# block 1

### Signal wires by layer, block 1

Scale: 3 px per um.
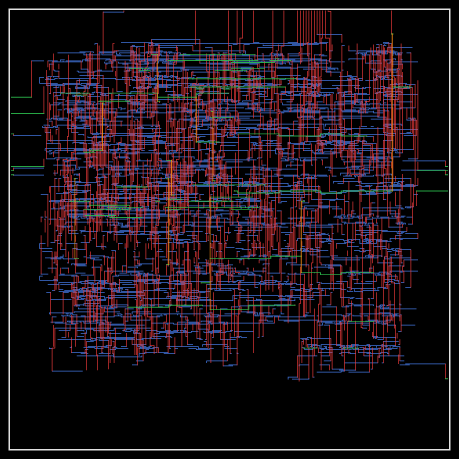

`src/rtl/nrs_tx_gen_mapper_pkg.sv`:
```
// nrs_tx_gen_mapper_pkg
//   Shared constants, FSM encoding and small helpers for the NB-IoT NRS
//   transmit generator (antenna port 2000, normal CP).
//   No ports; imported by nrs_tx_cinit and nrs_tx_gen_mapper.
package nrs_tx_gen_mapper_pkg;

  localparam int NC       = 1600;
  localparam int NMAX_RB  = 110;
  localparam int OFFS     = 2 * (NMAX_RB - 1);
  localparam int WIDTH_B  = 9;
  localparam int SKIP_LEN = NC + OFFS;

  localparam logic [2:0] NRS_L0 = 3'd5;
  localparam logic [2:0] NRS_L1 = 3'd6;

  // Register bit 0 holds x(n); the tap mask selects the terms XORed into x(n+31).
  localparam logic [30:0] X1_TAPS = 31'h0000_0009;
  localparam logic [30:0] X2_TAPS = 31'h0000_000F;

  typedef enum logic [2:0] {
    ST_IDLE = 3'd0,
    ST_CALC = 3'd1,
    ST_LOAD = 3'd2,
    ST_SKIP = 3'd3,
    ST_CAPT = 3'd4,
    ST_EMIT = 3'd5
  } nrs_state_t;

  function automatic logic [30:0] lfsr_step(input logic [30:0] x, input logic [30:0] taps);
    return {^(x & taps), x[30:1]};
  endfunction

  // Base subcarrier (m=0): (v + N_cell_ID mod 6) mod 6, v=3 for l=6 else 0.
  function automatic logic [3:0] k_base(input logic [WIDTH_B-1:0] cell_id, input logic l_is_6);
    logic [2:0] rem;
    logic [3:0] sum;
    rem = 3'(cell_id % WIDTH_B'(6));
    sum = {1'b0, rem} + (l_is_6 ? 4'd3 : 4'd0);
    if (sum >= 4'd6) sum = sum - 4'd6;
    return sum;
  endfunction

endpackage

```
`src/rtl/nrs_tx_gen_mapper_if.sv`:
```
// nrs_tx_gen_mapper_if
//   Valid/ready NRS symbol stream towards the TX resource-grid mapper.
//   nrs_valid / nrs_ready : handshake
//   nrs_r, nrs_i          : QPSK sign bits (0 -> +1/sqrt2, 1 -> -1/sqrt2)
//   nrs_k                 : subcarrier 0..11
//   nrs_l                 : OFDM symbol 5 or 6
//   nrs_slot              : slot number 0..19
interface nrs_tx_gen_mapper_if;
  logic       nrs_valid;
  logic       nrs_ready;
  logic       nrs_r;
  logic       nrs_i;
  logic [3:0] nrs_k;
  logic [2:0] nrs_l;
  logic [4:0] nrs_slot;

  modport master (
    output nrs_valid, nrs_r, nrs_i, nrs_k, nrs_l, nrs_slot,
    input  nrs_ready
  );

  modport slave (
    input  nrs_valid, nrs_r, nrs_i, nrs_k, nrs_l, nrs_slot,
    output nrs_ready
  );
endinterface

```
`src/rtl/nrs_tx_cinit.sv`:
```
// nrs_tx_cinit
//   Combinational Gold-sequence initialiser for one NRS job:
//   cinit = ((7*(ns+1) + l + 1) * (2*N_cell_ID + 1)) << 10 + 2*N_cell_ID + 1
//   Ports:
//     ns      in  5   slot number 0..19
//     l       in  3   OFDM symbol (5 or 6)
//     cell_id in  9   physical cell id 0..503
//     cinit   out 28  initial value of x2
module nrs_tx_cinit
  import nrs_tx_gen_mapper_pkg::*;
(
  input  logic [4:0]         ns,
  input  logic [2:0]         l,
  input  logic [WIDTH_B-1:0] cell_id,
  output logic [27:0]        cinit
);

  logic [7:0]  slot_term;
  logic [9:0]  id_term;
  logic [17:0] prod;

  // Largest slot term is 7*20+7 = 147, so 8 bits suffice.
  assign slot_term = 8'd7 * ({3'b000, ns} + 8'd1) + {5'b00000, l} + 8'd1;
  assign id_term   = {cell_id, 1'b1};
  assign prod      = {10'b0, slot_term} * {8'b0, id_term};

  // The product is shifted by 10 and 2N+1 < 1024, so the add is a concatenation.
  assign cinit = {prod, id_term};

endmodule

```
`src/rtl/nrs_tx_gen_mapper.sv`:
```
// nrs_tx_gen_mapper
//   NB-IoT NRS source for the transmit path. Each subframe start launches
//   four jobs (ns=2sf,l=5), (2sf,6), (2sf+1,5), (2sf+1,6); each job seeds the
//   Gold sequence, fast-forwards NC+OFFS bits, captures four bits and emits
//   two QPSK symbols (m=0, m=1) on the valid/ready stream.
//   Ports:
//     clk          in   single clock
//     rst_n        in   asynchronous active-low reset
//     N_cell_ID    in   PCI, latched at each start
//     new_frame    in   pulse, forces subframe counter to 0
//     new_subframe in   pulse, starts generation for the next subframe
//     nrs          if   master side of the symbol stream
//     busy         out  generation in progress
//     gen_done     out  1-cycle pulse after the 8th handshake
//     overrun      out  1-cycle pulse when a start aborts a running subframe
module nrs_tx_gen_mapper
  import nrs_tx_gen_mapper_pkg::*;
(
  input  logic                 clk,
  input  logic                 rst_n,
  input  logic [WIDTH_B-1:0]   N_cell_ID,
  input  logic                 new_frame,
  input  logic                 new_subframe,
  nrs_tx_gen_mapper_if.master  nrs,
  output logic                 busy,
  output logic                 gen_done,
  output logic                 overrun
);

  nrs_state_t         state, state_nxt;
  logic               start;
  logic               handshake;
  logic               last_sym;
  logic               last_job;
  logic [3:0]         sf;
  logic [WIDTH_B-1:0] cell_id;
  logic [1:0]         job;
  logic               m;
  logic [27:0]        cinit_w, cinit_q;
  logic [30:0]        x1, x2;
  logic [10:0]        skip_cnt;
  logic [1:0]         capt_cnt;
  logic [3:0]         sym_bits;
  logic [4:0]         ns;
  logic [2:0]         l_cur;

  // new_frame always coincides with a subframe start, so either pulse starts a subframe.
  assign start     = new_subframe | new_frame;
  assign handshake = (state == ST_EMIT) & nrs.nrs_ready;
  assign last_sym  = handshake & m;
  assign last_job  = (job == 2'd3);
  assign ns        = {sf, job[1]};
  assign l_cur     = job[0] ? NRS_L1 : NRS_L0;

  nrs_tx_cinit u_cinit (
    .ns      (ns),
    .l       (l_cur),
    .cell_id (cell_id),
    .cinit   (cinit_w)
  );

  always_ff @(posedge clk or negedge rst_n) begin
    if (!rst_n) state <= ST_IDLE;
    else        state <= state_nxt;
  end

  // A start in any state restarts from CALC; when busy this is the abort path.
  always_comb begin
    state_nxt = state;
    if (start) begin
      state_nxt = ST_CALC;
    end else begin
      case (state)
        ST_IDLE: state_nxt = ST_IDLE;
        ST_CALC: state_nxt = ST_LOAD;
        ST_LOAD: state_nxt = ST_SKIP;
        ST_SKIP: if (skip_cnt == 11'(SKIP_LEN - 1)) state_nxt = ST_CAPT;
        ST_CAPT: if (capt_cnt == 2'd3) state_nxt = ST_EMIT;
        ST_EMIT: if (last_sym) state_nxt = last_job ? ST_IDLE : ST_CALC;
        default: state_nxt = ST_IDLE;
      endcase
    end
  end

  // Payload is forced to zero outside EMIT so idle/reset outputs are all 0.
  always_comb begin
    busy          = (state != ST_IDLE);
    nrs.nrs_valid = 1'b0;
    nrs.nrs_r     = 1'b0;
    nrs.nrs_i     = 1'b0;
    nrs.nrs_k     = 4'd0;
    nrs.nrs_l     = 3'd0;
    nrs.nrs_slot  = 5'd0;
    if (state == ST_EMIT) begin
      nrs.nrs_valid = 1'b1;
      nrs.nrs_r     = m ? sym_bits[2] : sym_bits[0];
      nrs.nrs_i     = m ? sym_bits[3] : sym_bits[1];
      nrs.nrs_k     = k_base(cell_id, job[0]) + (m ? 4'd6 : 4'd0);
      nrs.nrs_l     = l_cur;
      nrs.nrs_slot  = ns;
    end
  end

  // Datapath: subframe counter, job sequencing and the two Gold-sequence LFSRs.
  always_ff @(posedge clk or negedge rst_n) begin
    if (!rst_n) begin
      sf       <= 4'd0;
      cell_id  <= '0;
      job      <= 2'd0;
      m        <= 1'b0;
      cinit_q  <= 28'd0;
      x1       <= 31'd0;
      x2       <= 31'd0;
      skip_cnt <= 11'd0;
      capt_cnt <= 2'd0;
      sym_bits <= 4'd0;
      gen_done <= 1'b0;
      overrun  <= 1'b0;
    end else begin
      if (start) begin
        cell_id <= N_cell_ID;
        job     <= 2'd0;
        m       <= 1'b0;
        if (new_frame)       sf <= 4'd0;
        else if (sf == 4'd9) sf <= 4'd0;
        else                 sf <= sf + 4'd1;
      end else begin
        case (state)
          ST_CALC: cinit_q <= cinit_w;
          ST_LOAD: begin
            x1       <= 31'h0000_0001;
            x2       <= {3'b000, cinit_q};
            skip_cnt <= 11'd0;
          end
          ST_SKIP: begin
            x1       <= lfsr_step(x1, X1_TAPS);
            x2       <= lfsr_step(x2, X2_TAPS);
            skip_cnt <= skip_cnt + 11'd1;
            capt_cnt <= 2'd0;
          end
          // Captured bits c(218..221) land in sym_bits[0..3] = r0,i0,r1,i1.
          ST_CAPT: begin
            sym_bits[capt_cnt] <= x1[0] ^ x2[0];
            x1       <= lfsr_step(x1, X1_TAPS);
            x2       <= lfsr_step(x2, X2_TAPS);
            capt_cnt <= capt_cnt + 2'd1;
            m        <= 1'b0;
          end
          ST_EMIT: begin
            if (handshake) begin
              m <= ~m;
              if (m) job <= job + 2'd1;
            end
          end
          default: ;
        endcase
      end
      gen_done <= ~start & last_sym & last_job;
      overrun  <= start & (state != ST_IDLE);
    end
  end

endmodule

```
`src/flat_wrapper.sv`:
```
// flat-port wrapper written by rule: the top's interface ports become plain ports
module nrs_tx_gen_mapper_flat import nrs_tx_gen_mapper_pkg::*;
  (clk, rst_n, N_cell_ID, new_frame, new_subframe, busy, gen_done, overrun, nrs_nrs_valid, nrs_nrs_r, nrs_nrs_i, nrs_nrs_k, nrs_nrs_l, nrs_nrs_slot, nrs_nrs_ready);
  nrs_tx_gen_mapper_if nrs_i ();
  input  logic clk;
  input  logic rst_n;
  input  logic [WIDTH_B-1:0] N_cell_ID;
  input  logic new_frame;
  input  logic new_subframe;
  output logic busy;
  output logic gen_done;
  output logic overrun;
  output wire logic [$bits(nrs_i.nrs_valid)-1:0] nrs_nrs_valid;
  output wire logic [$bits(nrs_i.nrs_r)-1:0] nrs_nrs_r;
  output wire logic [$bits(nrs_i.nrs_i)-1:0] nrs_nrs_i;
  output wire logic [$bits(nrs_i.nrs_k)-1:0] nrs_nrs_k;
  output wire logic [$bits(nrs_i.nrs_l)-1:0] nrs_nrs_l;
  output wire logic [$bits(nrs_i.nrs_slot)-1:0] nrs_nrs_slot;
  input wire logic [$bits(nrs_i.nrs_ready)-1:0] nrs_nrs_ready;
  assign nrs_nrs_valid = nrs_i.nrs_valid;
  assign nrs_nrs_r = nrs_i.nrs_r;
  assign nrs_nrs_i = nrs_i.nrs_i;
  assign nrs_nrs_k = nrs_i.nrs_k;
  assign nrs_nrs_l = nrs_i.nrs_l;
  assign nrs_nrs_slot = nrs_i.nrs_slot;
  assign nrs_i.nrs_ready = nrs_nrs_ready;
  nrs_tx_gen_mapper u_core (.clk(clk), .rst_n(rst_n), .N_cell_ID(N_cell_ID), .new_frame(new_frame), .new_subframe(new_subframe), .nrs(nrs_i), .busy(busy), .gen_done(gen_done), .overrun(overrun));
endmodule
```
`config.mk`:
```
export PLATFORM = sky130hd
export DESIGN_NAME = nrs_tx_gen_mapper_flat
export DESIGN_NICKNAME = d
export VERILOG_FILES = /design/src/rtl/nrs_tx_gen_mapper_pkg.sv /design/src/rtl/nrs_tx_gen_mapper_if.sv /design/src/rtl/nrs_tx_cinit.sv /design/src/rtl/nrs_tx_gen_mapper.sv /design/src/flat_wrapper.sv
export SDC_FILE = /design/constraint.sdc
export NUM_CORES = 1
export LEC_CHECK = 0
export CORE_MARGIN = 10
export CORE_UTILIZATION = 57
export DETAILED_ROUTE_END_ITERATION = 10
export GPL_ROUTABILITY_DRIVEN = 0
export HOLD_SLACK_MARGIN = 0.03
export PLACE_DENSITY = 0.8
export SYNTH_ARGS = -nofsm -noshare
export SYNTH_HDL_FRONTEND = slang
export SYNTH_SLANG_ARGS = --single-unit
```
`constraint.sdc`:
```
create_clock -name clk -period 7.3 [get_ports clk]
set_input_delay 1.46 -clock clk [delete_from_list [all_inputs] [get_ports clk]]
set_output_delay 1.46 -clock clk [all_outputs]
set_load 0.02 [all_outputs]
```
# block 2

### src/rtl/sum_loop_pkg.sv
// Shared types, widths and the loop-invariant helper for the summation-loop sequencer.
package sum_loop_pkg;

  localparam int unsigned SL_W  = 13;
  localparam int unsigned SL_CW = SL_W + 2;

  typedef enum logic [1:0] {
    IDLE = 2'd0,
    RUN  = 2'd1,
    FIN  = 2'd2
  } state_t;

  // True when !(2n >= k+j+i); evaluated two bits wider so neither side truncates.
  function automatic logic inv_check(input logic [SL_W-1:0] n,
                                     input logic [SL_W-1:0] k,
                                     input logic [SL_W-1:0] j,
                                     input logic [SL_W-1:0] i);
    logic [SL_CW-1:0] lhs;
    logic [SL_CW-1:0] rhs;
    lhs = SL_CW'(n) << 1;
    rhs = SL_CW'(k) + SL_CW'(j) + SL_CW'(i);
    return !(lhs >= rhs);
  endfunction

endpackage

### src/rtl/sum_loop_sched_rr_arb2.sv
// Two-input round-robin arbiter: combinational pick, registered last-served pointer.
module rr_arb2 (
  input  logic       clk,
  input  logic       rst,
  input  logic [1:0] req,
  input  logic       upd,
  output logic [1:0] gnt_c,
  output logic       id_c,
  output logic       vld_c
);

  logic last_q;

  // On a tie the requester that was not served last wins.
  always_comb begin
    id_c = 1'b0;
    case (req)
      2'b01:   id_c = 1'b0;
      2'b10:   id_c = 1'b1;
      2'b11:   id_c = ~last_q;
      default: id_c = 1'b0;
    endcase
    vld_c = |req;
    gnt_c = {vld_c & id_c, vld_c & ~id_c};
  end

  // Reset to 1 so requester 0 takes the first tie.
  always_ff @(posedge clk) begin
    if (!rst) begin
      last_q <= 1'b1;
    end else if (upd) begin
      last_q <= id_c;
    end
  end

endmodule

### src/rtl/sum_loop_sched.sv
// Shared sequencer: arbitrates two requesters and runs j += i, i++ until i > n.
import sum_loop_pkg::*;

module sum_loop_sched #(
  parameter int unsigned W = SL_W
) (
  input  logic         clk,
  input  logic         rst,
  input  logic [1:0]   req,
  input  logic [W-1:0] n_in0,
  input  logic [W-1:0] k_in0,
  input  logic [W-1:0] n_in1,
  input  logic [W-1:0] k_in1,
  output logic [1:0]   gnt,
  output logic         busy,
  output logic         done,
  output logic         done_id,
  output logic         err,
  output logic [W-1:0] j_out,
  output logic [W-1:0] i_out,
  output logic         inv_ok
);

  state_t state_q;
  state_t state_d;

  logic [W-1:0] n_q;
  logic [W-1:0] k_q;
  logic [W-1:0] i_q;
  logic [W-1:0] j_q;
  logic         id_q;

  logic [1:0]   arb_gnt_c;
  logic         arb_id_c;
  logic         arb_vld_c;
  logic [W-1:0] sel_n_c;
  logic [W-1:0] sel_k_c;
  logic         sel_ones_c;

  logic accept_c;
  logic reject_c;
  logic step_c;
  logic fin_c;

  rr_arb2 u_arb (
    .clk   (clk),
    .rst   (rst),
    .req   (req),
    .upd   (accept_c | reject_c),
    .gnt_c (arb_gnt_c),
    .id_c  (arb_id_c),
    .vld_c (arb_vld_c)
  );

  // An all-ones bound can never be exceeded, so such a request is bounced.
  always_comb begin
    sel_n_c    = arb_id_c ? n_in1 : n_in0;
    sel_k_c    = arb_id_c ? k_in1 : k_in0;
    sel_ones_c = &sel_n_c;
  end

  always_ff @(posedge clk) begin
    if (!rst) begin
      state_q <= IDLE;
    end else begin
      state_q <= state_d;
    end
  end

  // The last iteration (i == n) and the move to FIN share one edge.
  always_comb begin
    state_d = state_q;
    case (state_q)
      IDLE:    if (accept_c) state_d = RUN;
      RUN:     if (i_q >= n_q) state_d = FIN;
      FIN:     state_d = IDLE;
      default: state_d = IDLE;
    endcase
  end

  always_comb begin
    accept_c = 1'b0;
    reject_c = 1'b0;
    step_c   = 1'b0;
    fin_c    = 1'b0;
    case (state_q)
      IDLE: begin
        accept_c = arb_vld_c & ~sel_ones_c;
        reject_c = arb_vld_c & sel_ones_c;
      end
      RUN:     step_c = (i_q <= n_q);
      FIN:     fin_c  = 1'b1;
      default: ;
    endcase
  end

  always_ff @(posedge clk) begin
    if (!rst) begin
      gnt     <= 2'b00;
      busy    <= 1'b0;
      done    <= 1'b0;
      done_id <= 1'b0;
      err     <= 1'b0;
      j_out   <= '0;
      i_out   <= '0;
      inv_ok  <= 1'b0;
      n_q     <= '0;
      k_q     <= '0;
      i_q     <= '0;
      j_q     <= '0;
      id_q    <= 1'b0;
    end else begin
      gnt  <= 2'b00;
      done <= 1'b0;
      err  <= 1'b0;
      if (accept_c || reject_c) begin
        gnt <= arb_gnt_c;
        err <= reject_c;
      end
      if (accept_c) begin
        n_q  <= sel_n_c;
        k_q  <= sel_k_c;
        i_q  <= '0;
        j_q  <= '0;
        id_q <= arb_id_c;
        busy <= 1'b1;
      end
      if (step_c) begin
        i_q <= i_q + W'(1);
        j_q <= j_q + i_q;
      end
      if (fin_c) begin
        j_out   <= j_q;
        i_out   <= i_q;
        done_id <= id_q;
        inv_ok  <= inv_check(n_q, k_q, j_q, i_q);
        done    <= 1'b1;
        busy    <= 1'b0;
      end
    end
  end

endmodule

### config.mk
export PLATFORM = sky130hd
export DESIGN_NAME = sum_loop_sched
export DESIGN_NICKNAME = d
export VERILOG_FILES = /design/src/rtl/sum_loop_pkg.sv /design/src/rtl/sum_loop_sched_rr_arb2.sv /design/src/rtl/sum_loop_sched.sv
export SDC_FILE = /design/constraint.sdc
export NUM_CORES = 1
export LEC_CHECK = 0
export CAP_MARGIN = 40
export CORE_MARGIN = 2
export CORE_UTILIZATION = 35
export DETAILED_ROUTE_END_ITERATION = 8
export PLACE_DENSITY = 0.59
export SLEW_MARGIN = 20
export SYNTH_ARGS = -nofsm -noshare
export SYNTH_HDL_FRONTEND = slang
export SYNTH_SLANG_ARGS = --single-unit
### constraint.sdc
create_clock -name clk -period 11.6 [get_ports clk]
set_clock_uncertainty 0.1 [all_clocks]
set_input_delay 1.74 -clock clk [delete_from_list [all_inputs] [get_ports clk]]
set_output_delay 1.74 -clock clk [all_outputs]
set_load 0.01 [all_outputs]

==> gallery <==
Placed cells, one color a class.
picture 1
Scale: 4 px per um. Fill, decap, tap and diode cells in gray.
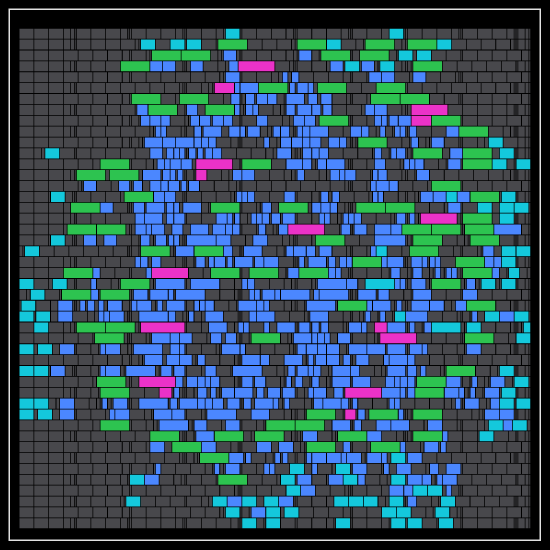
picture 2
Scale: 3 px per um. Fill, decap, tap and diode cells in gray.
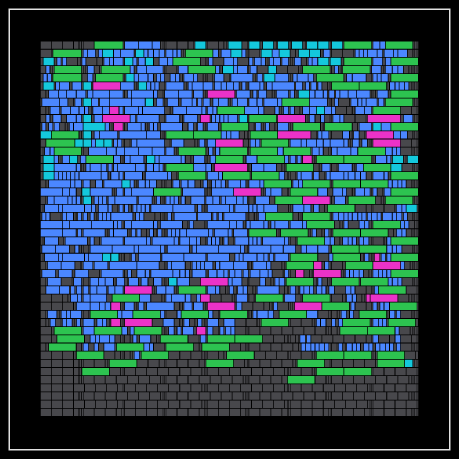
block 1 -> picture 2
block 2 -> picture 1

### Routed clock nets over the placement, block 1

Scale: 2 px per um.
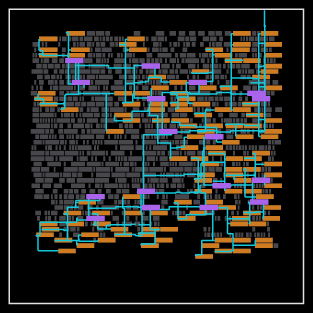
legend:
  clock-net drivers:
    color: purple
    count: 17
  clock wires:
    color: cyan
    length: 1850 um
  flip-flops:
    color: orange
    count: 128
routed clock nets: 18
flops lie: widely spread
clock latency on the worst-skew pair: 430 ps
fraction of power consumed by the clock network: 28.3%
power drawn by the clock network: 0.000887 W
largest clock skew in the final design: 8.34 ps

Notes on 'Signal wires by layer' of block 1 above:
legend:
  M3:
    color: green
    wire_length: 751 um
  M2:
    color: red
    wire_length: 9520 um
  M4:
    color: orange
    wire_length: 250 um
  M1:
    color: blue
    wire_length: 8660 um
average detailed-routed wire length per instance: 15.4 um
all-layer global routing usage: 17.9%
count of vias placed by the detailed router: 6799

==> out/results.ini, block 1 <==
[cells_and_area]
drive_above_1_share_pct = 10.6
area_growth_pct = 14.9
top_logic_cell_by_instance_count_in_the_layout = nand2_1
sequential_area_mm2 = 0.00321
reg_top3 = u_core.x1 x31, u_core.x2 x31, u_core.cinit_q x28
layout.buffer.nonclock.area_share_pct = 5.03
nNonClkInverters = 89

[synth]
syn_area_mm2 = 0.00910
syn_avg_cell_area_um2 = 9.18
synth_chip_area_mm2 = 0.00910
yosysUniqueCellTypes = 59
numSynthFlops = 128
synth-xor-area-share_pct = 3.84

[outcome]
outcome = finished clean

[die]
initCoreUtil_pct = 57.7
die_area_mm2 = 0.0214
taps = 216

[timing]
slew-limit-headroom_pct = 34.1
max_freq_mhz = 142
setup_viol_count_final = 0

[drt]
wl_met1_um = 8660
ant_nets = 0
drc = 0
drt_iter0_markers = 413
via_per_inst = 5.45

[global_route]
globalRoute.busiestLayer = met2
grt_start_max_net_pins = 125
first_global_vias = 6790

[job]
warnings = 38

[setup_path]
launching_point_of_the_worst_reg2reg_path = u_core.sf[1]
critPathSlowestCell = clkdlybuf4s50_1
cp-startpoint = u_core.cell_id[5]

[clock_network]
cts_num_sinks = 128
cts_hold_buffers = 0

[min_path]
min_path_type = reg2reg

[place]
portBuffers = 31

-- block 1: through the flow --
step / worst slack, ps / power (W) / hold slack [ps] / cells / utilization (%)
after detailed placement: -236 / 0.00216 / 460 / 1204 / 60.9
after CTS: 11.0 / 0.00308 / 475 / 1237 / 65.0
after global routing: -113 / 0.00338 / 482 / 1247 / 66.3
after global placement: 6.69 / 0.00211 / 450 / 1204 / 60.9
final: 255 / 0.00313 / 473 / 1247 / 66.3
after floorplan: 308 / 0.00188 / 434 / 991 / -
-- block 1: worst max-delay path, delay by kind of cell, from the launching register on --
kind / cells / cell delay, ps
adder cells (fa/ha/maj): 4 / 1590
AND-OR/OR-AND: 7 / 1490
AND/OR/NAND/NOR: 4 / 740
buffers and inverters: 1 / 620
flip-flops: 1 / 510
XOR/XNOR: 1 / 200
-- block 1: where the power goes --
group	switching, W	total (W)	internal [W]
Combinational	0.000699	0.00130	0.000599
Clock	0.000345	0.000887	0.000542
Sequential	0.0000996	0.000947	0.000847
-- block 1: cell families (layout without fill, tap and decap cells) --
logic type / after synthesis / count (layout)
simple gates: 342 / 342
flops: 128 / 128
mux: 41 / 41
buf+inv: 139 / 179
xor+xnor: 39 / 39
fa+ha+maj: 123 / 123
compound gates: 179 / 179
### Routed clock nets over the placement, block 2

Scale: 3 px per um.
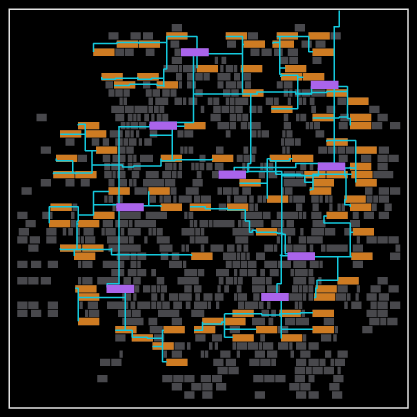
legend:
  clock-net drivers:
    color: purple
    count: 9
  clock wires:
    color: cyan
    length: 1250 um
  flip-flops:
    color: orange
    count: 89
flops lie: widely spread
clock latency on the worst-skew pair: 350 ps
power drawn by the clock network: 0.000308 W

==> out/results.ini, block 2 <==
[outcome]
outcome = finished clean

[global_route]
gr-usage-all-layers_pct = 17.9
grt_first_pass_wirelength_um = 25000
met2_usage_pct = 29.0
overflow_left_after_global_routing = 0

[clock_network]
cts_num_sinks = 89
clock-root-buffer = clkbuf_16
cts_hold_buffers = 0

[min_path]
min_path_type = reg2reg

[synth]
count_of_yosys_warnings_during_synthesis = 0
synth_chip_area_mm2 = 0.00577
dominantRegCellSynth = dfxtp_1

[die]
die_area_mm2 = 0.0175

[timing]
final_period_minus_worst_setup_slack_ps = 4480

[drt]
wl_met2_um = 6970
count_of_vias_placed_by_the_detailed_router = 4949
top_signal_layer_used = met4
totalWireLength_um = 15500

[place]
dp_hpwl_um = 11500

[setup_path]
worstPathCellList = clkdlybuf4s50_1 -> a21boi_4 -> buf_4 -> mux2i_1 -> nand2_1 -> and3_2 -> o31a_1

block 2: logic make-up (layout without fill, tap and decap cells):
logic type	Yosys count	count (layout)	synth area share, %
adder cells (fa/ha/maj)	66	66	16.3
XOR/XNOR	15	15	2.28
buffers and inverters	63	140	4.97
multiplexers	33	33	5.75
AND-OR/OR-AND	167	167	22.1
AND/OR/NAND/NOR	207	207	17.7
flip-flops	89	89	30.9
block 2: layout by cell type (no fill, tap or decap), types with 5 or more instances in the layout:
cell,synthesis,layout
o211a_1,28,28
inv_1,30,30
fa_1,15,15
nand4_1,8,8
o21ai_0,19,19
nand3_1,14,14
a21oi_1,27,27
a211oi_1,7,7
xor2_1,11,11
mux2i_1,32,32
and3_1,27,27
nand2_1,69,69
o21a_1,17,17
nor2b_1,9,9
a21o_1,10,10
clkbuf_16,0,9
nor2_1,37,37
a22o_1,22,22
nand2b_1,6,6
nor3b_1,6,6
o31a_1,11,11
nor4_1,5,5
ha_1,51,51
nor3_1,14,14
o211ai_1,5,5
clkdlybuf4s50_1,0,87
dfxtp_1,89,89
block 2: where the power goes:
part,internal [W],switching [W],total (W)
clock network,0.000180,0.000128,0.000308
registers,0.000320,0.0000150,0.000335
logic,0.0000708,0.0000813,0.000152

# block 3

### Placed cells, one color a class, block 3

Scale: 8 px per um. Fill, decap, tap and diode cells in gray.
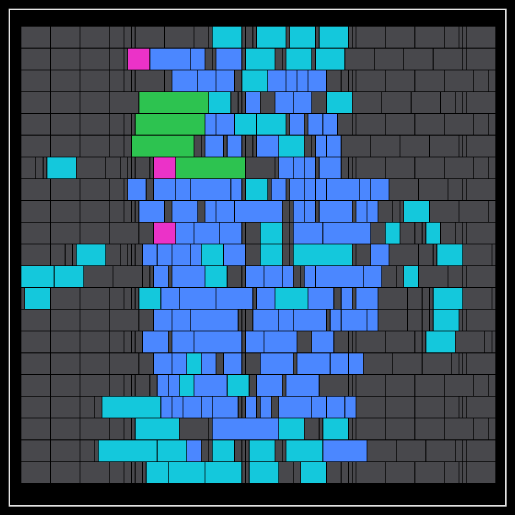

--- config.mk ---
export PLATFORM = sky130hd
export DESIGN_NAME = control_unit
export DESIGN_NICKNAME = d
export VERILOG_FILES = /design/src/rtl/control_unit.sv
export SDC_FILE = /design/constraint.sdc
export NUM_CORES = 1
export LEC_CHECK = 0
export CAP_MARGIN = 20
export CORE_MARGIN = 1
export CORE_UTILIZATION = 24
export DETAILED_ROUTE_END_ITERATION = 10
export GPL_TIMING_DRIVEN = 0
export PLACE_DENSITY = 0.69
export REMOVE_ABC_BUFFERS = 1
export SYNTH_ARGS = -nofsm -noshare
export SYNTH_HDL_FRONTEND = slang
export SYNTH_SLANG_ARGS = --single-unit
--- constraint.sdc ---
create_clock -name clk -period 2.6 [get_ports clk]
set_clock_uncertainty 0.15 [all_clocks]
set_input_delay 0.52 -clock clk [delete_from_list [all_inputs] [get_ports clk]]
set_output_delay 0.52 -clock clk [all_outputs]
set_load 0.01 [all_outputs]
--- src/rtl/control_unit.sv ---
// Hardwired control sequencer: fetch (T0-T2), opcode decode, T3-T7 execute strobes.
// Optional CU_SINGLE_STEP_EN adds a `step` input and a PAUSE state between instructions.
module control_unit #(
  parameter logic [4:0] ADD_ENC = 5'b00011
) (
  input  logic        clk,
  input  logic        clr,
`ifdef CU_SINGLE_STEP_EN
  input  logic        step,
`endif
  input  logic [31:0] ir,
  input  logic        con_ff,
  output logic        PCout, IncPC, PCin,
  output logic        MARin, MDRin, MDRout, Read, ramWE,
  output logic        IRin, Yin, ZLowIn, ZHighIn, ZLowout, ZHighout,
  output logic        HIin, HIout, LOin, LOout, Cout, InPortout, OutPortIn, CONin,
  output logic        Gra, Grb, Grc, R_in, R_out, BAout,
  output logic [3:0]  tstate,
  output logic        run
);

  typedef enum logic [3:0] {
    RST = 4'd0, T0 = 4'd1, T1 = 4'd2, T2 = 4'd3, T3 = 4'd4,
    T4 = 4'd5, T5 = 4'd6, T6 = 4'd7, T7 = 4'd8, HALT = 4'd9
`ifdef CU_SINGLE_STEP_EN
    , PAUSE = 4'd10
`endif
  } state_t;

  typedef enum logic [3:0] {
    C_ALU, C_IMM, C_MULDIV, C_NEGNOT, C_LD, C_LDI, C_ST, C_BR,
    C_JR, C_IN, C_OUT, C_MFHI, C_MFLO, C_NOP, C_HALT
  } cls_t;

  localparam logic [5:0] ALU_LO = {1'b0, ADD_ENC};
  localparam logic [5:0] ALU_HI = ALU_LO + 6'd8;

  state_t      state, nxt, last, done;
  cls_t        cls;
  logic [4:0]  op;
  logic        unused_ir;

  assign op        = ir[31:27];
  assign unused_ir = ^ir[26:0];
  assign tstate    = state;

  always_comb begin
    cls = C_NOP;
    case (op)
      5'b00000: cls = C_LD;
      5'b00001: cls = C_LDI;
      5'b00010: cls = C_ST;
      5'b01100, 5'b01101, 5'b01110: cls = C_IMM;
      5'b01111, 5'b10000: cls = C_MULDIV;
      5'b10001, 5'b10010: cls = C_NEGNOT;
      5'b10011: cls = C_BR;
      5'b10100: cls = C_JR;
      5'b10110: cls = C_IN;
      5'b10111: cls = C_OUT;
      5'b11000: cls = C_MFHI;
      5'b11001: cls = C_MFLO;
      5'b11011: cls = C_HALT;
      default:  if ({1'b0, op} >= ALU_LO && {1'b0, op} <= ALU_HI) cls = C_ALU;
    endcase
  end

  // Final execute state of each class; stepping past it ends the instruction.
  always_comb begin
    last = T3;
    case (cls)
      C_NEGNOT:             last = T4;
      C_ALU, C_IMM, C_LDI:  last = T5;
      C_MULDIV, C_BR:       last = T6;
      C_LD, C_ST:           last = T7;
      default:              last = T3;
    endcase
`ifdef CU_SINGLE_STEP_EN
    done = (cls == C_HALT) ? HALT : PAUSE;
`else
    done = (cls == C_HALT) ? HALT : T0;
`endif
  end

  always_comb begin
    nxt = RST;
    case (state)
      RST:  nxt = T0;
      T0:   nxt = T1;
      T1:   nxt = T2;
      T2:   nxt = T3;
      T3:   nxt = (last == T3) ? done : T4;
      T4:   nxt = (last == T4) ? done : T5;
      T5:   nxt = (last == T5) ? done : T6;
      T6:   nxt = (last == T6) ? done : T7;
      T7:   nxt = done;
      HALT: nxt = HALT;
`ifdef CU_SINGLE_STEP_EN
      PAUSE: nxt = step ? T0 : PAUSE;
`endif
      default: nxt = RST;
    endcase
  end

  always_ff @(posedge clk) begin
    if (clr) state <= RST;
    else     state <= nxt;
  end

  assign run = (state != RST) && (state != HALT)
`ifdef CU_SINGLE_STEP_EN
               && (state != PAUSE)
`endif
               ;

  always_comb begin
    {PCout, IncPC, PCin, MARin, MDRin, MDRout, Read, ramWE} = '0;
    {IRin, Yin, ZLowIn, ZHighIn, ZLowout, ZHighout}         = '0;
    {HIin, HIout, LOin, LOout, Cout, InPortout, OutPortIn, CONin} = '0;
    {Gra, Grb, Grc, R_in, R_out, BAout}                     = '0;
    case (state)
      T0: begin PCout = 1'b1; MARin = 1'b1; IncPC = 1'b1; end
      T1: begin Read = 1'b1; MDRin = 1'b1; end
      T2: begin MDRout = 1'b1; IRin = 1'b1; end
      T3: case (cls)
        C_ALU, C_IMM:      begin Grb = 1'b1; R_out = 1'b1; Yin = 1'b1; end
        C_MULDIV:          begin Gra = 1'b1; R_out = 1'b1; Yin = 1'b1; end
        C_NEGNOT:          begin Grb = 1'b1; R_out = 1'b1; ZLowIn = 1'b1; end
        C_LD, C_LDI, C_ST: begin Grb = 1'b1; BAout = 1'b1; Yin = 1'b1; end
        C_BR:              begin Gra = 1'b1; R_out = 1'b1; CONin = 1'b1; end
        C_JR:              begin Gra = 1'b1; R_out = 1'b1; PCin = 1'b1; end
        C_IN:              begin InPortout = 1'b1; Gra = 1'b1; R_in = 1'b1; end
        C_OUT:             begin Gra = 1'b1; R_out = 1'b1; OutPortIn = 1'b1; end
        C_MFHI:            begin HIout = 1'b1; Gra = 1'b1; R_in = 1'b1; end
        C_MFLO:            begin LOout = 1'b1; Gra = 1'b1; R_in = 1'b1; end
        default: ;
      endcase
      T4: case (cls)
        C_ALU:                    begin Grc = 1'b1; R_out = 1'b1; ZLowIn = 1'b1; end
        C_IMM, C_LD, C_LDI, C_ST: begin Cout = 1'b1; ZLowIn = 1'b1; end
        C_MULDIV: begin Grb = 1'b1; R_out = 1'b1; ZLowIn = 1'b1; ZHighIn = 1'b1; end
        C_NEGNOT: begin ZLowout = 1'b1; Gra = 1'b1; R_in = 1'b1; end
        C_BR:     begin PCout = 1'b1; Yin = 1'b1; end
        default: ;
      endcase
      T5: case (cls)
        C_ALU, C_IMM, C_LDI: begin ZLowout = 1'b1; Gra = 1'b1; R_in = 1'b1; end
        C_MULDIV:            begin ZLowout = 1'b1; LOin = 1'b1; end
        C_LD, C_ST:          begin ZLowout = 1'b1; MARin = 1'b1; end
        C_BR:                begin Cout = 1'b1; ZLowIn = 1'b1; end
        default: ;
      endcase
      T6: case (cls)
        C_MULDIV: begin ZHighout = 1'b1; HIin = 1'b1; end
        C_LD:     begin Read = 1'b1; MDRin = 1'b1; end
        C_ST:     begin Gra = 1'b1; R_out = 1'b1; MDRin = 1'b1; end
        C_BR:     begin ZLowout = 1'b1; PCin = con_ff; end
        default: ;
      endcase
      T7: case (cls)
        C_LD:    begin MDRout = 1'b1; Gra = 1'b1; R_in = 1'b1; end
        C_ST:    ramWE = 1'b1;
        default: ;
      endcase
      default: ;
    endcase
  end

endmodule

# block 4

`src/rtl/truth_table_sweeper_if.sv`:
```
// Stimulus/capture bundle between truth_table_sweeper and its circuit under test.
// The pass/mismatch_idx signals exist only when TTS_COMPARE_EN is defined.
interface truth_table_sweeper_if #(
    parameter int unsigned WIDTH = 3
);
    logic                    start;
    logic                    abort;
    logic                    z;
    logic [WIDTH-1:0]        abc;
    logic                    busy;
    logic                    done;
    logic [(2**WIDTH)-1:0]   table_out;
`ifdef TTS_COMPARE_EN
    logic                    pass;
    logic [WIDTH-1:0]        mismatch_idx;

    modport master (
        output start, abort, z,
        input  abc, busy, done, table_out, pass, mismatch_idx
    );

    modport slave (
        input  start, abort, z,
        output abc, busy, done, table_out, pass, mismatch_idx
    );
`else
    modport master (
        output start, abort, z,
        input  abc, busy, done, table_out
    );

    modport slave (
        input  start, abort, z,
        output abc, busy, done, table_out
    );
`endif
endinterface

```
`src/rtl/truth_table_sweeper.sv`:
```
// Exhaustive input sweeper: walks every WIDTH-bit vector, holds each DWELL cycles, captures z.
// Optional TTS_COMPARE_EN adds a registered comparison of the captured table against EXPECTED.
module truth_table_sweeper #(
    parameter int unsigned           WIDTH    = 3,
    parameter int unsigned           DWELL    = 20,
    parameter logic [(2**WIDTH)-1:0] EXPECTED = 8'hEA
) (
    input logic                  clk,
    input logic                  rst_n,
    truth_table_sweeper_if.slave bus
);
    localparam int unsigned      Entries   = 2 ** WIDTH;
    // A dwell of 0 behaves as 1; the counter is 16 bits wide.
    localparam int unsigned      DwellEff  = (DWELL == 0) ? 1 : ((DWELL > 65535) ? 65535 : DWELL);
    localparam logic [15:0]      DwellLast = 16'(DwellEff - 1);
    localparam logic [WIDTH-1:0] VecLast   = WIDTH'(Entries - 1);

    typedef enum logic [1:0] {
        StIdle,
        StDrive,
        StDone
    } state_e;

    state_e             state_q, state_d;
    logic [WIDTH-1:0]   vec_q, vec_d;
    logic [15:0]        dwell_q, dwell_d;
    logic [Entries-1:0] table_q, table_d;
    logic               accept;
    logic               sweep_end;

    always_comb begin
        state_d   = state_q;
        vec_d     = vec_q;
        dwell_d   = dwell_q;
        table_d   = table_q;
        accept    = 1'b0;
        sweep_end = 1'b0;
        unique case (state_q)
            StIdle: begin
                if (bus.start && !bus.abort) begin
                    accept  = 1'b1;
                    table_d = '0;
                    vec_d   = '0;
                    dwell_d = '0;
                    state_d = StDrive;
                end
            end
            StDrive: begin
                // abort wins even over the final sample, which is then dropped
                if (bus.abort) begin
                    state_d = StIdle;
                end else if (dwell_q == DwellLast) begin
                    table_d[vec_q] = bus.z;
                    dwell_d        = '0;
                    if (vec_q == VecLast) begin
                        sweep_end = 1'b1;
                        state_d   = StDone;
                    end else begin
                        vec_d = vec_q + WIDTH'(1);
                    end
                end else begin
                    dwell_d = dwell_q + 16'd1;
                end
            end
            StDone: begin
                state_d = StIdle;
            end
            default: begin
                state_d = StIdle;
            end
        endcase
    end

    always_ff @(posedge clk) begin
        if (!rst_n) begin
            state_q <= StIdle;
            vec_q   <= '0;
            dwell_q <= '0;
            table_q <= '0;
        end else begin
            state_q <= state_d;
            vec_q   <= vec_d;
            dwell_q <= dwell_d;
            table_q <= table_d;
        end
    end

    // vec_q keeps the final vector through DONE, so abc holds it there.
    assign bus.abc       = (state_q == StIdle) ? '0 : vec_q;
    assign bus.busy      = (state_q == StDrive);
    assign bus.done      = (state_q == StDone);
    assign bus.table_out = table_q;

`ifdef TTS_COMPARE_EN
    logic               pass_q, pass_d;
    logic [WIDTH-1:0]   midx_q, midx_d;
    logic [Entries-1:0] diff;

    always_comb begin
        pass_d = pass_q;
        midx_d = midx_q;
        diff   = table_d ^ EXPECTED;
        if (accept) begin
            pass_d = 1'b0;
            midx_d = '0;
        end else if (sweep_end) begin
            pass_d = (diff == '0);
            midx_d = '0;
            // Scan downwards so the lowest differing index is the one kept.
            for (int i = int'(Entries) - 1; i >= 0; i--) begin
                if (diff[i]) begin
                    midx_d = WIDTH'(i);
                end
            end
        end
    end

    always_ff @(posedge clk) begin
        if (!rst_n) begin
            pass_q <= 1'b0;
            midx_q <= '0;
        end else begin
            pass_q <= pass_d;
            midx_q <= midx_d;
        end
    end

    assign bus.pass         = pass_q;
    assign bus.mismatch_idx = midx_q;
`else
    logic unused_cfg;
    assign unused_cfg = ^{EXPECTED, accept, sweep_end};
`endif
endmodule

```
`src/flat_wrapper.sv`:
```
// flat-port wrapper written by rule: the top's interface ports become plain ports
module truth_table_sweeper_flat 
#(
    parameter int unsigned           WIDTH    = 3,
    parameter int unsigned           DWELL    = 20,
    parameter logic [(2**WIDTH)-1:0] EXPECTED = 8'hEA
)
  (clk, rst_n, bus_start, bus_abort, bus_z, bus_abc, bus_busy, bus_done, bus_table_out);
  truth_table_sweeper_if #(.WIDTH(WIDTH)) bus_i ();
  input logic clk;
  input logic rst_n;
  input wire logic [$bits(bus_i.start)-1:0] bus_start;
  input wire logic [$bits(bus_i.abort)-1:0] bus_abort;
  input wire logic [$bits(bus_i.z)-1:0] bus_z;
  output wire logic [$bits(bus_i.abc)-1:0] bus_abc;
  output wire logic [$bits(bus_i.busy)-1:0] bus_busy;
  output wire logic [$bits(bus_i.done)-1:0] bus_done;
  output wire logic [$bits(bus_i.table_out)-1:0] bus_table_out;
  assign bus_i.start = bus_start;
  assign bus_i.abort = bus_abort;
  assign bus_i.z = bus_z;
  assign bus_abc = bus_i.abc;
  assign bus_busy = bus_i.busy;
  assign bus_done = bus_i.done;
  assign bus_table_out = bus_i.table_out;
  truth_table_sweeper #(.WIDTH(WIDTH), .DWELL(DWELL), .EXPECTED(EXPECTED)) u_core (.clk(clk), .rst_n(rst_n), .bus(bus_i));
endmodule
```
`config.mk`:
```
export PLATFORM = sky130hd
export DESIGN_NAME = truth_table_sweeper_flat
export DESIGN_NICKNAME = d
export VERILOG_FILES = /design/src/rtl/truth_table_sweeper_if.sv /design/src/rtl/truth_table_sweeper.sv /design/src/flat_wrapper.sv
export SDC_FILE = /design/constraint.sdc
export NUM_CORES = 1
export LEC_CHECK = 0
export CORE_MARGIN = 2
export CORE_UTILIZATION = 55
export CTS_BUF_LIST = sky130_fd_sc_hd__clkbuf_4 sky130_fd_sc_hd__clkbuf_8 sky130_fd_sc_hd__clkbuf_16
export CTS_CLUSTER_SIZE = 20
export DETAILED_ROUTE_END_ITERATION = 12
export PLACE_DENSITY = 0.85
export REMOVE_ABC_BUFFERS = 1
export SETUP_SLACK_MARGIN = 0.1
export SKIP_CTS_REPAIR_TIMING = 1
export SYNTH_ARGS = -nofsm -noshare
export SYNTH_HDL_FRONTEND = slang
export SYNTH_SLANG_ARGS = --single-unit
```
`constraint.sdc`:
```
create_clock -name clk -period 4.25 [get_ports clk]
set_clock_uncertainty 0.15 [all_clocks]
set_input_delay 0.6375 -clock clk [delete_from_list [all_inputs] [get_ports clk]]
set_output_delay 0.6375 -clock clk [all_outputs]
set_load 0.01 [all_outputs]
```

==> notes/layouts.md <==
Pictures saved along the way, in no particular order.

Track usage over the die.
panel A
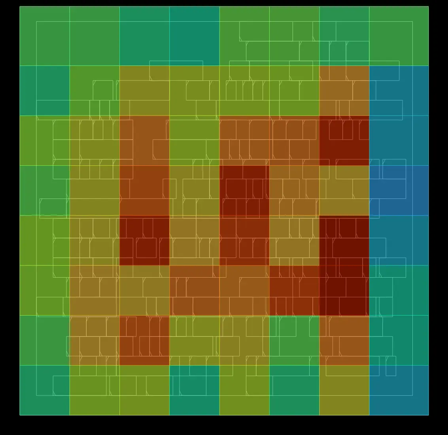
panel B
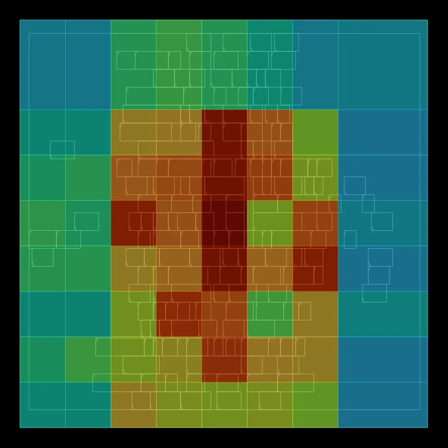
| from | picture |
|---|---|
| block 3 | panel B |
| block 4 | panel A |
Of these, highest utilization: panel A

### Placed cells, one color a class, block 4

Scale: 8 px per um. Fill, decap, tap and diode cells in gray.
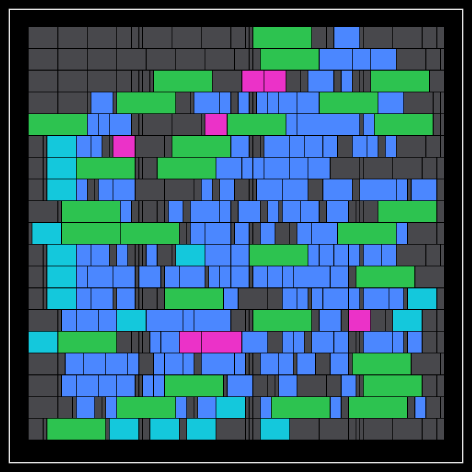
legend:
  remaining buffers and delay cells:
    color: cyan
    cells: 17
    share_of_their_area: 10%
  clock drivers and dummy loads:
    color: magenta
    cells: 7
    share_of_their_area: 3.4%
  sequential cells:
    color: green
    cells: 29
    share_of_their_area: 34%
  remaining logic cells:
    color: blue
    cells: 147
    share_of_their_area: 53%
core region area: 0.00269 mm^2
end-of-flow core utilization: 64.9%
share of cell area taken by flip-flops and latches: 33.3%
number of core rows: 19
post-route standard cell area excluding fillers: 0.00174 mm^2

==> out/results.ini, block 4 <==
[outcome]
outcome = finished clean

[drt]
wire_per_inst_um = 16.3
totalWireLength_um = 3770
drc = 0
ant_nets = 0

[synth]
synth_chip_area_mm2 = 0.00152
fa_ha_area_share_pct = 2.48
numSynthFlops = 29
ys_top_cells_by_count = dfxtp_1 (29), nor2_1 (25), nand2_1 (19)
ys_async_sr_fraction_pct = 0

[setup_path]
critPathMaxStageDelay_ps = 550
worstPathRequired_ps = 3460

[cells_and_area]
nNetsFinal = 208
top_logic_cell_by_instance_count_in_the_layout = dfxtp_1

[clock_network]
cts-root-to-sink-buffers = 2

[place]
numPlacedInstances = 224

[timing]
final_period_minus_worst_setup_slack_ps = 2910

==> block 4: per-layer routing <==
layer,up-vias,wire length (um)
li1,716,-
met1,722,1630
met2,64,1850
met3,6,229
met4,0,57
met5,-,0
==> block 4: final cells by class <==
| cell class | count | area share [%] |
|---|---|---|
| inverter | 4 | 0.861 |
| multi-input combinational | 143 | 50.5 |
| timing repair buffer | 17 | 9.76 |
| clock buffer | 7 | 3.37 |
| tap | 31 | 2.22 |
| sequential | 29 | 33.3 |
==> block 4: state kept, by name, indices dropped and copies added, names as in the netlist <==
name / flops
u_core.state_q: 2
u_core.bus.table_out: 8
u_core.vec_q: 3
u_core.dwell_q: 16
==> block 4: critical path, delay by kind of cell (launching register included) <==
| family | cells | cell delay, ps |
|---|---|---|
| flops | 1 | 420 |
| simple gates | 1 | 530 |
| buf+inv | 2 | 860 |
==> block 4: power by group <==
group | internal [W] | leakage, nW | switching [W]
registers | 0.000273 | 0.234 | 0.00000176
logic | 0.00000951 | 0.326 | 0.0000209
clock network | 0.0000844 | 0.0348 | 0.0000936
total | 0.000366 | 0.594 | 0.000116
### Supply network, block 3

Scale: 8 px per um. Pins as bars on the die edge. Tap cells in gray.
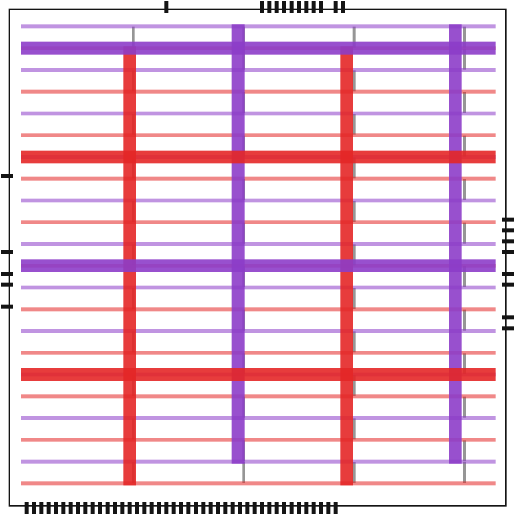
legend:
  VDD:
    color: purple
  VSS:
    color: red
met1 rails: 22
met5 straps: 4
Peak VDD IR: 0.159 mV
Die W: 61.9 um

Notes on 'Placed cells, one color a class' of block 3 above:
legend:
  remaining buffers and delay cells:
    color: cyan
    cells: 51
    share_of_their_area: 34%
  remaining logic cells:
    color: blue
    cells: 117
    share_of_their_area: 58%
  clock-net drivers:
    color: magenta
    cells: 3
    share_of_their_area: 1.6%
  sequential cells:
    color: green
    cells: 4
    share_of_their_area: 6.5%
post-route standard cell area excluding fillers: 0.00149 mm^2
number of core rows: 21

==> out/results.ini, block 3 <==
[synth]
numSynthFlops = 4
syn_area_um2 = 861
ys_async_sr_fraction_pct = 0
edf_count = 0
yosys_cells = 133
synth-simple-area-share_pct = 47.2
part_of_the_yosys_area_used_for_sequential_elements_pct = 9.30
post_synth_main_area_contributors = dfxtp_1 (9.3%), nor2_1 (8.7%), nand2b_1 (5.8%)
fa_ha_area_share_pct = 0

[global_route]
grt_first_pass_wirelength_um = 4930
gr-usage-all-layers_pct = 17.0
initial_antenna_violation_count = 0

[die]
boundaryPins = 68
core_region_area_mm2 = 0.00339

[outcome]
violations = negative setup slack
outcome = finished with violations

[clock_network]
cts_num_sinks = 4
cts_hold_buffers = 0
tritoncts.num_buffers = 3

[place]
numPlacedInstances = 207

[timing]
slew_viol_final = 0
setup_viol_count_final = 1
finalWorstSetupSlack_ps = -2.07

[min_path]
min_path_type = reg2reg

[setup_path]
cp-startpoint = ir[31]
crit_end = Grb
worstPathRequired_ps = 1930

[drt]
totalWireLength_um = 3350
count_of_vias_placed_by_the_detailed_router = 1229
drt_iter0_markers = 39

[cells_and_area]
area_growth_pct = 72.8
top_logic_cell_by_instance_count_in_the_layout = nor2_1

[power_and_ir_drop]
power.sequential.fraction_pct = 23.2
cell_internal_pwr_w = 0.000198

[job]
max_cap_viol_count = 0

block 3: per-layer routing:
layer	share of wire (%)	wire, um	up-vias	global-route usage (%)
li1	-	-	580	-
met1	39	1300	577	21.5
met2	52	1740	54	28.4
met3	5.7	191	18	2.48
met4	3.5	116	0	7.94
met5	0	0	-	0
block 3: power by group through the flow:
stage               Combinational, W  Sequential, W   Clock, W
floorplan                  0.0000737      0.0000767          0
global placement            0.000143      0.0000786          0
detailed placement          0.000143      0.0000784          0
CTS                         0.000163      0.0000756  0.0000791
global route                0.000187      0.0000768  0.0000848
finish                      0.000174      0.0000759  0.0000769
block 3: synth_stat cells, types with 4 or more instances:
cell      instances
o22ai_1           7
a21oi_1           7
buf_2             5
nor4_1            4
nand2b_1          8
nor3_1            8
dfxtp_1           4
nand2_1           9
o21ai_0           6
o32ai_1           4
clkbuf_1          4
nor2_1           20
block 3: worst min path at each step:
stage | startpoint | endpoint | slack [ps] | cells past startpoint
floorplan | clr | tstate[0] | 440 | 1
global placement | tstate[2] | tstate[0] | 520 | 2
finish | tstate[2] | tstate[1] | 490 | 3
global route | tstate[2] | tstate[1] | 510 | 3
detailed placement | tstate[2] | tstate[0] | 510 | 2
CTS | tstate[2] | tstate[1] | 470 | 3

# block 5

### Placed cells, one color a class, block 5

Scale: 4 px per um. Fill, decap, tap and diode cells in gray.
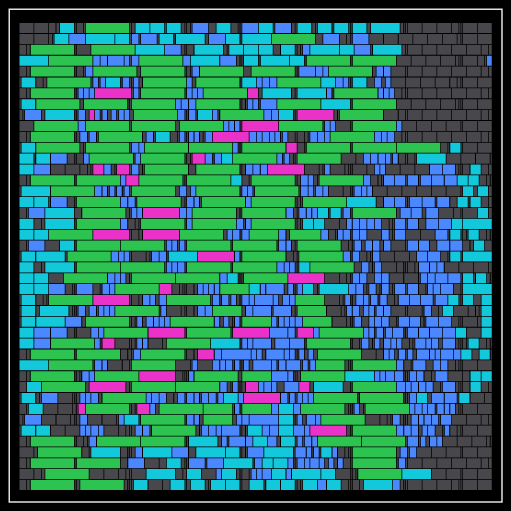

## src/rtl/rf_writeback_queue.sv

```systemverilog
// Register-file writeback queue: merges ALU and load results into an in-order
// FIFO and drains at most one register write per cycle, exporting a RAW mask.
module rf_writeback_queue #(
  parameter int unsigned WIDTH  = 32,
  parameter int unsigned RWIDTH = 5,
  parameter int unsigned DEPTH  = 4
) (
  input  logic                         clk,
  input  logic                         rst_n,
  input  logic                         alu_valid,
  input  logic [RWIDTH-1:0]            alu_rd,
  input  logic [WIDTH-1:0]             alu_data,
  output logic                         alu_ready,
  input  logic                         mem_valid,
  input  logic [RWIDTH-1:0]            mem_rd,
  input  logic [WIDTH-1:0]             mem_data,
  output logic                         mem_ready,
  input  logic                         rf_hold,
  output logic                         rf_we,
  output logic [RWIDTH-1:0]            rf_rd,
  output logic [WIDTH-1:0]             rf_wdata,
  output logic [(2**RWIDTH)-1:0]       pending,
  output logic [$clog2(DEPTH+1)-1:0]   count
);

  localparam int unsigned PW   = $clog2(DEPTH);
  localparam int unsigned CW   = $clog2(DEPTH+1);
  localparam int unsigned NREG = 2**RWIDTH;
  localparam logic [CW-1:0] FULL = CW'(DEPTH);

  logic [RWIDTH-1:0] r_rd   [DEPTH];
  logic [WIDTH-1:0]  r_data [DEPTH];
  logic [DEPTH-1:0]  r_vld;
  logic [PW-1:0]     r_head;
  logic [PW-1:0]     r_tail;
  logic [CW-1:0]     r_count;

  logic              w_empty;
  logic              w_we;
  logic              w_space;
  logic              w_acc_mem;
  logic              w_acc_alu;
  logic              w_push;
  logic [RWIDTH-1:0] w_in_rd;
  logic [WIDTH-1:0]  w_in_data;
  logic [NREG-1:0]   w_pend;

  always_comb begin
    w_empty   = (r_count == '0);
    w_we      = !w_empty && !rf_hold;
    // A pop in the same cycle frees a slot, so a full queue still accepts.
    w_space   = (r_count != FULL) || w_we;
    w_acc_mem = mem_valid && w_space;
    w_acc_alu = alu_valid && w_space && !mem_valid;
    w_in_rd   = w_acc_mem ? mem_rd   : alu_rd;
    w_in_data = w_acc_mem ? mem_data : alu_data;
    w_push    = (w_acc_mem || w_acc_alu) && (w_in_rd != '0);
  end

  always_comb begin
    w_pend = '0;
    for (int unsigned i = 0; i < DEPTH; i++) begin
      if (r_vld[i]) w_pend[r_rd[i]] = 1'b1;
    end
    w_pend[0] = 1'b0;
  end

  assign mem_ready = w_space;
  assign alu_ready = w_space && !mem_valid;
  assign rf_we     = w_we;
  assign rf_rd     = w_empty ? '0 : r_rd[r_head];
  assign rf_wdata  = w_empty ? '0 : r_data[r_head];
  assign pending   = w_pend;
  assign count     = r_count;

  // Control state; when full, push and pop hit the same slot and the set wins.
  always_ff @(posedge clk) begin
    if (!rst_n) begin
      r_head  <= '0;
      r_tail  <= '0;
      r_count <= '0;
      r_vld   <= '0;
    end else begin
      if (w_we) begin
        r_vld[r_head] <= 1'b0;
        r_head        <= r_head + PW'(1);
      end
      if (w_push) begin
        r_vld[r_tail] <= 1'b1;
        r_tail        <= r_tail + PW'(1);
      end
      case ({w_push, w_we})
        2'b10:   r_count <= r_count + CW'(1);
        2'b01:   r_count <= r_count - CW'(1);
        default: r_count <= r_count;
      endcase
    end
  end

  always_ff @(posedge clk) begin
    if (rst_n && w_push) begin
      r_rd[r_tail]   <= w_in_rd;
      r_data[r_tail] <= w_in_data;
    end
  end

endmodule

```

## config.mk

```make
export PLATFORM = sky130hd
export DESIGN_NAME = rf_writeback_queue
export DESIGN_NICKNAME = d
export VERILOG_FILES = /design/src/rtl/rf_writeback_queue.sv
export SDC_FILE = /design/constraint.sdc
export NUM_CORES = 1
export LEC_CHECK = 0
export ABC_AREA = 1
export CORE_MARGIN = 2
export CORE_UTILIZATION = 55
export DETAILED_ROUTE_END_ITERATION = 8
export PLACE_DENSITY = 0.85
export SYNTH_ARGS = -nofsm -noshare
export SYNTH_HDL_FRONTEND = slang
export SYNTH_SLANG_ARGS = --single-unit
```

## constraint.sdc

```tcl
create_clock -name clk -period 4.2 [get_ports clk]
set_input_delay 1.26 -clock clk [delete_from_list [all_inputs] [get_ports clk]]
set_output_delay 1.26 -clock clk [all_outputs]
set_load 0.1 [all_outputs]
```

# block 6

$ cat config.mk
export PLATFORM = sky130hd
export DESIGN_NAME = keypad_decoder_flat
export DESIGN_NICKNAME = d
export VERILOG_FILES = /design/src/rtl/keypad_pkg.sv /design/src/rtl/keypad_if.sv /design/src/rtl/keypad_col_scanner.sv /design/src/rtl/keypad_decoder.sv /design/src/flat_wrapper.sv
export SDC_FILE = /design/constraint.sdc
export NUM_CORES = 1
export LEC_CHECK = 0
export ABC_AREA = 1
export ABC_CLOCK_PERIOD_IN_PS = 1800
export CAP_MARGIN = 25
export CORE_MARGIN = 3
export CORE_UTILIZATION = 50
export CTS_BUF_LIST = sky130_fd_sc_hd__clkbuf_2
export DETAILED_ROUTE_END_ITERATION = 8
export GPL_TIMING_DRIVEN = 0
export PLACE_DENSITY = 0.76
export SETUP_SLACK_MARGIN = 0.5
export SLEW_MARGIN = 15
export SYNTH_ARGS = -nofsm -noshare
export SYNTH_HDL_FRONTEND = slang
export SYNTH_SLANG_ARGS = --single-unit
$ cat constraint.sdc
create_clock -name clk -period 1.8 [get_ports clk]
set_input_delay 0.18 -clock clk [delete_from_list [all_inputs] [get_ports clk]]
set_output_delay 0.18 -clock clk [all_outputs]
set_load 0.01 [all_outputs]
$ cat src/rtl/keypad_pkg.sv
// Shared types and constants for the keypad decoder: FSM state encoding,
// key codes matching the game FSM's operator encoding, and the matrix map.
package keypad_pkg;

  typedef enum logic [1:0] {
    IDLE    = 2'd0,
    CONFIRM = 2'd1,
    HELD    = 2'd2
  } state_t;

  localparam logic [3:0] KEY_0 = 4'h0;
  localparam logic [3:0] KEY_1 = 4'h1;
  localparam logic [3:0] KEY_2 = 4'h2;
  localparam logic [3:0] KEY_3 = 4'h3;
  localparam logic [3:0] KEY_4 = 4'h4;
  localparam logic [3:0] KEY_5 = 4'h5;
  localparam logic [3:0] KEY_6 = 4'h6;
  localparam logic [3:0] KEY_7 = 4'h7;
  localparam logic [3:0] KEY_8 = 4'h8;
  localparam logic [3:0] KEY_9 = 4'h9;
  localparam logic [3:0] KEY_A = 4'hA;
  localparam logic [3:0] KEY_B = 4'hB;
  localparam logic [3:0] KEY_C = 4'hC;
  localparam logic [3:0] KEY_D = 4'hD;
  localparam logic [3:0] KEY_E = 4'hE;
  localparam logic [3:0] KEY_F = 4'hF;

  // Operator aliases used by the game FSM
  localparam logic [3:0] KEY_ADD = KEY_A;
  localparam logic [3:0] KEY_SUB = KEY_B;
  localparam logic [3:0] KEY_DIV = KEY_C;
  localparam logic [3:0] KEY_MUL = KEY_D;

  // Physical position (row, column) to key code
  function automatic logic [3:0] key_code(input logic [1:0] r, input logic [1:0] c);
    logic [3:0] code;
    case ({r, c})
      4'b00_00: code = KEY_1;
      4'b00_01: code = KEY_2;
      4'b00_10: code = KEY_3;
      4'b00_11: code = KEY_A;
      4'b01_00: code = KEY_4;
      4'b01_01: code = KEY_5;
      4'b01_10: code = KEY_6;
      4'b01_11: code = KEY_B;
      4'b10_00: code = KEY_7;
      4'b10_01: code = KEY_8;
      4'b10_10: code = KEY_9;
      4'b10_11: code = KEY_C;
      4'b11_00: code = KEY_0;
      4'b11_01: code = KEY_F;
      4'b11_10: code = KEY_E;
      default:  code = KEY_D;
    endcase
    return code;
  endfunction

endpackage

$ cat src/rtl/keypad_if.sv
// Key event bus from the keypad decoder to the game FSM.
// decode is only meaningful while key_valid is high.
interface keypad_if;
  logic [3:0] decode;
  logic       key_valid;
  logic       key_down;

  modport master (output decode, output key_valid, output key_down);
  modport slave  (input  decode, input  key_valid, input  key_down);
endinterface

$ cat src/rtl/keypad_col_scanner.sv
// Column scanner: synchronizes the row lines, drives one column low at a
// time for SCAN_CYCLES each, and reports the highest-priority key seen in a
// full scan (lowest column, then lowest row) with a one-cycle scan_end.
module keypad_col_scanner
  import keypad_pkg::*;
#(
  parameter int SCAN_CYCLES = 100000
) (
  input  logic       clk,
  input  logic       rst,
  input  logic [3:0] row,
  output logic [3:0] col,
  output logic       scan_end,
  output logic       hit,
  output logic [3:0] code
);

  localparam int            DW         = $clog2(SCAN_CYCLES);
  localparam logic [DW-1:0] DWELL_LAST = DW'(SCAN_CYCLES - 1);

  logic [3:0]    row_meta;
  logic [3:0]    row_sync;
  logic [DW-1:0] dwell;
  logic [1:0]    col_idx;
  logic [3:0]    col_q;
  logic          acc_hit;
  logic [3:0]    acc_code;
  logic          sample;
  logic          row_low;
  logic [1:0]    first_row;
  logic [3:0]    sample_code;

  // Two-flop synchronizer; resets to all-ones so no key is seen after reset
  // NOTE: sequential state uses non-blocking (<=) so every flop samples pre-edge values.
  always_ff @(posedge clk) begin
    if (rst) begin
      row_meta <= '1;
      row_sync <= '1;
    end else begin
      row_meta <= row;
      row_sync <= row_meta;
    end
  end

  // Rows are sampled on the last dwell cycle so the column has settled
  assign sample  = (dwell == DWELL_LAST);
  assign row_low = ~&row_sync;

  // Dwell counter and column rotation 1110 -> 1101 -> 1011 -> 0111
  always_ff @(posedge clk) begin
    if (rst) begin
      dwell   <= '0;
      col_idx <= 2'd0;
      col_q   <= 4'b1110;
    end else if (sample) begin
      dwell   <= '0;
      col_idx <= col_idx + 2'd1;
      col_q   <= {col_q[2:0], col_q[3]};
    end else begin
      dwell   <= dwell + DW'(1);
    end
  end

  assign col = col_q;

  // Lowest active-low row in the current column wins
  // NOTE: default assignment first keeps always_comb free of inferred latches.
  always_comb begin
    first_row = 2'd0;
    for (int r = 3; r >= 0; r--) begin
      if (!row_sync[r]) first_row = 2'(r);
    end
  end

  assign sample_code = key_code(first_row, col_idx);

  // Per-scan accumulator: column 0 starts a fresh scan, later columns only
  // fill in if nothing was found earlier in the scan
  always_ff @(posedge clk) begin
    if (rst) begin
      acc_hit  <= 1'b0;
      acc_code <= KEY_0;
    end else if (sample) begin
      if (col_idx == 2'd0) begin
        acc_hit  <= row_low;
        acc_code <= sample_code;
      end else if (!acc_hit && row_low) begin
        acc_hit  <= 1'b1;
        acc_code <= sample_code;
      end
    end
  end

  // Scan result is complete on the column-3 sample cycle
  assign scan_end = sample && (col_idx == 2'd3);
  assign hit      = acc_hit | row_low;
  assign code     = acc_hit ? acc_code : sample_code;

endmodule

$ cat src/rtl/keypad_decoder.sv
// Keypad decoder top: column scanner plus debounce FSM.  One key_valid
// strobe per debounced press; key_down spans strobe to confirmed release.
// Optional feature macro: KEYPAD_REPEAT_EN (autorepeat while held).
module keypad_decoder
  import keypad_pkg::*;
#(
  parameter int SCAN_CYCLES    = 100000,
  parameter int DEBOUNCE_SCANS = 4,
  parameter int REPEAT_SCANS   = 250
) (
  input  logic       clk,
  input  logic       rst,
  input  logic [3:0] row,
  output logic [3:0] col,
  keypad_if.master   key_bus
);

  if (SCAN_CYCLES < 4 || DEBOUNCE_SCANS < 2 || REPEAT_SCANS < 1) begin : g_param_check
    $error("keypad_decoder: parameter out of range");
  end

  localparam int            CW      = $clog2(DEBOUNCE_SCANS + 1);
  localparam logic [CW-1:0] DB_LAST = CW'(DEBOUNCE_SCANS);

  logic       scan_end;
  logic       hit;
  logic [3:0] code;

  state_t        state, state_n;
  logic [3:0]    cand, cand_n;
  logic [CW-1:0] cnt, cnt_n;
  logic [CW-1:0] rel, rel_n;
  // Held off after reset until a scan sees no key, so a key held across
  // reset must be released and pressed again
  logic          armed, armed_n;
  logic          strobe;
  logic          key_valid_q, key_valid_n;
  logic [3:0]    decode_q, decode_n;
  logic          key_down_q, key_down_n;

`ifdef KEYPAD_REPEAT_EN
  localparam int            RW       = $clog2(REPEAT_SCANS + 1);
  localparam logic [RW-1:0] REP_LAST = RW'(REPEAT_SCANS);
  logic [RW-1:0] rep, rep_n;
`endif

  keypad_col_scanner #(.SCAN_CYCLES(SCAN_CYCLES)) u_scanner (
    .clk      (clk),
    .rst      (rst),
    .row      (row),
    .col      (col),
    .scan_end (scan_end),
    .hit      (hit),
    .code     (code)
  );

  // State and counter registers
  always_ff @(posedge clk) begin
    if (rst) begin
      state <= IDLE;
      cand  <= KEY_0;
      cnt   <= '0;
      rel   <= '0;
      armed <= 1'b0;
`ifdef KEYPAD_REPEAT_EN
      rep   <= '0;
`endif
    end else begin
      state <= state_n;
      cand  <= cand_n;
      cnt   <= cnt_n;
      rel   <= rel_n;
      armed <= armed_n;
`ifdef KEYPAD_REPEAT_EN
      rep   <= rep_n;
`endif
    end
  end

  // Next-state and counter updates, evaluated only on scan_end
  always_comb begin
    state_n = state;
    cand_n  = cand;
    cnt_n   = cnt;
    rel_n   = rel;
    armed_n = armed;
    strobe  = 1'b0;
`ifdef KEYPAD_REPEAT_EN
    rep_n   = rep;
`endif
    if (scan_end) begin
      if (!hit) armed_n = 1'b1;
      case (state)
        IDLE: begin
          if (hit && armed) begin
            cand_n  = code;
            cnt_n   = CW'(1);
            state_n = CONFIRM;
          end
        end
        CONFIRM: begin
          if (hit && code == cand) begin
            cnt_n = cnt + CW'(1);
            if (cnt_n == DB_LAST) begin
              strobe  = 1'b1;
              cnt_n   = '0;
              rel_n   = '0;
              state_n = HELD;
`ifdef KEYPAD_REPEAT_EN
              rep_n   = '0;
`endif
            end
          end else begin
            cnt_n   = '0;
            state_n = IDLE;
          end
        end
        HELD: begin
          if (hit) begin
            rel_n = '0;
          end else begin
            rel_n = rel + CW'(1);
            if (rel_n == DB_LAST) begin
              rel_n   = '0;
              state_n = IDLE;
            end
          end
`ifdef KEYPAD_REPEAT_EN
          if (hit && code == cand) begin
            rep_n = rep + RW'(1);
            if (rep_n == REP_LAST) begin
              strobe = 1'b1;
              rep_n  = '0;
            end
          end else begin
            rep_n = '0;
          end
`endif
        end
        default: state_n = IDLE;
      endcase
    end
  end

  // Output values to register: strobe carries the candidate code
  always_comb begin
    key_valid_n = strobe;
    decode_n    = strobe ? cand : KEY_0;
    key_down_n  = (state_n == HELD);
  end

  // Registered outputs
  always_ff @(posedge clk) begin
    if (rst) begin
      key_valid_q <= 1'b0;
      decode_q    <= KEY_0;
      key_down_q  <= 1'b0;
    end else begin
      key_valid_q <= key_valid_n;
      decode_q    <= decode_n;
      key_down_q  <= key_down_n;
    end
  end

  assign key_bus.key_valid = key_valid_q;
  assign key_bus.decode    = decode_q;
  assign key_bus.key_down  = key_down_q;

endmodule

$ cat src/flat_wrapper.sv
// flat-port wrapper written by rule: the top's interface ports become plain ports
module keypad_decoder_flat import keypad_pkg::*;
#(
  parameter int SCAN_CYCLES    = 100000,
  parameter int DEBOUNCE_SCANS = 4,
  parameter int REPEAT_SCANS   = 250
)
  (clk, rst, row, col, key_bus_decode, key_bus_key_valid, key_bus_key_down);
  keypad_if key_bus_i ();
  input  logic clk;
  input  logic rst;
  input  logic [3:0] row;
  output logic [3:0] col;
  output wire logic [$bits(key_bus_i.decode)-1:0] key_bus_decode;
  output wire logic [$bits(key_bus_i.key_valid)-1:0] key_bus_key_valid;
  output wire logic [$bits(key_bus_i.key_down)-1:0] key_bus_key_down;
  assign key_bus_decode = key_bus_i.decode;
  assign key_bus_key_valid = key_bus_i.key_valid;
  assign key_bus_key_down = key_bus_i.key_down;
  keypad_decoder #(.SCAN_CYCLES(SCAN_CYCLES), .DEBOUNCE_SCANS(DEBOUNCE_SCANS), .REPEAT_SCANS(REPEAT_SCANS)) u_core (.clk(clk), .rst(rst), .row(row), .col(col), .key_bus(key_bus_i));
endmodule
# block 7

## src/rtl/cpu_controller_if.sv

```systemverilog
// cpu_controller_if: control bundle between the sequencing FSM and the 16-bit datapath
interface cpu_controller_if #(parameter int SIZE = 16);
    logic            run;
    logic [SIZE-1:0] instr;
    logic [1:0]      flags1out;
    logic [2:0]      flags2out;
    logic            MemW1en, MemW2en, RFen, PSRen, PCen, INSTRen, Movm, A1m, setZNL;
    logic [1:0]      PCm, MAm, A2m, RWm;
    logic [3:0]      aluOp, state_dbg;
    modport master (
        input  run, instr, flags1out, flags2out,
        output MemW1en, MemW2en, RFen, PSRen, PCen, INSTRen, Movm, A1m, setZNL,
               PCm, MAm, A2m, RWm, aluOp, state_dbg
    );
    modport slave (
        output run, instr, flags1out, flags2out,
        input  MemW1en, MemW2en, RFen, PSRen, PCen, INSTRen, Movm, A1m, setZNL,
               PCm, MAm, A2m, RWm, aluOp, state_dbg
    );
endinterface

```

## src/rtl/cpu_controller.sv

```systemverilog
// cpu_controller: multi-cycle FSM sequencing fetch, decode and execute for the 16-bit datapath
module cpu_controller #(
    parameter int         SIZE   = 16,
    parameter logic [3:0] ADD_OP = 4'b0101
) (
    input logic            clk,
    input logic            reset,
    cpu_controller_if.master bus
);
    typedef enum logic [3:0] {
        FETCH, FWAIT, DECODE, EXEC_R, EXEC_I, LUI, LD_ADDR, LD_WB,
        STORE, JAL, JCOND, BCOND, NOP
    } state_t;
    state_t state, next;
    logic [3:0] op, cond, ext, code;
    logic       taken;
    function automatic logic is_alu(input logic [3:0] c);
        return c inside {4'b0001, 4'b0010, 4'b0011, 4'b0101, 4'b1001, 4'b1011, 4'b1101};
    endfunction
    assign op   = bus.instr[SIZE-1 -: 4];
    assign cond = bus.instr[SIZE-5 -: 4];
    assign ext  = bus.instr[SIZE-9 -: 4];
    assign code = (state == EXEC_I) ? op : ext;
    // flags: flags1out = {C,F}, flags2out = {Z,N,L}
    assign taken = (cond == 4'b0000) ?  bus.flags2out[2] :
                   (cond == 4'b0001) ? !bus.flags2out[2] :
                   (cond == 4'b0110) ?  bus.flags2out[1] :
                   (cond == 4'b0111) ? !bus.flags2out[1] :
                   (cond == 4'b0010) ?  bus.flags1out[1] :
                   (cond == 4'b0011) ? !bus.flags1out[1] :
                   (cond == 4'b1110);
    assign bus.state_dbg = state;
    assign bus.MemW2en   = 1'b0;
    always_ff @(posedge clk or negedge reset)
        if (!reset) state <= FETCH;
        else        state <= next;
    always_comb begin
        next        = state;
        bus.MemW1en = 1'b0;
        bus.RFen    = 1'b0;
        bus.PSRen   = 1'b0;
        bus.PCen    = 1'b0;
        bus.INSTRen = 1'b0;
        bus.Movm    = 1'b0;
        bus.A1m     = 1'b0;
        bus.setZNL  = 1'b0;
        bus.PCm     = 2'd0;
        bus.MAm     = 2'd0;
        bus.A2m     = 2'd0;
        bus.RWm     = 2'd0;
        bus.aluOp   = 4'd0;
        case (state)
            FETCH: next = bus.run ? FWAIT : FETCH;
            FWAIT: begin
                bus.INSTRen = 1'b1;
                next        = DECODE;
            end
            DECODE: next = (op == 4'b0000) ? (is_alu(ext) ? EXEC_R : NOP) :
                           is_alu(op)      ? EXEC_I :
                           (op == 4'b1111) ? LUI :
                           (op == 4'b1100) ? BCOND :
                           (op != 4'b0100) ? NOP :
                           (ext == 4'b0000) ? LD_ADDR :
                           (ext == 4'b0100) ? STORE :
                           (ext == 4'b1000) ? JAL :
                           (ext == 4'b1100) ? JCOND : NOP;
            EXEC_R, EXEC_I: begin
                bus.A2m   = (state == EXEC_I) ? 2'd2 : 2'd0;
                bus.aluOp = code;
                bus.Movm  = (code != 4'b1101);
                bus.RWm   = 2'd2;
                bus.RFen  = (code != 4'b1011);
                bus.PSRen = code inside {4'b0101, 4'b1001, 4'b1011};
                bus.setZNL = (code == 4'b1011);
                bus.PCen  = 1'b1;
                next      = FETCH;
            end
            LUI: begin
                bus.RWm  = 2'd3;
                bus.RFen = 1'b1;
                bus.PCen = 1'b1;
                next     = FETCH;
            end
            LD_ADDR: begin
                bus.MAm = 2'd1;
                next    = LD_WB;
            end
            LD_WB: begin
                bus.MAm  = 2'd1;
                bus.RFen = 1'b1;
                bus.PCen = 1'b1;
                next     = FETCH;
            end
            STORE: begin
                bus.MAm     = 2'd1;
                bus.MemW1en = 1'b1;
                bus.PCen    = 1'b1;
                next        = FETCH;
            end
            JAL: begin
                bus.RWm  = 2'd1;
                bus.RFen = 1'b1;
                bus.PCen = 1'b1;
                bus.PCm  = 2'd1;
                next     = FETCH;
            end
            JCOND: begin
                bus.PCen = 1'b1;
                bus.PCm  = taken ? 2'd1 : 2'd0;
                next     = FETCH;
            end
            // taken branch: ALU computes PC + sign-extended imm8
            BCOND: begin
                bus.PCen  = 1'b1;
                bus.A1m   = taken;
                bus.A2m   = taken ? 2'd2 : 2'd0;
                bus.aluOp = taken ? ADD_OP : 4'd0;
                bus.PCm   = taken ? 2'd2 : 2'd0;
                next      = FETCH;
            end
            default: begin
                bus.PCen = 1'b1;
                next     = FETCH;
            end
        endcase
    end
endmodule

```

## src/flat_wrapper.sv

```systemverilog
// flat-port wrapper written by rule: the top's interface ports become plain ports
module cpu_controller_flat 
#(
    parameter int         SIZE   = 16,
    parameter logic [3:0] ADD_OP = 4'b0101
)
  (clk, reset, bus_run, bus_instr, bus_flags1out, bus_flags2out, bus_MemW1en, bus_MemW2en, bus_RFen, bus_PSRen, bus_PCen, bus_INSTRen, bus_Movm, bus_A1m, bus_setZNL, bus_PCm, bus_MAm, bus_A2m, bus_RWm, bus_aluOp, bus_state_dbg);
  cpu_controller_if #(.SIZE(SIZE)) bus_i ();
  input logic clk;
  input logic reset;
  input wire logic [$bits(bus_i.run)-1:0] bus_run;
  input wire logic [$bits(bus_i.instr)-1:0] bus_instr;
  input wire logic [$bits(bus_i.flags1out)-1:0] bus_flags1out;
  input wire logic [$bits(bus_i.flags2out)-1:0] bus_flags2out;
  output wire logic [$bits(bus_i.MemW1en)-1:0] bus_MemW1en;
  output wire logic [$bits(bus_i.MemW2en)-1:0] bus_MemW2en;
  output wire logic [$bits(bus_i.RFen)-1:0] bus_RFen;
  output wire logic [$bits(bus_i.PSRen)-1:0] bus_PSRen;
  output wire logic [$bits(bus_i.PCen)-1:0] bus_PCen;
  output wire logic [$bits(bus_i.INSTRen)-1:0] bus_INSTRen;
  output wire logic [$bits(bus_i.Movm)-1:0] bus_Movm;
  output wire logic [$bits(bus_i.A1m)-1:0] bus_A1m;
  output wire logic [$bits(bus_i.setZNL)-1:0] bus_setZNL;
  output wire logic [$bits(bus_i.PCm)-1:0] bus_PCm;
  output wire logic [$bits(bus_i.MAm)-1:0] bus_MAm;
  output wire logic [$bits(bus_i.A2m)-1:0] bus_A2m;
  output wire logic [$bits(bus_i.RWm)-1:0] bus_RWm;
  output wire logic [$bits(bus_i.aluOp)-1:0] bus_aluOp;
  output wire logic [$bits(bus_i.state_dbg)-1:0] bus_state_dbg;
  assign bus_i.run = bus_run;
  assign bus_i.instr = bus_instr;
  assign bus_i.flags1out = bus_flags1out;
  assign bus_i.flags2out = bus_flags2out;
  assign bus_MemW1en = bus_i.MemW1en;
  assign bus_MemW2en = bus_i.MemW2en;
  assign bus_RFen = bus_i.RFen;
  assign bus_PSRen = bus_i.PSRen;
  assign bus_PCen = bus_i.PCen;
  assign bus_INSTRen = bus_i.INSTRen;
  assign bus_Movm = bus_i.Movm;
  assign bus_A1m = bus_i.A1m;
  assign bus_setZNL = bus_i.setZNL;
  assign bus_PCm = bus_i.PCm;
  assign bus_MAm = bus_i.MAm;
  assign bus_A2m = bus_i.A2m;
  assign bus_RWm = bus_i.RWm;
  assign bus_aluOp = bus_i.aluOp;
  assign bus_state_dbg = bus_i.state_dbg;
  cpu_controller #(.SIZE(SIZE), .ADD_OP(ADD_OP)) u_core (.clk(clk), .reset(reset), .bus(bus_i));
endmodule
```

## config.mk

```make
export PLATFORM = sky130hd
export DESIGN_NAME = cpu_controller_flat
export DESIGN_NICKNAME = d
export VERILOG_FILES = /design/src/rtl/cpu_controller_if.sv /design/src/rtl/cpu_controller.sv /design/src/flat_wrapper.sv
export SDC_FILE = /design/constraint.sdc
export NUM_CORES = 1
export LEC_CHECK = 0
export CORE_UTILIZATION = 38
export DETAILED_ROUTE_END_ITERATION = 16
export PLACE_DENSITY_LB_ADDON = 0.1
export SLEW_MARGIN = 20
export SYNTH_ARGS = -nofsm -noshare
export SYNTH_HDL_FRONTEND = slang
export SYNTH_SLANG_ARGS = --single-unit
```

## constraint.sdc

```tcl
create_clock -name clk -period 6.6 [get_ports clk]
set_input_delay 1.98 -clock clk [delete_from_list [all_inputs] [get_ports clk]]
set_output_delay 1.98 -clock clk [all_outputs]
set_load 0.01 [all_outputs]
```

# block 8

`src/rtl/decode_scan_n.sv`:
```
// decode_scan_n: registered AW-to-2^AW decoder/demultiplexer with
// active-low one-hot outputs and 74x138-style enables.
// Two modes: direct (address loaded on request) and scan (self-cycling
// through all addresses at a prescaled rate).
// Optional feature: define DECODE_SCAN_BLANK_EN to insert a one-cycle
// all-ones gap on y_n at every scan step (anti-ghosting).
module decode_scan_n #(
    parameter int unsigned AW       = 3,
    parameter int unsigned PRESCALE = 4
) (
    input  logic                 clk,
    input  logic                 reset,
    input  logic                 e1_n,
    input  logic                 e2_n,
    input  logic                 e3,
    input  logic                 mode,
    input  logic                 load,
    input  logic [AW-1:0]        addr,
    output logic [(2**AW)-1:0]   y_n,
    output logic [AW-1:0]        cur_addr,
    output logic                 wrap
);

    localparam int unsigned NO = 2**AW;
    localparam int unsigned PW = (PRESCALE > 1) ? $clog2(PRESCALE) : 1;

    typedef enum logic [1:0] {
        DIS    = 2'd0,
        DIRECT = 2'd1,
        SCAN   = 2'd2
    } state_t;

    state_t          state_q, state_d;
    logic [PW-1:0]   presc_q, presc_d;
    logic [AW-1:0]   cur_addr_q, cur_addr_d;
    logic [NO-1:0]   y_n_q, y_n_d;
    logic            wrap_q, wrap_d;

    logic            en;
    logic            scanning;
    logic            scan_step;
    logic [NO-1:0]   one_hot;

    // Next-state, prescaler, address, wrap and decoded output computation.
    // y_n is decoded from the address the register takes at this same edge,
    // so y_n and cur_addr can never disagree.
    always_comb begin
        en = e3 & ~e1_n & ~e2_n;

        if (!en)
            state_d = DIS;
        else if (mode)
            state_d = SCAN;
        else
            state_d = DIRECT;

        // Only count while staying in SCAN; the entry edge merely clears.
        scanning  = (state_q == SCAN) && (state_d == SCAN);
        scan_step = scanning && (presc_q == PW'(PRESCALE - 1));

        presc_d    = presc_q;
        cur_addr_d = cur_addr_q;

        if ((state_d == SCAN) && (state_q != SCAN)) begin
            presc_d = '0;
        end else if (scanning) begin
            if (scan_step) begin
                presc_d    = '0;
                cur_addr_d = cur_addr_q + AW'(1);
            end else begin
                presc_d = presc_q + PW'(1);
            end
        end

        // Direct loads apply even while disabled (preload while blanked).
        if (!mode && load)
            cur_addr_d = addr;

        wrap_d = scan_step && (cur_addr_q == '1);

        one_hot             = '0;
        one_hot[cur_addr_d] = 1'b1;

        y_n_d = en ? ~one_hot : '1;
`ifdef DECODE_SCAN_BLANK_EN
        if (scan_step)
            y_n_d = '1;
`else
`endif
    end

    // State register with synchronous reset dominating all inputs.
    always_ff @(posedge clk) begin
        if (reset) begin
            state_q    <= DIS;
            presc_q    <= '0;
            cur_addr_q <= '0;
            y_n_q      <= '1;
            wrap_q     <= 1'b0;
        end else begin
            state_q    <= state_d;
            presc_q    <= presc_d;
            cur_addr_q <= cur_addr_d;
            y_n_q      <= y_n_d;
            wrap_q     <= wrap_d;
        end
    end

    assign y_n      = y_n_q;
    assign cur_addr = cur_addr_q;
    assign wrap     = wrap_q;

endmodule

```
`config.mk`:
```
export PLATFORM = sky130hd
export DESIGN_NAME = decode_scan_n
export DESIGN_NICKNAME = d
export VERILOG_FILES = /design/src/rtl/decode_scan_n.sv
export SDC_FILE = /design/constraint.sdc
export NUM_CORES = 1
export LEC_CHECK = 0
export CORE_ASPECT_RATIO = 1.2
export CORE_MARGIN = 1.5
export CORE_UTILIZATION = 40
export DETAILED_ROUTE_END_ITERATION = 10
export PLACE_DENSITY = 0.71
export SYNTH_ARGS = -nofsm -noshare
export SYNTH_HDL_FRONTEND = slang
export SYNTH_SLANG_ARGS = --single-unit
```
`constraint.sdc`:
```
create_clock -name clk -period 1.9 [get_ports clk]
set_clock_uncertainty 0.1 [all_clocks]
set_input_delay 0.19 -clock clk [delete_from_list [all_inputs] [get_ports clk]]
set_output_delay 0.19 -clock clk [all_outputs]
set_load 0.005 [all_outputs]
```

==> screenshots <==
Routed clock nets over the placement.
shot_01.png
Scale: 8 px per um.
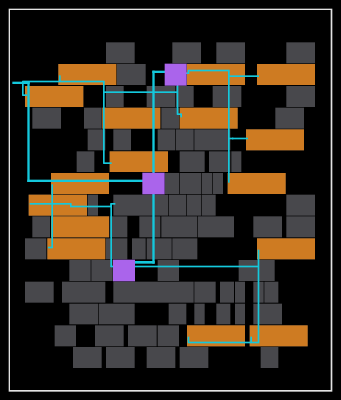
shot_02.png
Scale: 4 px per um.
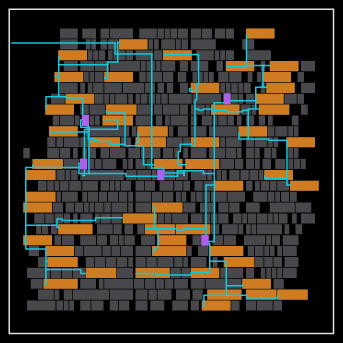
shot_03.png
Scale: 8 px per um.
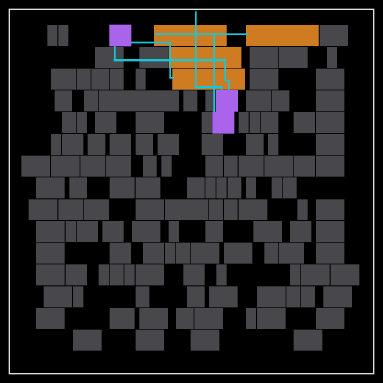
shot_04.png
Scale: 3 px per um.
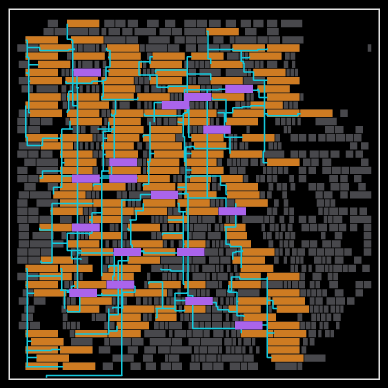
- most sequential cells: shot_04.png
- fewest sequential cells: shot_03.png
- shot_01.png = block 8
- shot_02.png = block 6
- shot_03.png = block 7
- shot_04.png = block 5

### Supply network, block 7

Scale: 10 px per um. Pins as bars on the die edge. Tap cells in gray.
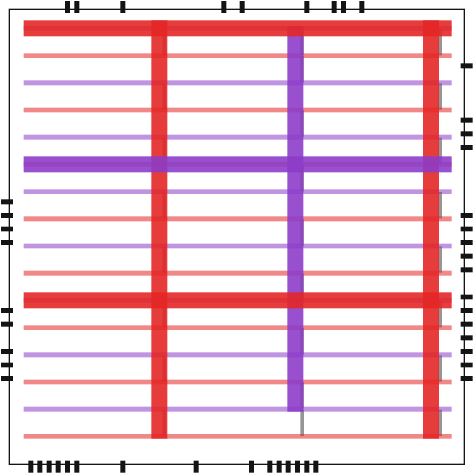
legend:
  VSS:
    color: red
  VDD:
    color: purple
met5 straps: 3
rows: 15
met4 straps: 3
Die W: 45.4 um
Peak VDD IR: 0.123 mV
core region area: 0.00175 mm^2
vertical die size: 45.4 um

==> out/results.ini, block 7 <==
[global_route]
overflow_left_after_global_routing = 0
met2_usage_pct = 35.4
groute.layer.met1.usage_pct = 26.6
grt_start_max_net_pins = 16
initial_antenna_violation_count = 0

[power_and_ir_drop]
power_after_layout_w = 0.000294
total_switching_power_w = 0.000128
power.sequential.fraction_pct = 20.7
power.leakage_nw = 0.398
swShare_pct = 43.7

[clock_network]
cts_num_sinks = 4
cts_hold_buffers = 0

[die]
num_rows = 15
boundaryPins = 49

[synth]
synth-xor-area-share_pct = 3.68
muxShareOfSynthArea_pct = 4.20
ys_top_cells_by_count = nor2_1 (15), a21oi_1 (8), clkbuf_1 (7)
syn_avg_cell_area_um2 = 7.00
post_synth_main_area_contributors = dfrtp_1 (14%), nor2_1 (7.9%), a21oi_1 (5.6%)
synth_chip_area_um2 = 714
part_of_the_yosys_area_used_for_sequential_elements_pct = 14.0

[place]
dp_hpwl_um = 1520
portBuffers = 39

[setup_path]
path_common_cell = clkdlybuf4s50_1
timing_worst_setup_path_type = in2out
critical_path_depth = 5
launching_point_of_the_worst_reg2reg_path = u_core.bus.state_dbg[1]
worstPathRequired_ps = 4620
critPathLaunchType = input port
crit_end = bus_PSRen
critPathMaxStageDelay_ps = 610

[drt]
met3_wirelength_um = 120
ant_nets = 0
wl_met2_um = 944
drt_first_pass_iters = 4
via_per_inst = 5.61

[timing]
skew_ps = 4.01
tightestPinTransition_ps = 537
slew-limit-headroom_pct = 64.1
finalWorstSetupSlack_ps = 722

[outcome]
outcome = finished clean

[cells_and_area]
drive_above_1_share_pct = 5.19

## block 7: cell families after synthesis
logic type,count (synthesis)
AND/OR/NAND/NOR,43
flip-flops,4
AND-OR/OR-AND,32
XOR/XNOR,3
other,1
buffers and inverters,16
multiplexers,3
## block 7: how the worst min path moves through the flow
stage / slack (ps) / cells past startpoint / end
global placement: 710 / 1 / u_core.bus.state_dbg[0]
finish: 720 / 1 / u_core.bus.state_dbg[0]
global route: 770 / 1 / u_core.bus.state_dbg[0]
detailed placement: 720 / 1 / u_core.bus.state_dbg[0]
floorplan: 720 / 3 / u_core.bus.state_dbg[2]
CTS: 720 / 1 / u_core.bus.state_dbg[0]
## block 7: area by class of cell
| cell class | instances | area (um^2) |
|---|---|---|
| Timing Repair Buffer | 39 | 390 |
| Clock buffer | 3 | 22.5 |
| Multi-Input combinational cell | 84 | 549 |
| Fill cell | 164 | 633 |
| Sequential cell | 4 | 100 |
| Inverter | 5 | 18.8 |
| Tap cell | 25 | 31.3 |
## block 7: cell usage in the layout, fill, tap and decap left out, drive strengths merged, types with 4 or more instances in the layout
cell and instances:
clkdlybuf4s50 39, nor2 15, a21oi 8, inv 5
a22oi 5, nand4b 4, dfrtp 4
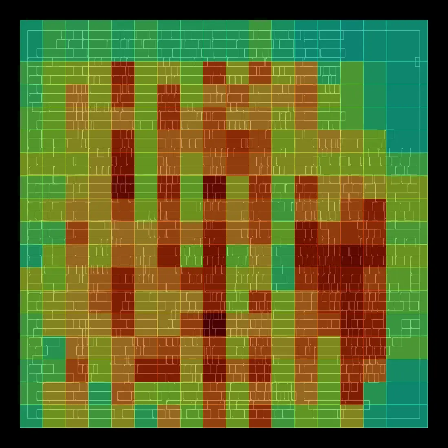
*Track usage over the die, block 5*
met2 capacity usage during global routing: 49.1%
met3 usage: 4.14%
met1 demand-to-capacity share in global routing: 33.0%

Notes on 'Placed cells, one color a class' of block 5 above:
legend:
  clock drivers and dummy loads:
    color: magenta
    cells: 32
    share_of_their_area: 5.4%
  remaining buffers and delay cells:
    color: cyan
    cells: 168
    share_of_their_area: 20%
  remaining logic cells:
    color: blue
    cells: 531
    share_of_their_area: 29%
  sequential cells:
    color: green
    cells: 161
    share_of_their_area: 46%
post-route standard cell area excluding fillers: 0.0104 mm^2
number of core rows: 43

==> out/results.ini, block 5 <==
[outcome]
outcome = finished clean

[setup_path]
critical_path.endpoint_type = output pin
critPathMaxStageDelay_ps = 450
critPathSlowestCell = clkinv_1
launching_point_of_the_worst_reg2reg_path = count[0]
critPathLaunchType = flip-flop

[cells_and_area]
sequential_area_mm2 = 0.00471
nNetsFinal = 968
seq-cell-share_pct = 45.2
comb_area_share_pct = 26.2
largest_register = r_data
diodes = 0

[power_and_ir_drop]
peak_vdd_ir_mv = 0.690
power.leakage_nw = 3.81
power_frac_comb_pct = 55.6
power_top_consumer = combinational cells

[drt]
drc = 0

[synth]
ys_async_sr_fraction_pct = 0
syn_area_mm2 = 0.00777
synth_top_cell_by_count = edfxtp_1
syn_avg_cell_area_um2 = 10.7
post_synth_main_area_contributors = edfxtp_1 (57%), nor2_1 (6.7%), o21ai_0 (5.3%)
yosysUniqueCellTypes = 30

[clock_network]
tritoncts.num_buffers = 17

[global_route]
first_global_vias = 6337
globalRoute.busiestLayer = met2
initial_antenna_violation_count = 0

[min_path]
min_path_type = reg2reg

[timing]
final-hold-violation-count = 0
skew_ps = 11.1

[place]
placed_cell_area_mm2 = 0.00986

-- block 5: logic make-up after synthesis --
group / Yosys count / synth area share [%]
simple gates: 238 / 13.6
fa+ha+maj: 10 / 1.71
other cells: 1 / 0.0483
compound gates: 197 / 15.0
flops: 161 / 60.6
mux: 32 / 4.64
buf+inv: 86 / 4.35
-- block 5: placed cells by master (no fill, tap or decap), types with 3 or more instances in the layout --
master	count
a21oi_1	58
a22oi_1	25
buf_12	43
buf_4	44
clkbuf_16	17
clkdlybuf4s50_1	81
clkinvlp_4	4
dfxtp_1	12
edfxtp_1	148
ha_1	9
inv_1	51
inv_6	5
mux2_2	32
nand2_1	24
nand2_2	4
nand3_1	34
nand3_2	4
nand3b_1	3
nor2_1	139
nor3_1	21
nor4_1	3
o21ai_0	82
o221ai_1	29
-- block 5: layer usage --
| metal | share of wire, % | up-vias | wire length, um |
|---|---|---|---|
| met4 | 3.5 | 0 | 715 |
| met5 | 0 | - | 0 |
| met2 | 52 | 381 | 10700 |
| met1 | 37 | 3035 | 7730 |
| li1 | - | 2962 | - |
| met3 | 7.1 | 74 | 1460 |
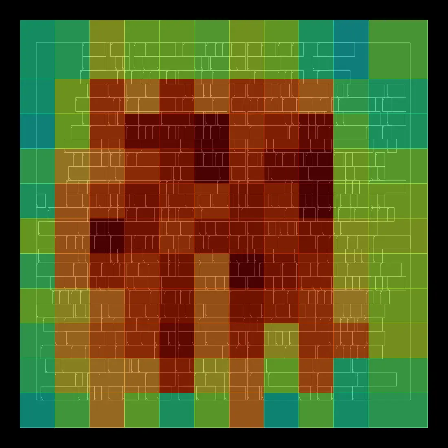
*Track usage over the die, block 6*
met2 capacity usage during global routing: 49.0%
met1 demand-to-capacity share in global routing: 29.1%
busiest grt layer: met2
average detailed-routed wire length per instance: 19.8 um

==> out/results.ini, block 6 <==
[cells_and_area]
multiInputCombCellCount = 268
nNetsFinal = 494

[synth]
fa_ha_area_share_pct = 5.83
syn_avg_cell_area_um2 = 7.26
synth_chip_area_mm2 = 0.00279

[setup_path]
path_max_fanout = 8
worst_r2r_path_depth = 13
crit_end = u_core.key_bus.key_down
critical_path.top_delay_family = simple AND/OR/NAND/NOR gates

[timing]
final_period_minus_worst_setup_slack_ps = 2050
slew-limit-headroom_pct = 58.1
setup_viol_count_final = 38
finalWorstSetupSlack_ps = -248

[place]
dp_hpwl_um = 4220

[outcome]
violations = negative setup slack
outcome = finished with violations

[drt]
ant_nets = 0
count_of_vias_placed_by_the_detailed_router = 3312
wl_met2_um = 5400

[global_route]
gr-usage-all-layers_pct = 27.5

[clock_network]
cts_setup_buffers = 44

[power_and_ir_drop]
power.density_mw_per_mm2 = 540
power.sequential.fraction_pct = 54.1

[job]
max_cap_viol_count = 0

block 6: worst reg2reg max path, delay by kind of cell, from the launching register on:
family	cells	cell delay, ps
simple gates	10	1220
flops	1	440
buf+inv	2	180
fa+ha+maj	1	180
block 6: synth_stat cells (2+ instances only):
library cell / n
nand3b_1: 3
dfxtp_1: 55
inv_2: 3
inv_1: 52
xor2_1: 4
nand3_1: 33
a31oi_1: 5
nor3_2: 4
nand2_4: 2
nor3_1: 3
nand2_1: 65
nand3_2: 2
nand4_1: 13
nand2_2: 10
nor4_1: 2
or2_2: 9
o21ai_0: 20
o21a_1: 2
nor2_2: 3
a21oi_1: 24
nor2_1: 45
ha_1: 13
block 6: state kept, by name, indices dropped and copies added, names as in the netlist, 2 cells and up:
name	flops
u_core.cand	4
u_core.cnt	3
u_core.key_bus.decode	4
u_core.rel	3
u_core.state	2
u_core.u_scanner.acc_code	4
u_core.u_scanner.col	4
u_core.u_scanner.col_idx	2
u_core.u_scanner.dwell	17
u_core.u_scanner.row_meta	4
u_core.u_scanner.row_sync	4
### Track usage over the die, block 8

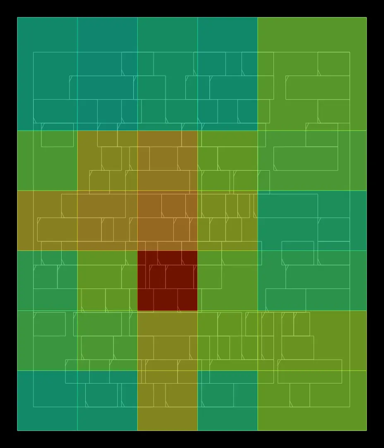
all-layer global routing usage: 18.6%
end-of-flow core utilization: 65.4%
busiest grt layer: met2
met1 demand-to-capacity share in global routing: 23.8%
met3 usage: 4.19%

==> out/results.ini, block 8 <==
[outcome]
outcome = finished clean

[synth]
syn-num-nets = 76
post_synth_main_area_contributors = dfxtp_1 (48%), nand4_1 (7.6%), ha_1 (5.7%)
syn_avg_cell_area_um2 = 10.5
fa_ha_area_share_pct = 5.68
muxShareOfSynthArea_pct = 0
numSynthFlops = 16
synth-compound-area-share_pct = 13.4

[setup_path]
r2r-end = y_n[1]

[clock_network]
clock-root-buffer = clkbuf_4
clock_latency_ps = 290
cts-htree-levels = 1
cts_hold_buffers = 0

[timing]
finalWorstSetupSlack_ps = 130
max_freq_mhz = 565

[place]
post-place-ws_ps = -41.5
placed_cell_area_um2 = 933

[drt]
wl_met1_um = 673
count_of_vias_placed_by_the_detailed_router = 585
drt_first_pass_iters = 4

[cells_and_area]
nNetsFinal = 107
area_growth_pct = 46.8

[min_path]
hp-start = presc_q[1]

[die]
boundaryPins = 22
fp.dieW_um = 40.1

[power_and_ir_drop]
power.density_mw_per_mm2 = 683

-- block 8: cell type report --
type	instances	share of cell area (%)
Clock buffer	4	3.74
Multi-Input combinational cell	46	34.7
Sequential cell	16	33.0
Tap cell	17	2.19
Timing Repair Buffer	27	26.3
-- block 8: power breakdown --
| part | switching (W) | internal (W) | total, W |
|---|---|---|---|
| Clock | 0.000109 | 0.000117 | 0.000226 |
| Sequential | 0.00000414 | 0.000341 | 0.000346 |
| Combinational | 0.0000410 | 0.0000497 | 0.0000907 |
-- block 8: cell usage in the layout, fill, tap and decap left out, drive strengths merged, types with 3 or more instances in the layout --
cell type      Yosys  final
a21oi              4      4
o21ai              3      3
buf                0      6
clkdlybuf4s50      0     21
nand4              8      8
clkbuf             1      4
dfxtp             16     16
ha                 3      3
nor2               6      6
nand2              3      3
-- block 8: sequential cells by signal, summed over array words and instances, names as in the netlist --
signal    flops
presc_q       2
state_q       2
y_n           8
wrap          1
cur_addr      3
-- block 8: worst max-delay path, cell delays in order (launching register included) --
cell and delay (ps):
dfxtp_1 360, ha_1 250, nand3b_1 150, or3_1 360
a31oi_2 280, nand4_1 140


==> screenshots <==
Supply network.
Plate I
Scale: 6 px per um. Pins as bars on the die edge. Tap cells in gray.
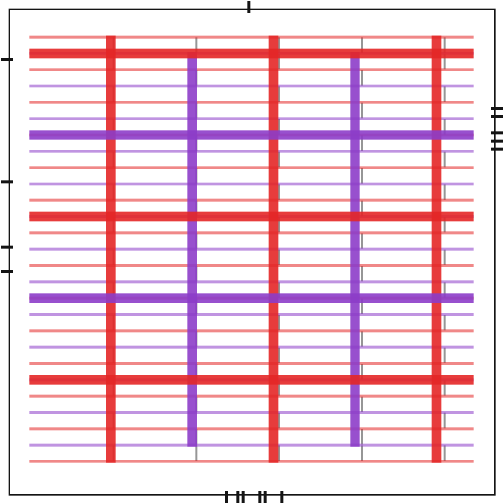
Plate II
Scale: 8 px per um. Pins as bars on the die edge. Tap cells in gray.
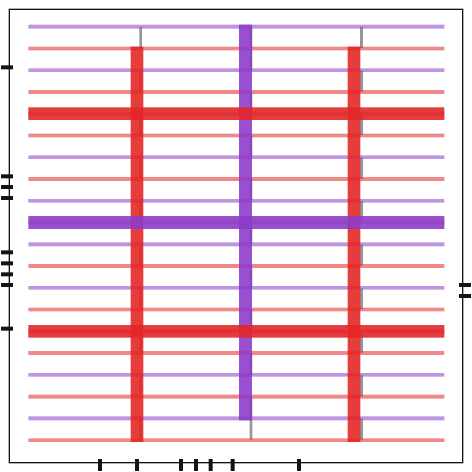
Plate III
Scale: 10 px per um. Pins as bars on the die edge. Tap cells in gray.
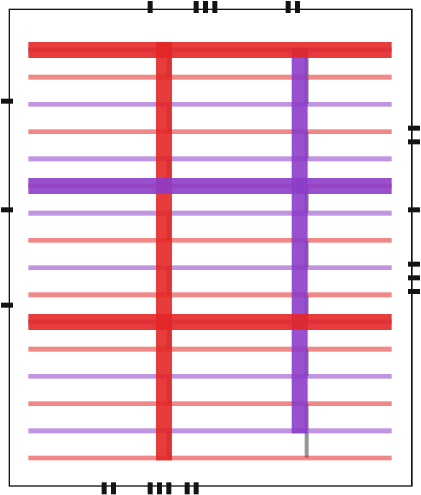
Plate IV
Scale: 4 px per um. Pins as bars on the die edge. Tap cells in gray.
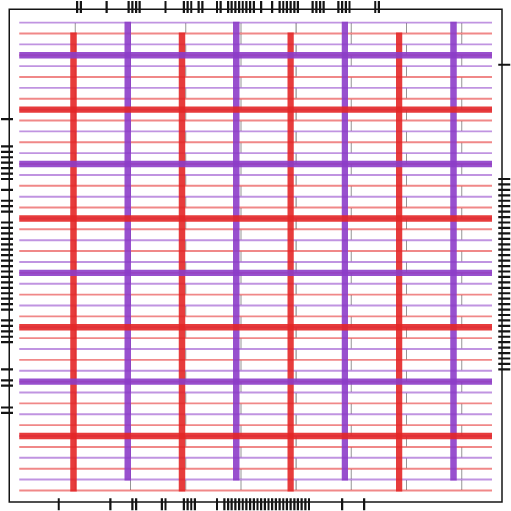
Plate V
Scale: 3 px per um. Pins as bars on the die edge. Tap cells in gray.
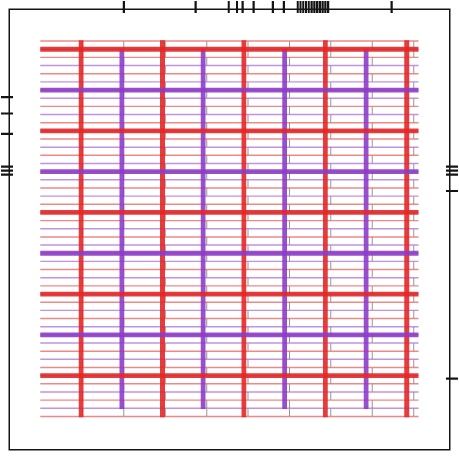
Plate VI
Scale: 4 px per um. Pins as bars on the die edge. Tap cells in gray.
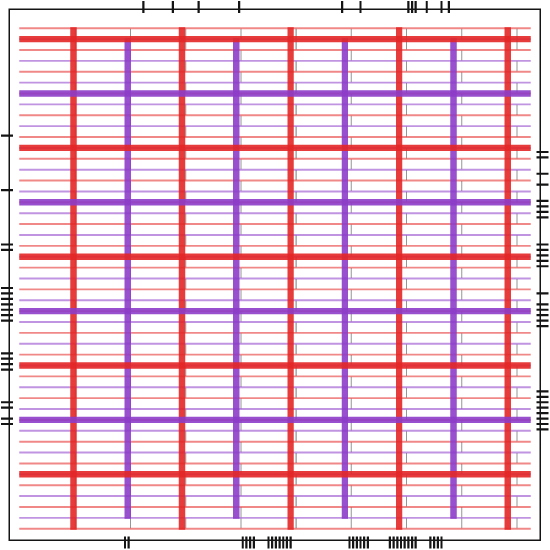
| from | picture |
|---|---|
| block 6 | Plate I |
| block 2 | Plate VI |
| block 1 | Plate V |
| block 4 | Plate II |
| block 5 | Plate IV |
| block 8 | Plate III |
The one with the smallest die is Plate III.
The one with the most pins is Plate IV.


==> layout pictures side by side <==
Signal wires by layer.
image #1
Scale: 10 px per um.
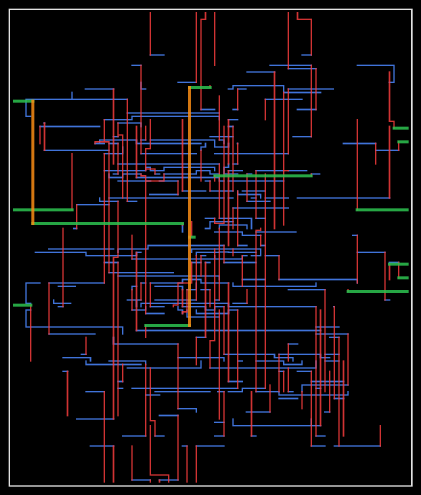
image #2
Scale: 10 px per um.
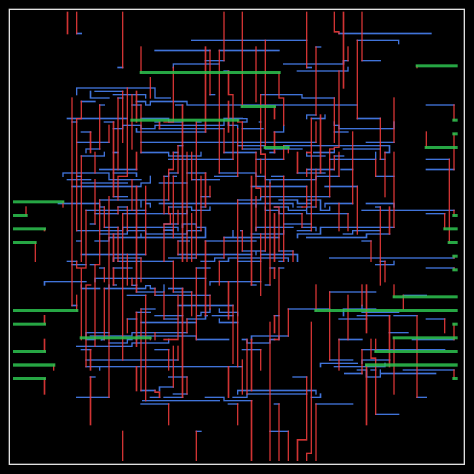
image #3
Scale: 8 px per um.
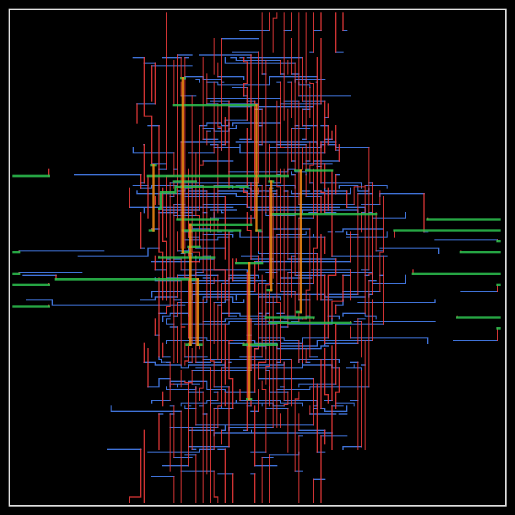
image #4
Scale: 8 px per um.
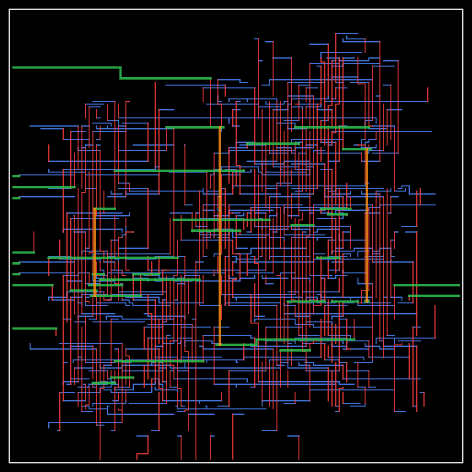
image #5
Scale: 6 px per um.
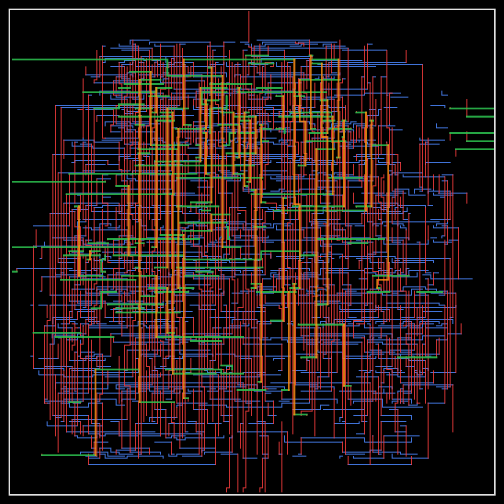
image #6
Scale: 4 px per um.
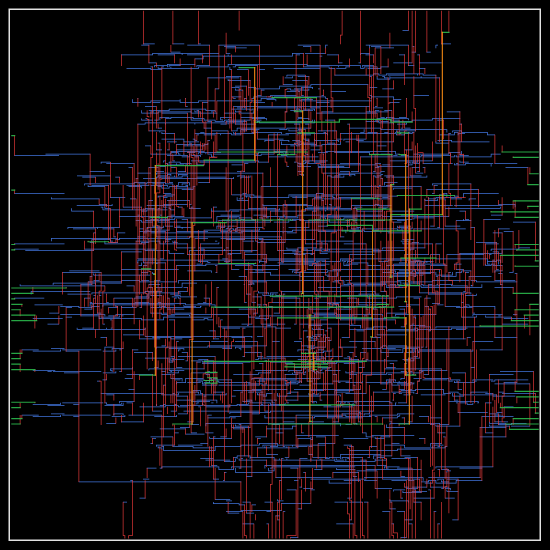
| picture | from |
|---|---|
| image #5 | block 6 |
| image #6 | block 2 |
| image #2 | block 7 |
| image #4 | block 4 |
| image #3 | block 3 |
| image #1 | block 8 |

Power is estimated from default activity; no workload was simulated.
